# ---- id_stream_arbiter ----
Fig. 1: id_stream_arbiter, cell area per tile
(4 px per µm) 7 x 8 tiles, from white (low) to dark blue (high), 0 to 100% covered.
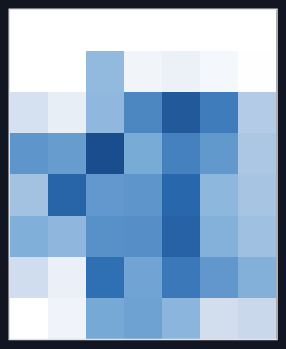

===== config.mk =====
export PLATFORM = sky130hd
export DESIGN_NAME = id_stream_arbiter
export DESIGN_NICKNAME = d
export VERILOG_FILES = /design/src/rtl/id_pkg.sv /design/src/rtl/id_scan_core.sv /design/src/rtl/id_stream_arbiter.sv
export SDC_FILE = /design/constraint.sdc
export NUM_CORES = 1
export LEC_CHECK = 0
export CAP_MARGIN = 20
export CORE_ASPECT_RATIO = 1.25
export CORE_MARGIN = 2
export CORE_UTILIZATION = 29
export DETAILED_ROUTE_END_ITERATION = 12
export SYNTH_ARGS = -nofsm -noshare
export SYNTH_HDL_FRONTEND = slang
export SYNTH_HIERARCHICAL = 1
export SYNTH_SLANG_ARGS = --single-unit

===== constraint.sdc =====
create_clock -name clk -period 2.05 [get_ports clk]
set_input_delay 0.205 -clock clk [delete_from_list [all_inputs] [get_ports clk]]
set_output_delay 0.205 -clock clk [all_outputs]
set_load 0.01 [all_outputs]

===== src/rtl/id_pkg.sv =====
// Shared types and character-class helpers for the identifier stream arbiter.
// Imported by the scan core and the arbiter top level.
package id_pkg;

  localparam int CHAR_W = 8;

  typedef enum logic [1:0] {
    IDLE_S = 2'd0,
    LETTER = 2'd1,
    DIGIT  = 2'd2
  } scan_state_e;

  typedef enum logic [1:0] {
    ARB    = 2'd0,
    STREAM = 2'd1,
    REPORT = 2'd2
  } ctrl_state_e;

  function automatic logic is_letter(input logic [CHAR_W-1:0] c);
    return ((c >= "a") && (c <= "z")) || ((c >= "A") && (c <= "Z"));
  endfunction

  function automatic logic is_digit(input logic [CHAR_W-1:0] c);
    return (c >= "0") && (c <= "9");
  endfunction

  // LETTER and DIGIT react identically to the next character; only IDLE_S
  // ignores digits, which is what makes a leading number not an identifier.
  function automatic scan_state_e scan_next(input scan_state_e s,
                                            input logic [CHAR_W-1:0] c);
    scan_state_e n;
    n = IDLE_S;
    case (s)
      IDLE_S:         n = is_letter(c) ? LETTER : IDLE_S;
      LETTER, DIGIT: begin
        if (is_digit(c))       n = DIGIT;
        else if (is_letter(c)) n = LETTER;
        else                   n = IDLE_S;
      end
      default:        n = IDLE_S;
    endcase
    return n;
  endfunction

endpackage : id_pkg


===== src/rtl/id_scan_core.sv =====
// Letter/digit recognizer with a saturating LETTER->DIGIT transition counter.
// Cleared at each grant, advanced only on accepted characters.
module id_scan_core
  import id_pkg::*;
#(
  parameter int CW = 8
) (
  input  logic              clk,
  input  logic              rst_n,
  input  logic              clr,
  input  logic              adv,
  input  logic [CHAR_W-1:0] char,
  output scan_state_e       state,
  output logic [CW-1:0]     count
);

  localparam logic [CW-1:0] CNT_MAX = '1;

  scan_state_e   state_q, state_d;
  logic [CW-1:0] count_q, count_d;

  always_comb begin
    // NOTE: every always_comb target gets a default first, so no path leaves it unassigned and no latch is inferred.
    state_d = state_q;
    count_d = count_q;
    if (clr) begin
      state_d = IDLE_S;
      count_d = '0;
    end else if (adv) begin
      state_d = scan_next(state_q, char);
      if ((state_q == LETTER) && (state_d == DIGIT) && (count_q != CNT_MAX)) begin
        count_d = count_q + CW'(1);
      end
    end
  end

  always_ff @(posedge clk or negedge rst_n) begin
    // NOTE: sequential state uses non-blocking assignments so every flop samples pre-edge values.
    if (!rst_n) begin
      state_q <= IDLE_S;
      count_q <= '0;
    end else begin
      state_q <= state_d;
      count_q <= count_d;
    end
  end

  assign state = state_q;
  assign count = count_q;

endmodule : id_scan_core


===== src/rtl/id_stream_arbiter.sv =====
// Round-robin arbiter granting whole character strings to one shared
// identifier scanner, with a valid/ready per-string result port.
module id_stream_arbiter
  import id_pkg::*;
#(
  parameter  int NREQ = 2,
  parameter  int CW   = 8,
  localparam int SW   = $clog2(NREQ)
) (
  input  logic                     clk,
  input  logic                     rst_n,
  input  logic [NREQ-1:0]          req_valid,
  input  logic [CHAR_W*NREQ-1:0]   req_char,
  input  logic [NREQ-1:0]          req_last,
  output logic [NREQ-1:0]          req_ready,
  output logic                     res_valid,
  input  logic                     res_ready,
  output logic [SW-1:0]            res_src,
  output logic                     res_match,
  output logic [CW-1:0]            res_count
);

  ctrl_state_e       ctrl_q, ctrl_d;
  logic [SW-1:0]     rr_ptr_q, rr_ptr_d;
  logic [SW-1:0]     grant_q, grant_d;
  logic [SW-1:0]     res_src_q, res_src_d;
  logic              res_match_q, res_match_d;
  logic [CW-1:0]     res_count_q, res_count_d;

  logic [SW:0]       pick;
  logic              pick_any;
  logic [SW-1:0]     pick_idx;
  logic              do_grant;
  logic              accept;
  logic              in_report;
  logic [CHAR_W-1:0] cur_char;
  scan_state_e       scan_state;
  logic [CW-1:0]     scan_count;

  // Returns {found, index} of the first valid requester at or above ptr,
  // wrapping; iterating from the far end lets the nearest hit win.
  function automatic logic [SW:0] rr_pick(input logic [NREQ-1:0] v,
                                          input logic [SW-1:0]   ptr);
    logic [SW:0] res;
    int          idx;
    res = '0;
    for (int k = NREQ - 1; k >= 0; k--) begin
      idx = int'(ptr) + k;
      if (idx >= NREQ) idx = idx - NREQ;
      if (v[idx]) res = {1'b1, SW'(idx)};
    end
    return res;
  endfunction

  assign pick      = rr_pick(req_valid, rr_ptr_q);
  assign pick_any  = pick[SW];
  assign pick_idx  = pick[SW-1:0];
  assign do_grant  = (ctrl_q == ARB) && pick_any;
  assign cur_char  = req_char[int'(grant_q)*CHAR_W +: CHAR_W];
  assign accept    = (ctrl_q == STREAM) && req_valid[grant_q];
  assign in_report = (ctrl_q == REPORT);

  id_scan_core #(
    .CW (CW)
  ) u_scan (
    .clk   (clk),
    .rst_n (rst_n),
    .clr   (do_grant),
    .adv   (accept),
    .char  (cur_char),
    .state (scan_state),
    .count (scan_count)
  );

  // Controller: state register
  always_ff @(posedge clk or negedge rst_n) begin
    if (!rst_n) begin
      ctrl_q <= ARB;
    end else begin
      ctrl_q <= ctrl_d;
    end
  end

  // Controller: next state
  always_comb begin
    ctrl_d = ctrl_q;
    case (ctrl_q)
      ARB:     if (pick_any) ctrl_d = STREAM;
      STREAM:  if (accept && req_last[grant_q]) ctrl_d = REPORT;
      REPORT:  if (res_ready) ctrl_d = ARB;
      default: ctrl_d = ARB;
    endcase
  end

  // Controller: outputs, decoded from registered state only. During REPORT the
  // scanner is frozen, so its registered state is the string's final result.
  always_comb begin
    req_ready = '0;
    if (ctrl_q == STREAM) req_ready[grant_q] = 1'b1;
    res_valid = in_report;
    res_src   = in_report ? grant_q              : res_src_q;
    res_match = in_report ? (scan_state == DIGIT) : res_match_q;
    res_count = in_report ? scan_count           : res_count_q;
  end

  always_comb begin
    rr_ptr_d    = rr_ptr_q;
    grant_d     = grant_q;
    res_src_d   = res_src_q;
    res_match_d = res_match_q;
    res_count_d = res_count_q;
    if (do_grant) begin
      grant_d  = pick_idx;
      rr_ptr_d = (pick_idx == SW'(NREQ - 1)) ? '0 : pick_idx + SW'(1);
    end
    // Result registers keep the reported values once REPORT is left.
    if (in_report) begin
      res_src_d   = grant_q;
      res_match_d = (scan_state == DIGIT);
      res_count_d = scan_count;
    end
  end

  always_ff @(posedge clk or negedge rst_n) begin
    if (!rst_n) begin
      rr_ptr_q    <= '0;
      grant_q     <= '0;
      res_src_q   <= '0;
      res_match_q <= 1'b0;
      res_count_q <= '0;
    end else begin
      rr_ptr_q    <= rr_ptr_d;
      grant_q     <= grant_d;
      res_src_q   <= res_src_d;
      res_match_q <= res_match_d;
      res_count_q <= res_count_d;
    end
  end

endmodule : id_stream_arbiter


# ---- prio_decoder_3x8_dispatch ----
File: src/rtl/prio_decoder_3x8_dispatch.sv
// Decodes the 3-bit encoder code into an 8-bit pending request set and dispatches
// pending requests one at a time, highest index first, on a one-hot valid/ready channel.
module prio_decoder_3x8_dispatch #(
   parameter int DROP_W = 4
) (
   input  logic              clk,
   input  logic              rst_n,
   input  logic [2:0]        in_code,
   input  logic              in_idle,
   input  logic              in_valid,
   output logic [7:0]        out_onehot,
   output logic              out_valid,
   input  logic              out_ready,
   output logic [7:0]        pending,
   output logic [DROP_W-1:0] drop_cnt,
   input  logic              clr_drops
);

   typedef enum logic {
      IDLE    = 1'b0,
      PRESENT = 1'b1
   } state_t;

   localparam logic [DROP_W-1:0] DROP_MAX = '1;

   state_t              state_q, state_d;
   logic [7:0]          pending_q, pending_d;
   logic [7:0]          out_onehot_q, out_onehot_d;
   logic                out_valid_q, out_valid_d;
   logic [DROP_W-1:0]   drop_cnt_q, drop_cnt_d;

   logic                accept;
   logic                handshake;
   logic                dup;
   logic [7:0]          set_vec;
   logic [7:0]          clr_vec;

   function automatic logic [7:0] decode3(input logic [2:0] code);
      return 8'b1 << code;
   endfunction

   // Later (higher) indices overwrite earlier ones, so the result is the top set bit.
   function automatic logic [7:0] highest_bit(input logic [7:0] vec);
      logic [7:0] r;
      r = '0;
      for (int i = 0; i < 8; i++) begin
         if (vec[i]) r = 8'b1 << i;
      end
      return r;
   endfunction

   always_comb begin
      accept    = in_valid & ~in_idle;
      handshake = out_valid_q & out_ready;
      set_vec   = accept ? decode3(in_code) : 8'h00;
      clr_vec   = handshake ? out_onehot_q : 8'h00;
      // A set that lands on a bit being retired this edge is a fresh request, not a merge.
      dup       = |(pending_q & set_vec & ~clr_vec);
      pending_d = (pending_q & ~clr_vec) | set_vec;

      drop_cnt_d = drop_cnt_q;
      if (clr_drops) begin
         drop_cnt_d = '0;
      end else if (dup && (drop_cnt_q != DROP_MAX)) begin
         drop_cnt_d = drop_cnt_q + 1'b1;
      end

      state_d      = state_q;
      out_onehot_d = out_onehot_q;
      out_valid_d  = out_valid_q;
      case (state_q)
         IDLE: begin
            if (pending_q != 8'h00) begin
               out_onehot_d = highest_bit(pending_q);
               out_valid_d  = 1'b1;
               state_d      = PRESENT;
            end
         end
         PRESENT: begin
            if (handshake) begin
               out_onehot_d = 8'h00;
               out_valid_d  = 1'b0;
               state_d      = IDLE;
            end
         end
         default: begin
            out_onehot_d = 8'h00;
            out_valid_d  = 1'b0;
            state_d      = IDLE;
         end
      endcase
   end

   always_ff @(posedge clk or negedge rst_n) begin
      if (!rst_n) begin
         state_q      <= IDLE;
         pending_q    <= 8'h00;
         out_onehot_q <= 8'h00;
         out_valid_q  <= 1'b0;
         drop_cnt_q   <= '0;
      end else begin
         state_q      <= state_d;
         pending_q    <= pending_d;
         out_onehot_q <= out_onehot_d;
         out_valid_q  <= out_valid_d;
         drop_cnt_q   <= drop_cnt_d;
      end
   end

   assign out_onehot = out_onehot_q;
   assign out_valid  = out_valid_q;
   assign pending    = pending_q;
   assign drop_cnt   = drop_cnt_q;

endmodule

File: config.mk
export PLATFORM = sky130hd
export DESIGN_NAME = prio_decoder_3x8_dispatch
export DESIGN_NICKNAME = d
export VERILOG_FILES = /design/src/rtl/prio_decoder_3x8_dispatch.sv
export SDC_FILE = /design/constraint.sdc
export NUM_CORES = 1
export LEC_CHECK = 0
export ABC_AREA = 0
export CORE_ASPECT_RATIO = 1.25
export CORE_UTILIZATION = 40
export DETAILED_ROUTE_END_ITERATION = 6
export GPL_TIMING_DRIVEN = 0
export PLACE_DENSITY = 0.78
export SLEW_MARGIN = 40
export SYNTH_ARGS = -nofsm -noshare
export SYNTH_HDL_FRONTEND = slang
export SYNTH_SLANG_ARGS = --single-unit
File: constraint.sdc
create_clock -name clk -period 5.3 [get_ports clk]
set_input_delay 1.06 -clock clk [delete_from_list [all_inputs] [get_ports clk]]
set_output_delay 1.06 -clock clk [all_outputs]
set_load 0.05 [all_outputs]
Fig. 2: prio_decoder_3x8_dispatch, met1 routing
(4 px per µm) Supply wires on this layer in gray.
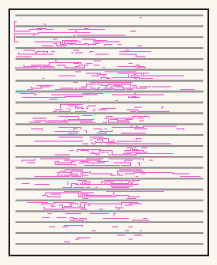
The longest straight run is 16.1 µm. The layer carries 1,130 µm of wire. The layer holds 45% of the routed length.
WL final: 2.51 mm
M1 GR Usage: 22.4%
routed vias: 993

==> run summary, prio_decoder_3x8_dispatch <==
yosys + openroad results -> Cells after Synth around 110, Synth mux share 2.79%, # Taps 34, synthesized area per cell roughly 10 µm², HPWL after DPL around 1.9 mm, Latency at later pin roughly 0.32 ns, Basic Gates by Area a little under a quarter, Final nets about 150, Startpoint Class input pin, status completed, CORE AREA approximately 2700 µm², per-cell routed wire length between 10 and 15 µm, Fin. Hold Viols 0, comb pwr 105 µW, Final WS setup between 2 and 3 ns, clock power share 23.9%, Setup Skew ~0.0018 ns, gr usage total roughly 18%, CTS Buf Count 3, Top power group registers, Non-clock buffer share between 20% and 30%, number of enable flip-flop cells 0, cell row count 21, sequential share of the synthesized area just under 50%, Synth area leader dfrtp_1, Final setup viols 0, clock buffers 4, Max Root-Sink Buffers 2, # clock sinks 22
## prio_decoder_3x8_dispatch: placed cells by master, fill, tap and decap left out, types with 3 or more instances in the layout
cell / synthesis / layout
nand3_1: 12 / 12
nor3_1: 3 / 3
nor2_1: 11 / 11
dfrtp_1: 22 / 22
clkbuf_4: 0 / 3
a22o_1: 7 / 7
a32o_1: 4 / 4
o21ai_0: 6 / 6
clkdlybuf4s50_1: 0 / 26
nand2_1: 7 / 7
buf_2: 2 / 3
## prio_decoder_3x8_dispatch: through the flow
| stage | instance area, µm² | util [%] | total power [mW] | hold slack [ns] | cells |
|---|---|---|---|---|---|
| floorplan | 1120 | - | 0.265 | 0.576 | 111 |
| global placement | 1430 | 53.5 | 0.305 | 0.518 | 172 |
| detailed placement | 1430 | 53.3 | 0.306 | 0.527 | 172 |
| CTS | 1470 | 54.7 | 0.400 | 0.558 | 176 |
| global route | 1470 | 54.7 | 0.411 | 0.583 | 176 |
| finish | 1470 | 54.7 | 0.398 | 0.553 | 176 |
## prio_decoder_3x8_dispatch: state kept, by name (all words and copies together), names as in the netlist
signal / count
drop_cnt: 4
out_onehot: 8
out_valid: 1
pending: 8
state_q: 1
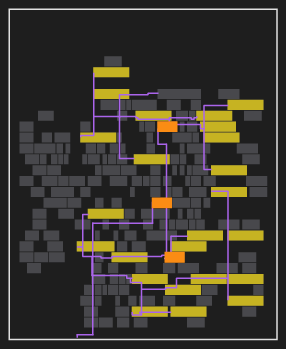
Fig. 3. Clock distribution (id_stream_arbiter).
(4 px per µm)
Key: orange = clock-net drivers [count 3]; purple = clock wires [length 343 µm]; yellow = flip-flops [count 24]
There are 4 routed clock nets.

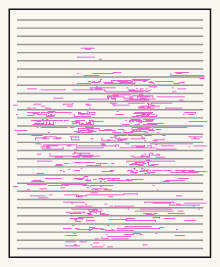
Fig. 4. Met1 routing (id_stream_arbiter).
(3 px per µm) Supply wires on this layer in gray.
189 nets have wire on it. The layer carries 1,400 µm of wire. The longest straight run is 17.0 µm.
routed vias: 1,279
M1 GR Usage: 15.5%
WL final: 3.66 mm

Notes on Fig. 1 above:
The emptiest ninth of the die: north-west. 8.9% of the tiles are over 75% full. The mean over all tiles is 37%.
Layout Utilization: 44.8%
CORE AREA: 4730 µm²
Init Core Util: 30.0%

==> run summary, id_stream_arbiter <==
yosys + openroad results -> status completed, Slew Viols, Final 0, Cells after Synth between 100 and 150, per-cell routed wire length around 15 µm, Startpoint Class flop, Min Clock Period, post-route 2.01 ns, Non-clock buffer share ~25%, Die X approximately 67 µm, Max-area cell class multi-input combinational cells, number of enable flip-flop cells 0, Worst slew margin about three fifths, TritonCTS clock tree yes, Unique cell types 40, placed insts 238, antenna violations before repair 0, Synth mux share 15.8%, Seq cells post-synth 24, CP arrival 2.22 ns, Worst-path clk slew about 0.09 ns, antenna viol nets, final 0
id_stream_arbiter: final timing paths:
path	slack [ns]	to	start
setup / recovery	0.04	u_scan/count[3]	grant_q
hold / removal	0.28	res_count_q[2]	rst_n
setup reg to reg	0.04	u_scan/count[3]	grant_q
hold reg to reg	0.50	res_count_q[1]	res_count_q[1]
max in group asynchronous	1.51	grant_q	rst_n
min in group clk	0.50	res_count_q[1]	res_count_q[1]
id_stream_arbiter: registers in the layout, indices dropped and copies added (netlist names):
register	count
ctrl_q	2
u_scan/count	8
res_src_q	1
grant_q	1
res_match_q	1
res_count_q	8
u_scan/state	2
rr_ptr_q	1
id_stream_arbiter: layer usage:
metal	vias to the layer above	wire length, µm	global-route usage, %
li1	609	-	-
met5	-	0	0
met1	612	1400	15.5
met2	47	1990	26.3
met4	0	110	7.76
met3	11	151	1.90
id_stream_arbiter: power by group:
| part | internal, mW | total, mW | switching, mW |
|---|---|---|---|
| Combinational | 0.483 | 0.864 | 0.381 |
| Clock | 0.261 | 0.422 | 0.161 |
| Sequential | 0.533 | 0.590 | 0.0569 |
| Total | 1.28 | 1.88 | 0.599 |

## Gallery

Clock wiring as the flow saved it.
picture 1
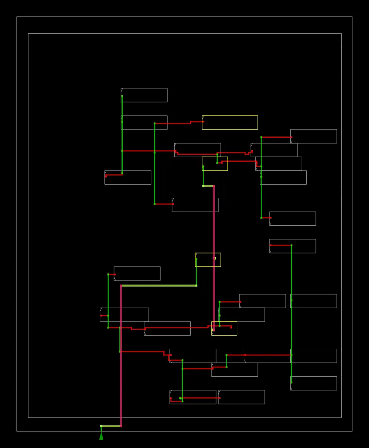
picture 2
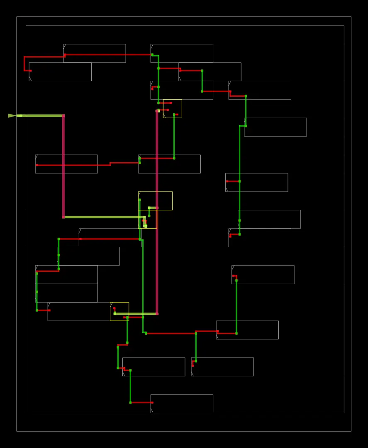
- prio_decoder_3x8_dispatch = picture 2
- id_stream_arbiter = picture 1


# ---- adc_sar_ctrl ----
Fig. 5: adc_sar_ctrl, cell area per tile
(4 px per µm) 6 x 7 tiles, from white (low) to dark blue (high), 0 to 100% covered.
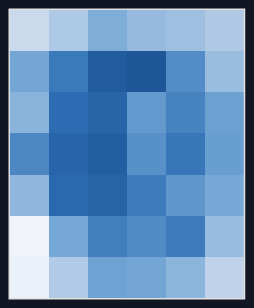

<file path="src/rtl/adc_sar_pkg.sv">
// adc_sar_pkg: shared SAR ADC constants and controller state encoding
// Used by adc_sar_ctrl and adc_row_col_decoder (ADC_BITS).
package adc_sar_pkg;
    localparam int ADC_BITS = 12;
    localparam logic [ADC_BITS-1:0] MIDSCALE = 12'h800;
    localparam logic [3:0] MSB_IDX = 4'(ADC_BITS - 1);
    typedef enum logic [2:0] {
        ST_IDLE,
        ST_SAMPLE,
        ST_SETTLE,
        ST_COMPARE,
        ST_DONE
    } state_t;
endpackage

</file>
<file path="src/rtl/adc_sar_timer.sv">
// adc_sar_timer: loadable down-counter timing the SAMPLE and SETTLE intervals
// Ports: clk, rst_n (async active-low), load/load_val (start an interval of
// load_val cycles), done (high in the last cycle of the interval).
module adc_sar_timer #(
    parameter int W = 3
) (
    input  logic         clk,
    input  logic         rst_n,
    input  logic         load,
    input  logic [W-1:0] load_val,
    output logic         done
);
    logic [W-1:0] cnt;
    // Loaded on the edge entering an interval, so cnt==1 marks its final cycle;
    // the count parks at zero rather than wrapping.
    always_ff @(posedge clk or negedge rst_n)
        if (!rst_n) cnt <= '0;
        else if (load) cnt <= load_val;
        else if (cnt != '0) cnt <= cnt - W'(1);
    assign done = (cnt == W'(1));
endmodule

</file>
<file path="src/rtl/adc_sar_ctrl.sv">
// adc_sar_ctrl: successive-approximation controller producing the 12-bit DAC trial code
// Ports: clk, rst_n (async active-low), start (conversion request), comp_in
// (comparator, 1 = Vin >= DAC), dac_data (trial code), sample, comp_strobe,
// busy, result (last conversion), result_valid (one-cycle pulse in DONE).
module adc_sar_ctrl
    import adc_sar_pkg::*;
#(
    parameter int SAMPLE_CYCLES = 4,
    parameter int SETTLE_CYCLES = 2
) (
    input  logic                clk,
    input  logic                rst_n,
    input  logic                start,
    input  logic                comp_in,
    output logic [ADC_BITS-1:0] dac_data,
    output logic                sample,
    output logic                comp_strobe,
    output logic                busy,
    output logic [ADC_BITS-1:0] result,
    output logic                result_valid
);
    localparam int CMAX = (SAMPLE_CYCLES > SETTLE_CYCLES) ? SAMPLE_CYCLES : SETTLE_CYCLES;
    localparam int CW = $clog2(CMAX + 1);

    state_t              state, nxt;
    logic                tmr_load, tmr_done;
    logic [CW-1:0]       tmr_val;
    logic [3:0]          bit_idx;
    logic [ADC_BITS-1:0] kept;

    adc_sar_timer #(.W(CW)) u_timer (
        .clk      (clk),
        .rst_n    (rst_n),
        .load     (tmr_load),
        .load_val (tmr_val),
        .done     (tmr_done)
    );

    always_comb begin
        nxt = state;
        case (state)
            ST_IDLE:    nxt = start ? ST_SAMPLE : ST_IDLE;
            ST_SAMPLE:  nxt = tmr_done ? ST_SETTLE : ST_SAMPLE;
            ST_SETTLE:  nxt = tmr_done ? ST_COMPARE : ST_SETTLE;
            ST_COMPARE: nxt = (bit_idx == '0) ? ST_DONE : ST_SETTLE;
            ST_DONE:    nxt = start ? ST_SAMPLE : ST_IDLE;
            default:    nxt = ST_IDLE;
        endcase
        // The timer is reloaded only on entry, so a state's interval restarts each visit.
        tmr_load     = (nxt != state) && (nxt == ST_SAMPLE || nxt == ST_SETTLE);
        tmr_val      = (nxt == ST_SAMPLE) ? CW'(SAMPLE_CYCLES) : CW'(SETTLE_CYCLES);
        kept         = comp_in ? dac_data : (dac_data & ~(ADC_BITS'(1) << bit_idx));
        sample       = (state == ST_SAMPLE);
        comp_strobe  = (state == ST_COMPARE);
        busy         = (state != ST_IDLE);
        result_valid = (state == ST_DONE);
    end

    always_ff @(posedge clk or negedge rst_n)
        if (!rst_n) begin
            state    <= ST_IDLE;
            dac_data <= '0;
            bit_idx  <= '0;
            result   <= '0;
        end else begin
            state <= nxt;
            if (state != ST_SAMPLE && nxt == ST_SAMPLE)
                dac_data <= '0;
            else if (state == ST_SAMPLE && nxt == ST_SETTLE) begin
                dac_data <= MIDSCALE;
                bit_idx  <= MSB_IDX;
            end else if (state == ST_COMPARE) begin
                if (bit_idx == '0) begin
                    dac_data <= kept;
                    result   <= kept;
                end else begin
                    dac_data <= kept | (ADC_BITS'(1) << (bit_idx - 4'd1));
                    bit_idx  <= bit_idx - 4'd1;
                end
            end
        end
endmodule

</file>
<file path="config.mk">
export PLATFORM = sky130hd
export DESIGN_NAME = adc_sar_ctrl
export DESIGN_NICKNAME = d
export VERILOG_FILES = /design/src/rtl/adc_sar_pkg.sv /design/src/rtl/adc_sar_timer.sv /design/src/rtl/adc_sar_ctrl.sv
export SDC_FILE = /design/constraint.sdc
export NUM_CORES = 1
export LEC_CHECK = 0
export ABC_AREA = 1
export CORE_ASPECT_RATIO = 1.25
export CORE_MARGIN = 2
export CORE_UTILIZATION = 50
export CTS_BUF_LIST = sky130_fd_sc_hd__clkbuf_8
export CTS_CLUSTER_DIAMETER = 80
export DETAILED_ROUTE_END_ITERATION = 8
export PLACE_DENSITY_LB_ADDON = 0.08
export RECOVER_POWER = 100
export SYNTH_ARGS = -nofsm -noshare
export SYNTH_HDL_FRONTEND = slang
export SYNTH_HIERARCHICAL = 1
export SYNTH_SLANG_ARGS = --single-unit
</file>
<file path="constraint.sdc">
create_clock -name clk -period 1.9 [get_ports clk]
set_input_delay 0.38 -clock clk [delete_from_list [all_inputs] [get_ports clk]]
set_output_delay 0.38 -clock clk [all_outputs]
set_load 0.05 [all_outputs]
</file>
# ---- door_motor_ctrl ----
File: src/rtl/door_motor_ctrl.sv
// Door motor controller: drives the open/close motor from the limit switches,
// the obstruction sensor and the upstream open request, with hold and motion timeouts.
module door_motor_ctrl #(
  parameter int HOLD_CYCLES    = 8,
  parameter int TIMEOUT_CYCLES = 32,
  parameter int CNT_W          = 8
) (
  input  logic       clk,
  input  logic       rst_n,
  input  logic       doorOpen,
  input  logic       limOpen,
  input  logic       limClosed,
  input  logic       obstruct,
  output logic       motorOpen,
  output logic       motorClose,
  output logic [2:0] doorState,
  output logic       fault
);

  typedef enum logic [2:0] {
    CLOSED  = 3'd0,
    OPENING = 3'd1,
    OPEN    = 3'd2,
    CLOSING = 3'd3,
    FAULT   = 3'd4
  } stateT;

  localparam logic [CNT_W-1:0] HOLD_LAST    = CNT_W'(HOLD_CYCLES - 1);
  localparam logic [CNT_W-1:0] TIMEOUT_LAST = CNT_W'(TIMEOUT_CYCLES - 1);
  localparam logic [CNT_W-1:0] CNT_MAX      = '1;

  stateT            state;
  stateT            nextState;
  logic [CNT_W-1:0] moveCnt;
  logic [CNT_W-1:0] holdCnt;
  logic             moveDone;
  logic             holdDone;
  logic             idle;

  assign moveDone = (moveCnt == TIMEOUT_LAST);
  assign holdDone = (holdCnt == HOLD_LAST);
  assign idle     = !doorOpen && !obstruct;

  always_ff @(posedge clk or negedge rst_n) begin
    if (!rst_n) begin
      state <= CLOSED;
    end else begin
      state <= nextState;
    end
  end

  // Conflicting limit switches always fault first; in CLOSING a reopen request beats limClosed.
  always_comb begin
    nextState = state;
    case (state)
      CLOSED: begin
        if (doorOpen) nextState = OPENING;
      end
      OPENING: begin
        if (limOpen && limClosed) nextState = FAULT;
        else if (limOpen)         nextState = OPEN;
        else if (moveDone)        nextState = FAULT;
      end
      OPEN: begin
        if (holdDone && idle) nextState = CLOSING;
      end
      CLOSING: begin
        if (limOpen && limClosed)     nextState = FAULT;
        else if (obstruct || doorOpen) nextState = OPENING;
        else if (limClosed)            nextState = CLOSED;
        else if (moveDone)             nextState = FAULT;
      end
      FAULT: begin
        nextState = FAULT;
      end
      default: begin
        nextState = FAULT;
      end
    endcase
  end

  // Any state change (including a CLOSING->OPENING reversal) restarts both counters.
  always_ff @(posedge clk or negedge rst_n) begin
    if (!rst_n) begin
      moveCnt <= '0;
      holdCnt <= '0;
    end else if (nextState != state) begin
      moveCnt <= '0;
      holdCnt <= '0;
    end else begin
      if ((state == OPENING || state == CLOSING) && moveCnt != CNT_MAX) begin
        moveCnt <= moveCnt + CNT_W'(1);
      end
      if (state == OPEN) begin
        if (!idle) begin
          holdCnt <= '0;
        end else if (holdCnt != CNT_MAX) begin
          holdCnt <= holdCnt + CNT_W'(1);
        end
      end
    end
  end

  always_comb begin
    motorOpen  = (state == OPENING);
    motorClose = (state == CLOSING);
    fault      = (state == FAULT);
    doorState  = state;
  end

endmodule

File: config.mk
export PLATFORM = sky130hd
export DESIGN_NAME = door_motor_ctrl
export DESIGN_NICKNAME = d
export VERILOG_FILES = /design/src/rtl/door_motor_ctrl.sv
export SDC_FILE = /design/constraint.sdc
export NUM_CORES = 1
export LEC_CHECK = 0
export CAP_MARGIN = 0
export CORE_MARGIN = 4
export CORE_UTILIZATION = 53
export CTS_BUF_LIST = sky130_fd_sc_hd__clkbuf_4 sky130_fd_sc_hd__clkbuf_8
export CTS_CLUSTER_DIAMETER = 30
export DETAILED_ROUTE_END_ITERATION = 16
export GPL_TIMING_DRIVEN = 0
export PLACE_DENSITY_LB_ADDON = 0.25
export RECOVER_POWER = 25
export SYNTH_ARGS = -nofsm -noshare
export SYNTH_HDL_FRONTEND = slang
export SYNTH_SLANG_ARGS = --single-unit
File: constraint.sdc
create_clock -name clk -period 1.65 [get_ports clk]
set_input_delay 0.2475 -clock clk [delete_from_list [all_inputs] [get_ports clk]]
set_output_delay 0.2475 -clock clk [all_outputs]
set_load 0.005 [all_outputs]
Fig. 6: adc_sar_ctrl, clock wiring as the flow saved it
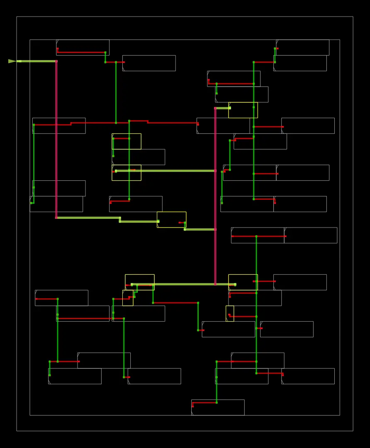
Setup Skew: 0.00490 ns
FFs & Latches: 34
Latency at later pin: 0.29 ns
CTS Buf Count: 5
# clock sinks: 34

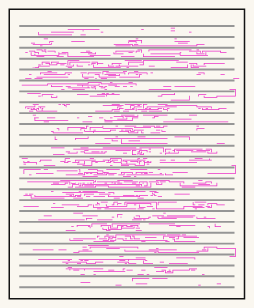
Fig. 7. Met1 routing (adc_sar_ctrl).
(4 px per µm) Supply wires on this layer in gray.
The longest straight run is 17.0 µm. 267 nets have wire on it. The wires run mostly horizontal. The layer carries 1,770 µm of wire. The layer holds 44% of the routed length.
routed vias: 1,693
M1 GR Usage: 25.7%

About Fig. 5:
The densest ninth of the die: center. The emptiest ninth of the die: south-west. The mean over all tiles is 55%.

==> run summary, adc_sar_ctrl <==
yosys + openroad results -> Synth warnings 6, Post-DP Area 2250 µm², WHS approximately 0.48 ns, required time worst endpoint approximately 1.5 ns, post-CTS setup buffers 0, TritonCTS clock tree yes, Synth area leader dfrtp_1, final std cell area, no fill approximately 2300 µm², count of tool warnings 33, slowest CP cell clkdlybuf4s50_1, Critical Path Max Stage Delay slightly above 0.8 ns, Worst-path clk slew ~0.06 ns, Hold Crit Endpoint result[6], Port Buffers 31, Syn-to-layout area delta 26.6%, sequential share of the synthesized area 46.0%, status completed, R2R setup slack ~0.13 ns, Final setup viols 0, Seq cells post-synth 34, Hold Crit Depth 2, Least-Margin Pin Slew around 0.85 ns, Worst slew margin about 43%, pwr dens approximately 1800 nW/µm², first-pass GRT wire length about 6.7 mm, Vias/cell just over 5, vias in the first global route around 1,600, Peak VDD IR between 1 and 1.5 mV, Worst setup EP type output pin, WL final around 4 mm
-- adc_sar_ctrl: power by group --
group	switching [mW]	internal [mW]	total, mW
combinational	1.74	0.832	2.57
clock	0.257	0.287	0.543
sequential	0.204	0.975	1.18
-- adc_sar_ctrl: routing by layer --
layer  share of wire, %  global-route usage (%)
met1                 44                    25.7
met2                 50                    34.6
met5                  0                       0
met3                4.3                    5.70
met4                1.4                    8.01
-- adc_sar_ctrl: area by class of cell --
type / instances / area, µm²
Clock buffer: 6 / 82.6
Fill cell: 317 / 1170
Timing Repair Buffer: 40 / 343
Sequential cell: 34 / 851
Multi-Input combinational cell: 182 / 893
Inverter: 31 / 116
Clock inverter: 2 / 8.76
Tap cell: 39 / 48.8
-- adc_sar_ctrl: logic make-up after synthesis --
family | synth area share [%]
fa+ha+maj | 6.09
flops | 46.0
other cells | 0.203
simple gates | 31.6
buf+inv | 7.23
compound gates | 8.86
-- adc_sar_ctrl: flip-flops by register name, indices dropped and copies added (netlist names) --
name,cells
dac_data,12
result,12
bit_idx,4
state,3
u_timer/cnt,3
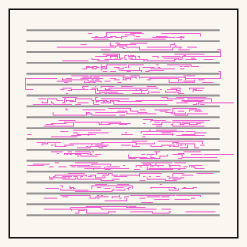
Fig. 8. Met1 routing (door_motor_ctrl).
(4 px per µm) Supply wires on this layer in gray.
The layer holds 43% of the routed length. The layer carries 1,440 µm of wire. The longest straight run is 14.7 µm.

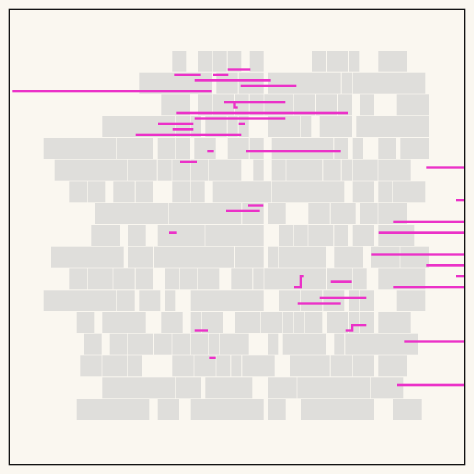
Fig. 9. Signal wires on met3 (door_motor_ctrl).
(8 px per µm) Cells faint in the background.
The longest straight run is 24.6 µm. 31 nets have wire on it. The layer carries 211 µm of wire. The wires run mostly horizontal.
WL final: 3.36 mm
met3 Use GR: 4.83%
routed vias: 1,226

==> run summary, door_motor_ctrl <==
yosys + openroad results -> R2R setup slack -0.22 ns, Max-area cell share ~38%, Max Root-Sink Buffers 2, per-cell routed wire length roughly 17 µm, Worst Setup SP holdCnt[4], first-pass GRT wire length approximately 5.8 mm, status finished, violations left, Critical Path Max Stage Delay about 0.55 ns, worst reg2reg path startpoint holdCnt[4], CP Depth 7, Final setup viols 17, combinational group share of total power 49.3%, top cells, area dfrtp_1 38%, a21oi_1 6.0%, nor2_2 5.0%, nand2_1 3.6%, mux2i_1 3.2%, fillers 140, hold buffers post-CTS 0, violated checks negative setup slack, seq pwr roughly 520 µW, FMAX 536 MHz, Least-Margin Pin Slew between 0.9 and 1 ns, Hold Crit Endpoint holdCnt[5], Post-DP Area between 1000 and 1500 µm², Worst slew margin 39.6%, NetSw between 500 and 600 µW, CTS Buf Count 3, Final WS setup -0.216 ns, Yosys top cell by instances dfrtp_1
## door_motor_ctrl: area by class of cell
type                            instances  area [µm²]  share of cell area [%]
Tap cell                               28        35.0                    2.04
Inverter                                2        7.51                   0.437
Multi-Input combinational cell        112         817                    47.5
Timing Repair Buffer                   31         289                    16.8
Clock buffer                            4        30.0                    1.75
Sequential cell                        19         475                    27.7
Buffer                                  5        65.1                    3.78
## door_motor_ctrl: logic make-up (layout without fill, tap and decap cells)
family,count (synthesis),in the layout,synth area share [%]
muxes,4,4,3.18
and+or+nand+nor,71,71,32.7
adders and majority gates,2,2,1.99
DFF,19,19,37.8
xor gates and xnor gates,5,5,3.48
buffers and inverters,7,42,4.77
AOI/OAI and AO/OA,30,30,16.1
## door_motor_ctrl: registers in the layout, summed over array words and instances (netlist names)
signal / count
moveCnt: 8
doorState: 3
holdCnt: 8
## door_motor_ctrl: layer usage
layer / share of wire [%] / vias to the layer above / GRT usage [%]
li1: - / 580 / -
met1: 43 / 582 / 28.9
met2: 48 / 54 / 36.1
met3: 6.3 / 10 / 4.83
met4: 2.5 / 0 / 8.94
met5: 0 / - / 0

# ---- lmult_arb ----
Fig. 10: lmult_arb, signal wires on met3
(2 px per µm) Cells faint in the background.
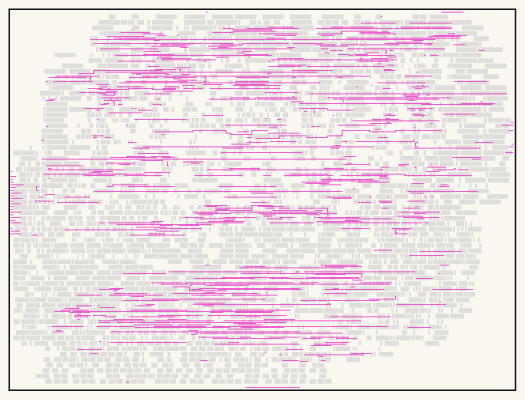

$ cat config.mk
export PLATFORM = sky130hd
export DESIGN_NAME = lmult_arb
export DESIGN_NICKNAME = d
export VERILOG_FILES = /design/src/rtl/lmult_pkg.sv /design/src/rtl/q15_lmult_core.sv /design/src/rtl/lmult_arb.sv
export SDC_FILE = /design/constraint.sdc
export NUM_CORES = 1
export LEC_CHECK = 0
export CAP_MARGIN = 20
export CORE_ASPECT_RATIO = 0.75
export CORE_UTILIZATION = 51
export DETAILED_ROUTE_END_ITERATION = 12
export PLACE_DENSITY = 0.81
export SLEW_MARGIN = 5
export SYNTH_ARGS = -nofsm -noshare
export SYNTH_HDL_FRONTEND = slang
export SYNTH_SLANG_ARGS = --single-unit
$ cat constraint.sdc
create_clock -name clk -period 9.9 [get_ports clk]
set_input_delay 1.485 -clock clk [delete_from_list [all_inputs] [get_ports clk]]
set_output_delay 1.485 -clock clk [all_outputs]
set_load 0.02 [all_outputs]
$ cat src/rtl/lmult_pkg.sv
// lmult_pkg: shared types, op encodings and saturation helper for the Q15 long-multiply arbiter.
// Exports: NREQ_DEF, op_t, q15_t, q31_t, Q31_MAX, Q31_MIN, sat32().
package lmult_pkg;
    localparam int NREQ_DEF = 4;
    typedef enum logic [1:0] {
        OP_MULT = 2'b00,
        OP_MAC  = 2'b01,
        OP_MSU  = 2'b10,
        OP_LOAD = 2'b11
    } op_t;
    typedef logic signed [15:0] q15_t;
    typedef logic signed [31:0] q31_t;
    localparam q31_t Q31_MAX = 32'sh7FFF_FFFF;
    localparam q31_t Q31_MIN = 32'sh8000_0000;
    // Overflow shows up as the two top bits of the 33-bit sum disagreeing.
    function automatic q31_t sat32(input logic signed [32:0] x);
        return (x[32] == x[31]) ? q31_t'(x[31:0]) : (x[32] ? Q31_MIN : Q31_MAX);
    endfunction
endpackage

$ cat src/rtl/q15_lmult_core.sv
// q15_lmult_core: combinational Q15 x Q15 -> Q31 fractional multiply with the -1 * -1 corner clamped.
// Ports: a, b - Q15 operands; l - Q31 product.
module q15_lmult_core
    import lmult_pkg::*;
(
    input  q15_t a,
    input  q15_t b,
    output q31_t l
);
    q31_t p;
    assign p = a * b;
    // Only 0x8000 * 0x8000 gives 2^30, whose doubling would wrap to Q31_MIN.
    assign l = (p == 32'sh4000_0000) ? Q31_MAX : q31_t'(p <<< 1);
endmodule

$ cat src/rtl/lmult_arb.sv
// lmult_arb: round-robin arbiter feeding a shared 2-stage Q15 multiply / per-requester accumulate pipeline.
// Ports: clk, rst_n (sync, active-low);
//        req_valid/req_ready per requester, req_a/req_b Q15 operands, req_op (MULT/MAC/MSU/LOAD);
//        res_valid/res_ready result handshake, res_data Q31 result, res_id originating requester.
module lmult_arb
    import lmult_pkg::*;
#(
    parameter int NREQ = NREQ_DEF,
    localparam int IW = (NREQ > 1) ? $clog2(NREQ) : 1
) (
    input  logic                  clk,
    input  logic                  rst_n,
    input  logic [NREQ-1:0]       req_valid,
    output logic [NREQ-1:0]       req_ready,
    input  logic [NREQ-1:0][15:0] req_a,
    input  logic [NREQ-1:0][15:0] req_b,
    input  logic [NREQ-1:0][1:0]  req_op,
    output logic                  res_valid,
    input  logic                  res_ready,
    output logic [31:0]           res_data,
    output logic [IW-1:0]         res_id
);
    function automatic logic [IW-1:0] wrap(input int v);
        return IW'(v % NREQ);
    endfunction

    logic [IW-1:0] ptr;
    logic [IW-1:0] gnt;
    logic          any;
    logic          adv;
    logic          xfer;
    logic          run;
    q31_t          l;
    logic          s1_valid;
    q31_t          s1_l;
    logic [IW-1:0] s1_id;
    op_t           s1_op;
    q31_t          acc [NREQ];
    q31_t          acc_cur;
    q31_t          acc_nxt;

    // Scan downward from ptr+NREQ-1 so the requester closest to ptr wins last.
    always_comb begin
        gnt = ptr;
        any = 1'b0;
        for (int k = NREQ - 1; k >= 0; k--) begin
            if (req_valid[wrap(int'(ptr) + k)]) begin
                gnt = wrap(int'(ptr) + k);
                any = 1'b1;
            end
        end
    end

    assign adv       = !res_valid || res_ready;
    // run holds off grants for the cycle right after a reset edge.
    assign xfer      = run && any && adv;
    assign req_ready = xfer ? (NREQ'(1) << gnt) : '0;

    q15_lmult_core u_core (
        .a (q15_t'(req_a[gnt])),
        .b (q15_t'(req_b[gnt])),
        .l (l)
    );

    // Accumulator update happens in S2, so consecutive ops on one id chain without stalling.
    assign acc_cur = acc[s1_id];
    assign acc_nxt = (s1_op == OP_LOAD) ? s1_l :
                     (s1_op == OP_MSU)  ? sat32({acc_cur[31], acc_cur} - {s1_l[31], s1_l}) :
                                          sat32({acc_cur[31], acc_cur} + {s1_l[31], s1_l});

    always_ff @(posedge clk) begin
        if (!rst_n) begin
            run       <= 1'b0;
            ptr       <= '0;
            s1_valid  <= 1'b0;
            s1_l      <= '0;
            s1_id     <= '0;
            s1_op     <= OP_MULT;
            res_valid <= 1'b0;
            res_data  <= '0;
            res_id    <= '0;
            for (int i = 0; i < NREQ; i++) acc[i] <= '0;
        end else begin
            run <= 1'b1;
            if (xfer) ptr <= wrap(int'(gnt) + 1);
            if (adv) begin
                s1_valid  <= xfer;
                res_valid <= s1_valid;
                if (xfer) begin
                    s1_l  <= l;
                    s1_id <= gnt;
                    s1_op <= op_t'(req_op[gnt]);
                end
                if (s1_valid) begin
                    res_data <= (s1_op == OP_MULT) ? s1_l : acc_nxt;
                    res_id   <= s1_id;
                    if (s1_op != OP_MULT) acc[s1_id] <= acc_nxt;
                end
            end
        end
    end
endmodule

# ---- inv_bist_ctrl ----
### config.mk
export PLATFORM = sky130hd
export DESIGN_NAME = inv_bist_ctrl
export DESIGN_NICKNAME = d
export VERILOG_FILES = /design/src/rtl/inv_bist_ctrl.sv
export SDC_FILE = /design/constraint.sdc
export NUM_CORES = 1
export LEC_CHECK = 0
export CAP_MARGIN = 15
export CELL_PAD_IN_SITES_DETAIL_PLACEMENT = 0
export CELL_PAD_IN_SITES_GLOBAL_PLACEMENT = 1
export CORE_MARGIN = 2
export CORE_UTILIZATION = 41
export DETAILED_ROUTE_END_ITERATION = 7
export PLACE_DENSITY = 0.87
export SLEW_MARGIN = 40
export SYNTH_ARGS = -nofsm -noshare
export SYNTH_HDL_FRONTEND = slang
export SYNTH_SLANG_ARGS = --single-unit
### constraint.sdc
create_clock -name clk -period 3.65 [get_ports clk]
set_clock_uncertainty 0.1 [all_clocks]
set_input_delay 0.365 -clock clk [delete_from_list [all_inputs] [get_ports clk]]
set_output_delay 0.365 -clock clk [all_outputs]
set_load 0.02 [all_outputs]
### src/rtl/inv_bist_ctrl.sv
// -----------------------------------------------------------------------------
// inv_bist_ctrl
//
// Built-in self-test controller for a bank of WIDTH inverters. A run applies
// N = 2*WIDTH+2 vectors (all zeros, all ones, walking one, walking zero). Each
// vector is held for SETTLE cycles and then compared in a single CHECK cycle
// against the expected bitwise inverse. The controller records the mismatch
// count, the index of the first failing vector, and an overall pass flag.
//
// Ports
//   clk       in   clock, all state changes on the rising edge
//   rst       in   synchronous active-high reset
//   start     in   level run request, only looked at while idle
//   dut_nota  in   [WIDTH] inverter bank output (combinational from dut_a)
//   dut_a     out  [WIDTH] registered stimulus to the inverter bank
//   busy      out  high while a run is applying/checking vectors
//   done      out  one-cycle pulse when a run completes
//   pass      out  1 when the last completed run saw no mismatches
//   err_cnt   out  [8] mismatch count of the current/last run (saturating)
//   fail_idx  out  [8] first failing vector index, 8'hFF when none
// -----------------------------------------------------------------------------
module inv_bist_ctrl #(
  parameter int WIDTH  = 4,
  parameter int SETTLE = 1
) (
  input  logic             clk,
  input  logic             rst,
  input  logic             start,
  input  logic [WIDTH-1:0] dut_nota,
  output logic [WIDTH-1:0] dut_a,
  output logic             busy,
  output logic             done,
  output logic             pass,
  output logic [7:0]       err_cnt,
  output logic [7:0]       fail_idx
);

  typedef enum logic [1:0] {
    IDLE  = 2'd0,
    APPLY = 2'd1,
    CHECK = 2'd2,
    DONE  = 2'd3
  } state_t;

  localparam logic [7:0] LAST_IDX    = 8'(2 * WIDTH + 1);
  localparam logic [3:0] SETTLE_LAST = 4'(SETTLE - 1);
  localparam logic [7:0] NO_FAIL     = 8'hFF;

  // Test vector for a given index: 0 -> zeros, 1 -> ones, then a walking one
  // across every bit, then a walking zero across every bit.
  function automatic logic [WIDTH-1:0] pattern(input logic [7:0] idx);
    logic [WIDTH-1:0] p;
    int               i_int;
    i_int = int'(idx);
    p     = '0;
    if (i_int == 1) begin
      p = '1;
    end else if (i_int >= 2 && i_int < WIDTH + 2) begin
      for (int b = 0; b < WIDTH; b++) p[b] = (b == i_int - 2);
    end else if (i_int >= WIDTH + 2) begin
      for (int b = 0; b < WIDTH; b++) p[b] = (b != i_int - WIDTH - 2);
    end
    return p;
  endfunction

  state_t           state, state_nxt;
  logic [7:0]       vec_idx, vec_idx_nxt;
  logic [3:0]       wait_cnt, wait_cnt_nxt;
  logic [WIDTH-1:0] dut_a_nxt;
  logic [7:0]       err_cnt_nxt, fail_idx_nxt;
  logic             pass_nxt;
  logic             mismatch;

  assign mismatch = (dut_nota != ~dut_a);

  // Status flags decode straight from the state register, so they change
  // only on clock edges.
  assign busy = (state == APPLY) || (state == CHECK);
  assign done = (state == DONE);

  // NOTE: every variable gets its default before the case statement; any
  // path that left one unassigned would infer a latch.
  always_comb begin
    state_nxt    = state;
    vec_idx_nxt  = vec_idx;
    wait_cnt_nxt = wait_cnt;
    dut_a_nxt    = dut_a;
    err_cnt_nxt  = err_cnt;
    fail_idx_nxt = fail_idx;
    pass_nxt     = pass;

    case (state)
      IDLE: begin
        dut_a_nxt = '0;
        if (start) begin
          state_nxt    = APPLY;
          vec_idx_nxt  = '0;
          dut_a_nxt    = pattern(8'd0);
          wait_cnt_nxt = '0;
          err_cnt_nxt  = '0;
          fail_idx_nxt = NO_FAIL;
          pass_nxt     = 1'b0;
        end
      end

      APPLY: begin
        wait_cnt_nxt = wait_cnt + 4'd1;
        if (wait_cnt == SETTLE_LAST) state_nxt = CHECK;
      end

      CHECK: begin
        if (mismatch) begin
          if (err_cnt != 8'hFF) err_cnt_nxt = err_cnt + 8'd1;
          if (fail_idx == NO_FAIL) fail_idx_nxt = vec_idx;
        end
        if (vec_idx == LAST_IDX) begin
          state_nxt = DONE;
          dut_a_nxt = '0;
          // The last vector's own mismatch has not reached err_cnt yet.
          pass_nxt  = (err_cnt == 8'd0) && !mismatch;
        end else begin
          state_nxt    = APPLY;
          vec_idx_nxt  = vec_idx + 8'd1;
          dut_a_nxt    = pattern(vec_idx + 8'd1);
          wait_cnt_nxt = '0;
        end
      end

      DONE: begin
        state_nxt = IDLE;
        dut_a_nxt = '0;
      end

      default: state_nxt = IDLE;
    endcase
  end

  // NOTE: state registers use non-blocking assignments so every flop samples
  // the pre-edge value of every other flop.
  always_ff @(posedge clk) begin
    if (rst) begin
      state    <= IDLE;
      vec_idx  <= '0;
      wait_cnt <= '0;
      dut_a    <= '0;
      err_cnt  <= '0;
      fail_idx <= NO_FAIL;
      pass     <= 1'b0;
    end else begin
      state    <= state_nxt;
      vec_idx  <= vec_idx_nxt;
      wait_cnt <= wait_cnt_nxt;
      dut_a    <= dut_a_nxt;
      err_cnt  <= err_cnt_nxt;
      fail_idx <= fail_idx_nxt;
      pass     <= pass_nxt;
    end
  end

endmodule
# ---- vram_arbiter ----
===== config.mk =====
export PLATFORM = sky130hd
export DESIGN_NAME = vram_arbiter
export DESIGN_NICKNAME = d
export VERILOG_FILES = /design/src/rtl/vram_arbiter.sv
export SDC_FILE = /design/constraint.sdc
export NUM_CORES = 1
export LEC_CHECK = 0
export ABC_AREA = 1
export ABC_CLOCK_PERIOD_IN_PS = 2900
export CAP_MARGIN = 10
export CELL_PAD_IN_SITES_DETAIL_PLACEMENT = 1
export CELL_PAD_IN_SITES_GLOBAL_PLACEMENT = 1
export CORE_MARGIN = 10
export CORE_UTILIZATION = 32
export DETAILED_ROUTE_END_ITERATION = 8
export PLACE_DENSITY = 0.92
export SLEW_MARGIN = 0
export SYNTH_ARGS = -nofsm -noshare
export SYNTH_HDL_FRONTEND = slang
export SYNTH_SLANG_ARGS = --single-unit

===== constraint.sdc =====
create_clock -name clk -period 2.9 [get_ports clk]
set_clock_uncertainty 0.1 [all_clocks]
set_input_delay 0.435 -clock clk [delete_from_list [all_inputs] [get_ports clk]]
set_output_delay 0.435 -clock clk [all_outputs]
set_load 0.03 [all_outputs]

===== src/rtl/vram_arbiter.sv =====
// ============================================================================
// Module   : vram_arbiter
// Purpose  : Shares one single-port, 1-cycle-latency video RAM between the
//            VGA pixel-fetch path and NREQ game-logic requesters. Video
//            accesses always win. Requesters share the remaining cycles
//            round-robin. Each requester has a sticky starvation flag.
//            All RAM-side outputs are registered.
// Ports    :
//   clk, rst_n              clock, asynchronous active-low reset
//   vid_req, vid_addr       video read request and address
//   vid_rvalid              video read data valid (2 cycles after request)
//   req, we, addr, wdata    per-requester request, write enable, address, data
//   gnt, rvalid             one-hot grant pulse, one-hot read-data-valid pulse
//   rdata                   read data (pass-through of mem_rdata)
//   starve                  sticky per-requester starvation flags
//   mem_en, mem_we          RAM enable and write enable
//   mem_addr, mem_wdata     RAM address and write data
//   mem_rdata               RAM read data, valid 1 cycle after mem_en
// Revision : 1.0 - initial release
// ============================================================================
`default_nettype none

module vram_arbiter #(
  parameter int NREQ     = 4,
  parameter int AW       = 12,
  parameter int DW       = 12,
  parameter int MAX_WAIT = 1023
) (
  input  logic               clk,
  input  logic               rst_n,
  input  logic               vid_req,
  input  logic [AW-1:0]      vid_addr,
  output logic               vid_rvalid,
  input  logic [NREQ-1:0]    req,
  input  logic [NREQ-1:0]    we,
  input  logic [NREQ*AW-1:0] addr,
  input  logic [NREQ*DW-1:0] wdata,
  output logic [NREQ-1:0]    gnt,
  output logic [NREQ-1:0]    rvalid,
  output logic [DW-1:0]      rdata,
  output logic [NREQ-1:0]    starve,
  output logic               mem_en,
  output logic               mem_we,
  output logic [AW-1:0]      mem_addr,
  output logic [DW-1:0]      mem_wdata,
  input  logic [DW-1:0]      mem_rdata
);

  localparam int          PW        = (NREQ > 1) ? $clog2(NREQ) : 1;
  localparam logic [PW:0] NREQ_W    = (PW+1)'(NREQ);
  // A waiting increment taken from this value lands on MAX_WAIT.
  localparam logic [9:0]  STARVE_AT = 10'(MAX_WAIT - 1);
  localparam logic [9:0]  CNT_SAT   = 10'h3FF;

  logic [PW-1:0]   rr_ptr;
  logic [NREQ-1:0] elig;
  logic            found;
  logic [PW-1:0]   win_idx;
  logic [PW:0]     cand;
  logic [NREQ-1:0] win_req;
  logic [9:0]      wait_cnt [NREQ];

  // A requester granted last cycle is masked so it has time to drop req.
  assign elig  = req & ~gnt;
  assign rdata = mem_rdata;

  // Round-robin search starting one past the last granted requester.
  always_comb begin
    found   = 1'b0;
    win_idx = '0;
    cand    = '0;
    for (int k = 1; k <= NREQ; k++) begin
      cand = {1'b0, rr_ptr} + (PW+1)'(k);
      if (cand >= NREQ_W) begin
        cand = cand - NREQ_W;
      end
      if (!found && elig[cand[PW-1:0]]) begin
        found   = 1'b1;
        win_idx = cand[PW-1:0];
      end
    end
  end

  // One-hot requester winner; empty whenever video takes the slot.
  assign win_req = (!vid_req && found) ? (NREQ'(1) << win_idx) : '0;

  // RAM port, grants and read-tracking pipeline.
  always_ff @(posedge clk or negedge rst_n) begin
    if (!rst_n) begin
      rr_ptr     <= PW'(NREQ - 1);
      mem_en     <= 1'b0;
      mem_we     <= 1'b0;
      mem_addr   <= '0;
      mem_wdata  <= '0;
      gnt        <= '0;
      rvalid     <= '0;
      vid_rvalid <= 1'b0;
    end else begin
      // A video access is the only kind of access with no grant bit set.
      vid_rvalid <= mem_en && (gnt == '0);
      rvalid     <= (mem_en && !mem_we) ? gnt : '0;
      if (vid_req) begin
        mem_en    <= 1'b1;
        mem_we    <= 1'b0;
        mem_addr  <= vid_addr;
        mem_wdata <= '0;
        gnt       <= '0;
      end else if (found) begin
        mem_en    <= 1'b1;
        mem_we    <= we[win_idx];
        mem_addr  <= addr[win_idx*AW +: AW];
        mem_wdata <= wdata[win_idx*DW +: DW];
        gnt       <= win_req;
        rr_ptr    <= win_idx;
      end else begin
        mem_en <= 1'b0;
        mem_we <= 1'b0;
        gnt    <= '0;
      end
    end
  end

  // Wait counters and sticky starvation flags. A win in the same cycle the
  // counter would reach MAX_WAIT clears it instead, so starve stays low.
  always_ff @(posedge clk or negedge rst_n) begin
    if (!rst_n) begin
      starve <= '0;
      for (int i = 0; i < NREQ; i++) begin
        wait_cnt[i] <= '0;
      end
    end else begin
      for (int i = 0; i < NREQ; i++) begin
        if (!req[i] || win_req[i]) begin
          wait_cnt[i] <= '0;
        end else begin
          if (wait_cnt[i] != CNT_SAT) begin
            wait_cnt[i] <= wait_cnt[i] + 10'd1;
          end
          if (wait_cnt[i] >= STARVE_AT) begin
            starve[i] <= 1'b1;
          end
        end
      end
    end
  end

endmodule

`default_nettype wire


# ---- kamacore_pipeline_ctrl_flat ----
File: src/rtl/kamacore_pipeline_ctrl_if.sv
// rtl/kamacore_pipeline_ctrl_if.sv - pipeline <-> hazard controller signal bundle (KAMACORE_PIPE_PERF_EN adds perf counters)
interface kamacore_pipeline_ctrl_if #(
   parameter int CPU_WIDTH      = 32,
   parameter int REG_ADDR_WIDTH = 5
);
   // pipeline status into the controller
   logic                      id_valid;
   logic [REG_ADDR_WIDTH-1:0] id_rs1_a;
   logic [REG_ADDR_WIDTH-1:0] id_rs2_a;
   logic                      id_rs1_used;
   logic                      id_rs2_used;
   logic                      ex_valid;
   logic                      ex_mem_read;
   logic [REG_ADDR_WIDTH-1:0] ex_rd_a;
   logic                      ex_branch_taken;
   logic [CPU_WIDTH-1:0]      ex_branch_target;
   logic                      mem_req;
   logic                      mem_ready;

   // controls back to the pipeline
   logic                      stall_if;
   logic                      stall_id;
   logic                      stall_ex;
   logic                      stall_mem;
   logic                      flush_id;
   logic                      flush_ex;
   logic                      redirect_valid;
   logic [CPU_WIDTH-1:0]      redirect_pc;
   logic                      mem_timeout;
`ifdef KAMACORE_PIPE_PERF_EN
   logic [31:0]               perf_stall_cycles;
   logic [31:0]               perf_flush_count;
`endif

   modport master (
      output id_valid, id_rs1_a, id_rs2_a, id_rs1_used, id_rs2_used,
      output ex_valid, ex_mem_read, ex_rd_a, ex_branch_taken, ex_branch_target,
      output mem_req, mem_ready,
      input  stall_if, stall_id, stall_ex, stall_mem, flush_id, flush_ex,
      input  redirect_valid, redirect_pc, mem_timeout
`ifdef KAMACORE_PIPE_PERF_EN
      , input perf_stall_cycles, perf_flush_count
`endif
   );

   modport slave (
      input  id_valid, id_rs1_a, id_rs2_a, id_rs1_used, id_rs2_used,
      input  ex_valid, ex_mem_read, ex_rd_a, ex_branch_taken, ex_branch_target,
      input  mem_req, mem_ready,
      output stall_if, stall_id, stall_ex, stall_mem, flush_id, flush_ex,
      output redirect_valid, redirect_pc, mem_timeout
`ifdef KAMACORE_PIPE_PERF_EN
      , output perf_stall_cycles, perf_flush_count
`endif
   );
endinterface

File: src/rtl/kamacore_pipeline_ctrl.sv
// rtl/kamacore_pipeline_ctrl.sv - kamacore stall/flush/redirect controller with memory-wait watchdog (KAMACORE_PIPE_PERF_EN adds perf counters)
module kamacore_pipeline_ctrl #(
   parameter int CPU_WIDTH      = 32,
   parameter int REG_ADDR_WIDTH = 5,
   parameter int MEM_TIMEOUT    = 256
) (
   input  logic                    clk,
   input  logic                    rst,
   kamacore_pipeline_ctrl_if.slave bus
);
   typedef enum logic {RUN, MEM_WAIT} state_t;

   localparam logic [15:0] TIMEOUT_C = 16'(MEM_TIMEOUT);

   state_t               state_q, state_d;
   logic [15:0]          cnt_q, cnt_d;
   logic                 pend_valid_q, pend_valid_d;
   logic [CPU_WIDTH-1:0] pend_pc_q, pend_pc_d;
   logic                 timeout_q, timeout_d;

   logic                 branch_c;
   logic                 hazard_c;
   logic                 resolve_c;
   logic                 stall_front_c;
   logic                 stall_back_c;
   logic                 flush_id_c;
   logic                 flush_ex_c;
   logic                 redir_c;
   logic [CPU_WIDTH-1:0] redir_pc_c;

   assign branch_c = bus.ex_valid && bus.ex_branch_taken;

   // x0 is hardwired zero, so a load targeting it never needs an interlock
   assign hazard_c = bus.ex_valid && bus.ex_mem_read && (bus.ex_rd_a != '0) && bus.id_valid &&
                     ((bus.id_rs1_used && (bus.id_rs1_a == bus.ex_rd_a)) ||
                      (bus.id_rs2_used && (bus.id_rs2_a == bus.ex_rd_a)));

   // Control decode and next-state: a memory wait freezes everything, a branch seen while
   // frozen is parked in pend_* and replayed on the cycle the wait ends
   always_comb begin
      state_d       = state_q;
      cnt_d         = cnt_q;
      pend_valid_d  = pend_valid_q;
      pend_pc_d     = pend_pc_q;
      timeout_d     = timeout_q;
      resolve_c     = 1'b0;
      stall_front_c = 1'b0;
      stall_back_c  = 1'b0;
      flush_id_c    = 1'b0;
      flush_ex_c    = 1'b0;
      redir_c       = 1'b0;
      redir_pc_c    = '0;

      case (state_q)
         RUN: begin
            if (bus.mem_req && !bus.mem_ready) begin
               stall_front_c = 1'b1;
               stall_back_c  = 1'b1;
               state_d       = MEM_WAIT;
               cnt_d         = 16'd1;
               if (branch_c) begin
                  pend_valid_d = 1'b1;
                  pend_pc_d    = bus.ex_branch_target;
               end
            end else begin
               resolve_c = 1'b1;
            end
         end
         MEM_WAIT: begin
            // dropping mem_req mid-wait is an abort and ends the wait like mem_ready
            if (bus.mem_req && !bus.mem_ready) begin
               stall_front_c = 1'b1;
               stall_back_c  = 1'b1;
               cnt_d         = (cnt_q >= TIMEOUT_C) ? cnt_q : cnt_q + 16'd1;
               if (branch_c && !pend_valid_q) begin
                  pend_valid_d = 1'b1;
                  pend_pc_d    = bus.ex_branch_target;
               end
            end else begin
               state_d = RUN;
               cnt_d   = 16'd0;
               if (pend_valid_q) begin
                  redir_c      = 1'b1;
                  redir_pc_c   = pend_pc_q;
                  flush_id_c   = 1'b1;
                  flush_ex_c   = 1'b1;
                  pend_valid_d = 1'b0;
               end else begin
                  resolve_c = 1'b1;
               end
            end
         end
         default: state_d = RUN;
      endcase

      // branch outranks load-use: the dependent ID instruction is flushed anyway
      if (resolve_c) begin
         if (branch_c) begin
            redir_c    = 1'b1;
            redir_pc_c = bus.ex_branch_target;
            flush_id_c = 1'b1;
            flush_ex_c = 1'b1;
         end else if (hazard_c) begin
            stall_front_c = 1'b1;
            flush_ex_c    = 1'b1;
         end
      end

      if (stall_back_c && (cnt_d == TIMEOUT_C)) begin
         timeout_d = 1'b1;
      end
   end

   // State, wait counter, parked branch and sticky watchdog flag
   always_ff @(posedge clk or negedge rst) begin
      if (!rst) begin
         state_q      <= RUN;
         cnt_q        <= 16'd0;
         pend_valid_q <= 1'b0;
         pend_pc_q    <= '0;
         timeout_q    <= 1'b0;
      end else begin
         state_q      <= state_d;
         cnt_q        <= cnt_d;
         pend_valid_q <= pend_valid_d;
         pend_pc_q    <= pend_pc_d;
         timeout_q    <= timeout_d;
      end
   end

   assign bus.stall_if       = rst && stall_front_c;
   assign bus.stall_id       = rst && stall_front_c;
   assign bus.stall_ex       = rst && stall_back_c;
   assign bus.stall_mem      = rst && stall_back_c;
   assign bus.flush_id       = rst && flush_id_c;
   assign bus.flush_ex       = rst && flush_ex_c;
   assign bus.redirect_valid = rst && redir_c;
   assign bus.redirect_pc    = rst ? redir_pc_c : '0;
   assign bus.mem_timeout    = timeout_q;

`ifdef KAMACORE_PIPE_PERF_EN
   logic [31:0] perf_stall_q;
   logic [31:0] perf_flush_q;

   // Saturating event counters for stalled-fetch cycles and redirects
   always_ff @(posedge clk or negedge rst) begin
      if (!rst) begin
         perf_stall_q <= 32'd0;
         perf_flush_q <= 32'd0;
      end else begin
         if (bus.stall_if && (perf_stall_q != 32'hFFFF_FFFF)) begin
            perf_stall_q <= perf_stall_q + 32'd1;
         end
         if (bus.redirect_valid && (perf_flush_q != 32'hFFFF_FFFF)) begin
            perf_flush_q <= perf_flush_q + 32'd1;
         end
      end
   end

   assign bus.perf_stall_cycles = perf_stall_q;
   assign bus.perf_flush_count  = perf_flush_q;
`endif
endmodule
File: src/flat_wrapper.sv
// flat-port wrapper written by rule: the top's interface ports become plain ports
module kamacore_pipeline_ctrl_flat 
#(
   parameter int CPU_WIDTH      = 32,
   parameter int REG_ADDR_WIDTH = 5,
   parameter int MEM_TIMEOUT    = 256
)
  (clk, rst, bus_id_valid, bus_id_rs1_a, bus_id_rs2_a, bus_id_rs1_used, bus_id_rs2_used, bus_ex_valid, bus_ex_mem_read, bus_ex_rd_a, bus_ex_branch_taken, bus_ex_branch_target, bus_mem_req, bus_mem_ready, bus_stall_if, bus_stall_id, bus_stall_ex, bus_stall_mem, bus_flush_id, bus_flush_ex, bus_redirect_valid, bus_redirect_pc, bus_mem_timeout);
  kamacore_pipeline_ctrl_if #(.CPU_WIDTH(CPU_WIDTH), .REG_ADDR_WIDTH(REG_ADDR_WIDTH)) bus_i ();
  input  logic clk;
  input  logic rst;
  input wire logic [$bits(bus_i.id_valid)-1:0] bus_id_valid;
  input wire logic [$bits(bus_i.id_rs1_a)-1:0] bus_id_rs1_a;
  input wire logic [$bits(bus_i.id_rs2_a)-1:0] bus_id_rs2_a;
  input wire logic [$bits(bus_i.id_rs1_used)-1:0] bus_id_rs1_used;
  input wire logic [$bits(bus_i.id_rs2_used)-1:0] bus_id_rs2_used;
  input wire logic [$bits(bus_i.ex_valid)-1:0] bus_ex_valid;
  input wire logic [$bits(bus_i.ex_mem_read)-1:0] bus_ex_mem_read;
  input wire logic [$bits(bus_i.ex_rd_a)-1:0] bus_ex_rd_a;
  input wire logic [$bits(bus_i.ex_branch_taken)-1:0] bus_ex_branch_taken;
  input wire logic [$bits(bus_i.ex_branch_target)-1:0] bus_ex_branch_target;
  input wire logic [$bits(bus_i.mem_req)-1:0] bus_mem_req;
  input wire logic [$bits(bus_i.mem_ready)-1:0] bus_mem_ready;
  output wire logic [$bits(bus_i.stall_if)-1:0] bus_stall_if;
  output wire logic [$bits(bus_i.stall_id)-1:0] bus_stall_id;
  output wire logic [$bits(bus_i.stall_ex)-1:0] bus_stall_ex;
  output wire logic [$bits(bus_i.stall_mem)-1:0] bus_stall_mem;
  output wire logic [$bits(bus_i.flush_id)-1:0] bus_flush_id;
  output wire logic [$bits(bus_i.flush_ex)-1:0] bus_flush_ex;
  output wire logic [$bits(bus_i.redirect_valid)-1:0] bus_redirect_valid;
  output wire logic [$bits(bus_i.redirect_pc)-1:0] bus_redirect_pc;
  output wire logic [$bits(bus_i.mem_timeout)-1:0] bus_mem_timeout;
  assign bus_i.id_valid = bus_id_valid;
  assign bus_i.id_rs1_a = bus_id_rs1_a;
  assign bus_i.id_rs2_a = bus_id_rs2_a;
  assign bus_i.id_rs1_used = bus_id_rs1_used;
  assign bus_i.id_rs2_used = bus_id_rs2_used;
  assign bus_i.ex_valid = bus_ex_valid;
  assign bus_i.ex_mem_read = bus_ex_mem_read;
  assign bus_i.ex_rd_a = bus_ex_rd_a;
  assign bus_i.ex_branch_taken = bus_ex_branch_taken;
  assign bus_i.ex_branch_target = bus_ex_branch_target;
  assign bus_i.mem_req = bus_mem_req;
  assign bus_i.mem_ready = bus_mem_ready;
  assign bus_stall_if = bus_i.stall_if;
  assign bus_stall_id = bus_i.stall_id;
  assign bus_stall_ex = bus_i.stall_ex;
  assign bus_stall_mem = bus_i.stall_mem;
  assign bus_flush_id = bus_i.flush_id;
  assign bus_flush_ex = bus_i.flush_ex;
  assign bus_redirect_valid = bus_i.redirect_valid;
  assign bus_redirect_pc = bus_i.redirect_pc;
  assign bus_mem_timeout = bus_i.mem_timeout;
  kamacore_pipeline_ctrl #(.CPU_WIDTH(CPU_WIDTH), .REG_ADDR_WIDTH(REG_ADDR_WIDTH), .MEM_TIMEOUT(MEM_TIMEOUT)) u_core (.clk(clk), .rst(rst), .bus(bus_i));
endmodule
File: config.mk
export PLATFORM = sky130hd
export DESIGN_NAME = kamacore_pipeline_ctrl_flat
export DESIGN_NICKNAME = d
export VERILOG_FILES = /design/src/rtl/kamacore_pipeline_ctrl_if.sv /design/src/rtl/kamacore_pipeline_ctrl.sv /design/src/flat_wrapper.sv
export SDC_FILE = /design/constraint.sdc
export NUM_CORES = 1
export LEC_CHECK = 0
export CAP_MARGIN = 5
export CELL_PAD_IN_SITES_DETAIL_PLACEMENT = 1
export CELL_PAD_IN_SITES_GLOBAL_PLACEMENT = 2
export CORE_ASPECT_RATIO = 0.75
export CORE_MARGIN = 2
export CORE_UTILIZATION = 31
export CTS_BUF_LIST = sky130_fd_sc_hd__clkbuf_2 sky130_fd_sc_hd__clkbuf_4 sky130_fd_sc_hd__clkbuf_8
export CTS_CLUSTER_DIAMETER = 80
export DETAILED_ROUTE_END_ITERATION = 12
export GPL_TIMING_DRIVEN = 0
export PLACE_DENSITY = 0.95
export SLEW_MARGIN = 20
export SYNTH_ARGS = -nofsm -noshare
export SYNTH_HDL_FRONTEND = slang
export SYNTH_SLANG_ARGS = --single-unit
export TNS_END_PERCENT = 1
File: constraint.sdc
create_clock -name clk -period 5.15 [get_ports clk]
set_input_delay 0.7725 -clock clk [delete_from_list [all_inputs] [get_ports clk]]
set_output_delay 0.7725 -clock clk [all_outputs]
set_load 0.01 [all_outputs]
Fig. 11: vram_arbiter, clock distribution
(2 px per µm)
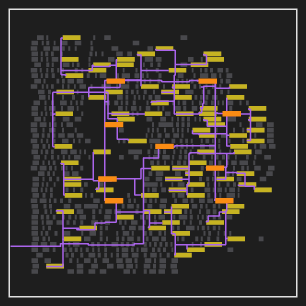
Key: purple = clock wires [length 1,240 µm]; orange = clock-net drivers [count 9]; yellow = flip-flops [count 81]
There are 10 routed clock nets.
Latency at later pin: 0.34 ns

==> run summary, vram_arbiter <==
yosys + openroad results -> # clock sinks between 80 and 90, Most flops, register wait_cnt, type of the worst min-delay path input pin to async pin, CORE AREA 14,700 µm², Signal inverters between 40 and 50, number of enable flip-flop cells 0, M1 GR Usage between 10% and 20%, routed vias ~5,000, fraction of area in multi-input gates a little over a third, slowest CP cell dfstp_2, status completed, Critical Path Most Common Cell nand2_1, synthesized area per cell ~7.7 µm², crit-path max FO 24, hold buffers post-CTS 0, # Taps ~180, met2 wire length ~8.1 mm, critical path class flop to flop, Non-clock buffer share about 25%, FMAX 399 MHz, H-tree depth 3, ant diodes 0, met2 usage between 20% and 30%, Max-area cell class multi-input combinational cells, most frequent cells in the layout 156 x clkdlybuf4s50_1, 149 x nand2_1, 133 x nand3_1, max reg flops around 40, R2R setup slack roughly 0.4 ns, Die X between 100 and 150 µm, required time worst endpoint just over 3 ns
==> vram_arbiter: synthesized netlist by cell type (all sizes together), types with 2 or more instances <==
cell type	count	area [µm²]
a21oi	47	246
a31o	2	17.5
buf	35	259
clkbuf	2	7.51
dfrtp	79	1980
dfstp	2	52.6
ha	8	100
inv	43	164
nand2	154	609
nand3	135	686
nand4	4	40.0
nor2	59	234
nor3	7	35.0
nor3b	5	42.5
o2111ai	2	17.5
o21ai	15	78.8
o21bai	2	15.0
or2	2	12.5
xnor2	6	52.6
xor2	18	158
==> vram_arbiter: worst max-delay path by stage <==
stage	from	endpoint	depth (start not counted)
floorplan	rr_ptr[0]	starve[3]	15
global placement	req[1]	mem_addr[10]	12
detailed placement	req[1]	mem_addr[5]	14
CTS	rr_ptr[0]	mem_addr[5]	12
global route	rr_ptr[0]	mem_addr[1]	12
finish	rr_ptr[0]	mem_addr[5]	12
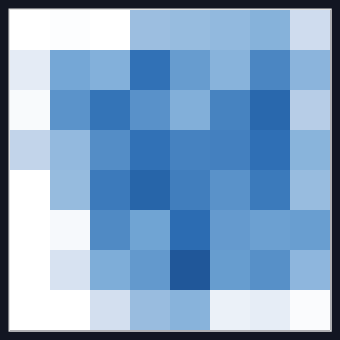
Fig. 12. Cell area per tile (inv_bist_ctrl).
(4 px per µm) 8 x 8 tiles, from white (low) to dark blue (high), 0 to 100% covered.
The emptiest ninth of the die: south-west. 13% of the tiles are nearly empty. The fullest tile reaches 84%. 6.2% of the tiles are over 75% full.

==> run summary, inv_bist_ctrl <==
yosys + openroad results -> status completed, Max Root-Sink Buffers 2, met2 wire length between 2 and 3 mm, metal3 WL 240 µm, setup_tns 0 ns, FFs & Latches 35, Port Buffers 29, Die Footprint 6410 µm², ant diodes 0, Hold Crit Endpoint wait_cnt[3], Max-area cell class multi-input combinational cells
inv_bist_ctrl: flip-flops by register name, summed over array words and instances, names as in the netlist:
signal,cells
err_cnt,8
fail_idx,8
vec_idx,8
dut_a,4
wait_cnt,4
state,2
pass,1
inv_bist_ctrl: worst reg2reg max path: stages, from the launching register on:
cell and delay, ns:
dfxtp_1 0.54, ha_1 0.25, xor2_1 0.25, inv_1 0.14, ha_1 0.24, inv_1 0.15
xnor3_1 0.31, nor4bb_1 0.14, a211oi_1 0.17, o221a_2 0.26, a21oi_1 0.08, a221o_1 0.26
inv_bist_ctrl: cell usage after synthesis, types with 3 or more instances:
cell type	number	share of area, %
nand3_1	4	0.84
ha_1	20	11
a21oi_1	25	5.3
nand4_1	8	2.1
a211oi_1	5	1.6
a21o_1	4	1.3
nor3_1	9	1.9
xnor2_1	7	2.6
inv_1	14	2.2
dfxtp_1	35	30
a221o_1	4	1.7
nand2b_1	7	1.8
buf_2	4	0.84
mux2i_1	5	2.1
nand2_1	21	3.3
nor3b_1	7	2.2
nor2_1	36	5.7
xor2_1	9	3.3
o21ai_0	12	2.5
or3_1	3	0.79
nor2b_1	3	0.79
o21bai_1	7	2.2
clkbuf_1	6	0.95
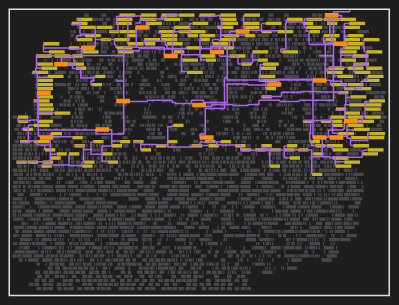
Fig. 13. Clock distribution (lmult_arb).
(1.5 px per µm)
Key: yellow = flip-flops [count 205]; purple = clock wires [length 2,750 µm]; orange = clock-net drivers [count 19]
There are 20 routed clock nets.

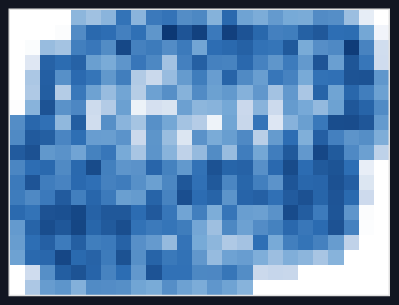
Fig. 14. Cell area per tile (lmult_arb).
(1.5 px per µm) 25 x 19 tiles, from white (low) to dark blue (high), 0 to 100% covered.
26% of the tiles are over 75% full. 8.8% of the tiles are nearly empty. The emptiest ninth of the die: south-east.
Init Core Util: 51.9%
Layout Utilization: 60.4%

About Fig. 10:
351 nets have wire on it. The layer holds 11% of the routed length. The longest straight run is 173 µm.

==> run summary, lmult_arb <==
yosys + openroad results -> ys cells 2,671, Synth warnings 0, Yosys top cell by instances nor2_1, top layer in use met4, GP Congestion 1.01, Setup Skew ~0.026 ns, post-CTS setup buffers 0, antenna viol nets, final 0, slowest CP cell fa_1, vias in the first global route roughly 22,000, post_cts resized 0, Worst-path clk slew approximately 0.070 ns, status completed, antenna violations before repair 0, CP arrival 9.91 ns, M1 WL 34.1 mm, Hold Crit Endpoint res_id[1], Max-Cap Viols 0, Most Used Layer, Global Route met2, Floorplan Nets approximately 3,200, ao+oa area frac between 10% and 20%, critical path class input pin to flop
[lmult_arb: registers in the layout, summed over array words and instances, names as in the netlist, named ones only]
register   count
res_valid      1
s1_id          2
res_data      32
s1_l          32
ptr            2
acc          128
s1_valid       1
s1_op          2
res_id         2
run            1
[lmult_arb: per-stage QoR]
| step | setup TNS, ns | hold slack, ns | worst slack (ns) |
|---|---|---|---|
| floorplan | 0 | 0.458 | 0.172 |
| finish | 0 | 0.469 | 0.430 |
| global placement | -2.57 | 0.452 | -0.121 |
| detailed placement | -9.90 | 0.457 | -0.345 |
| global route | 0 | 0.501 | 0.0284 |
| CTS | 0 | 0.472 | 0.179 |
[lmult_arb: cell type report]
class                           count  area, µm²
Clock buffer                       25        528
Sequential cell                   205       5390
Clock inverter                      9        125
Timing Repair Buffer              327       3000
Tap cell                          630        788
Multi-Input combinational cell   1999      16900
Fill cell                        3910      18300
Inverter                          319       1200
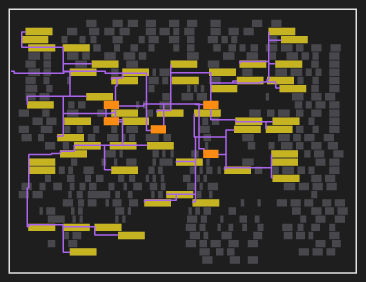
Fig. 15. Clock distribution (kamacore_pipeline_ctrl_flat).
(3 px per µm)
Key: purple = clock wires [length 648 µm]; orange = clock-net drivers [count 5]; yellow = flip-flops [count 51]
There are 6 routed clock nets.
Setup Skew: 0.00567 ns
Latency at later pin: 0.30 ns

==> run summary, kamacore_pipeline_ctrl_flat <==
yosys + openroad results -> biggest regs u_core.pend_pc_q x32, u_core.cnt_q x16, M1 GR Usage 22.1%, Least-Margin Pin Slew between 0.7 and 0.8 ns, Port Buffers around 96, Synth mux share about 13%, Post-synth ARST share 100%, Floorplan Nets about 330, RSZ-0062 raised after global routing no, status completed, residual DRC count 0, Yosys top cell by instances dfrtp_1, Worst-path clk slew about 0.090 ns, Syn-to-layout area delta 42.0%, most frequent cells in the layout 95 x clkdlybuf4s50_1, 51 x dfrtp_1, 33 x a22oi_1, Worst R2R End u_core.bus.mem_timeout, R2R setup slack around 2.9 ns, Worst Setup SP bus_mem_ready, setup_tns 0 ns
-- kamacore_pipeline_ctrl_flat: cell type report --
cell class                 count  share of cell area, %
multi-input combinational    198                   36.4
sequential                    51                   31.3
timing repair buffer          96                   23.5
tap                          128                   3.92
clock buffer                   6                   1.87
inverter                       5                  0.460
buffer                        20                   2.33
clock inverter                 2                  0.306
-- kamacore_pipeline_ctrl_flat: worst max-delay path, cell delays in order --
cell             delay [ns]
clkdlybuf4s50_1        0.50
nand2b_1               0.11
buf_2                  0.21
inv_1                  0.09
clkbuf_1               0.23
nor2_1                 0.38
clkbuf_1               0.44
a22oi_1                0.13
nor2b_1                0.15
clkdlybuf4s50_1        0.55
-- kamacore_pipeline_ctrl_flat: per-stage QoR --
stage / setup slack (ns) / cell area (µm²)
2_1_floorplan: 2.30 / 2880
3_3_place_gp: -0.0704 / 4000
3_5_place_dp: 0.806 / 3990
4_1_cts: 0.795 / 4080
5_1_grt: 0.541 / 4080
6_report: 0.800 / 4080


==> layout pictures side by side <==
Clock wiring as the flow saved it.
(a)
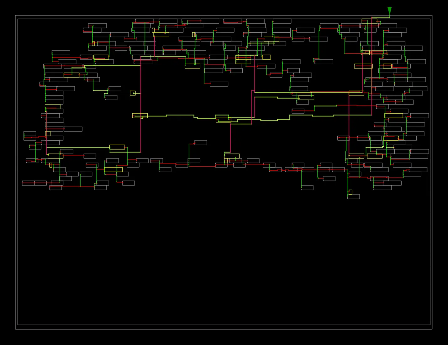
(b)
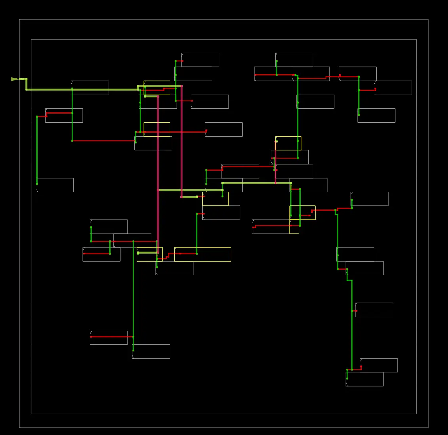
(c)
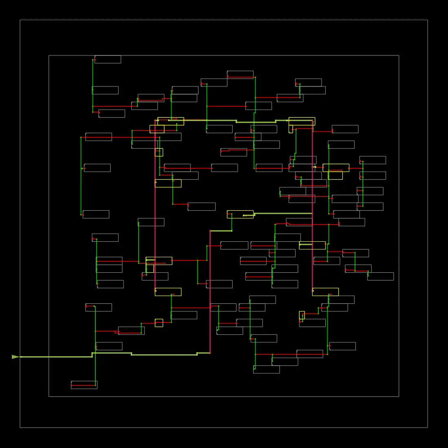
(d)
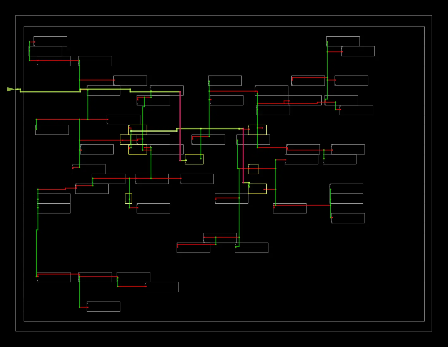
Of these, most clock buffers: (a)
Of these, fewest sequential cells: (b)
(b) is inv_bist_ctrl.
(c) is vram_arbiter.
(d) is kamacore_pipeline_ctrl_flat.
(a) is lmult_arb.


==> screenshots <==
Cell area per tile.
Plate I
(2 px per µm) 14 x 14 tiles, from white (low) to dark blue (high), 0 to 100% covered.
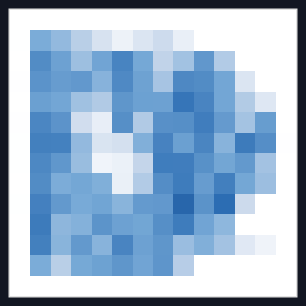
Plate II
(3 px per µm) 12 x 9 tiles, from white (low) to dark blue (high), 0 to 100% covered.
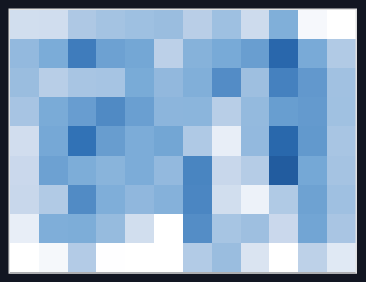
Plate III
(6 px per µm) 5 x 6 tiles, from white (low) to dark blue (high), 0 to 100% covered.
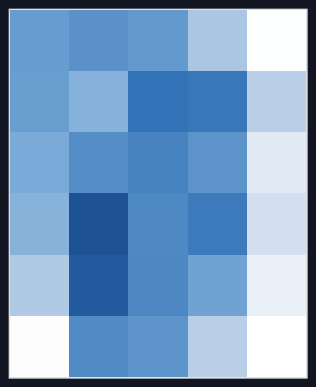
Plate IV
(6 px per µm) 11 x 11 tiles, from white (low) to dark blue (high), 0 to 100% covered.
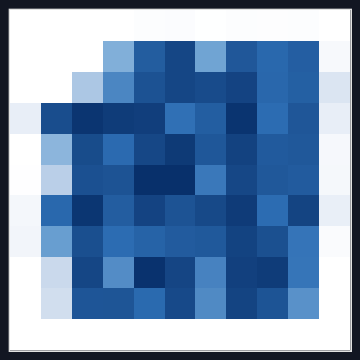
- highest utilization: Plate IV
Plate IV comes from door_motor_ctrl.
Plate I comes from vram_arbiter.
Plate III comes from prio_decoder_3x8_dispatch.
Plate II comes from kamacore_pipeline_ctrl_flat.

Key to Plate IV:
The fullest tile reaches 100%. The emptiest ninth of the die: north-west. 27% of the tiles are nearly empty. The densest ninth of the die: center.

Power and IR drop assume default switching activity.
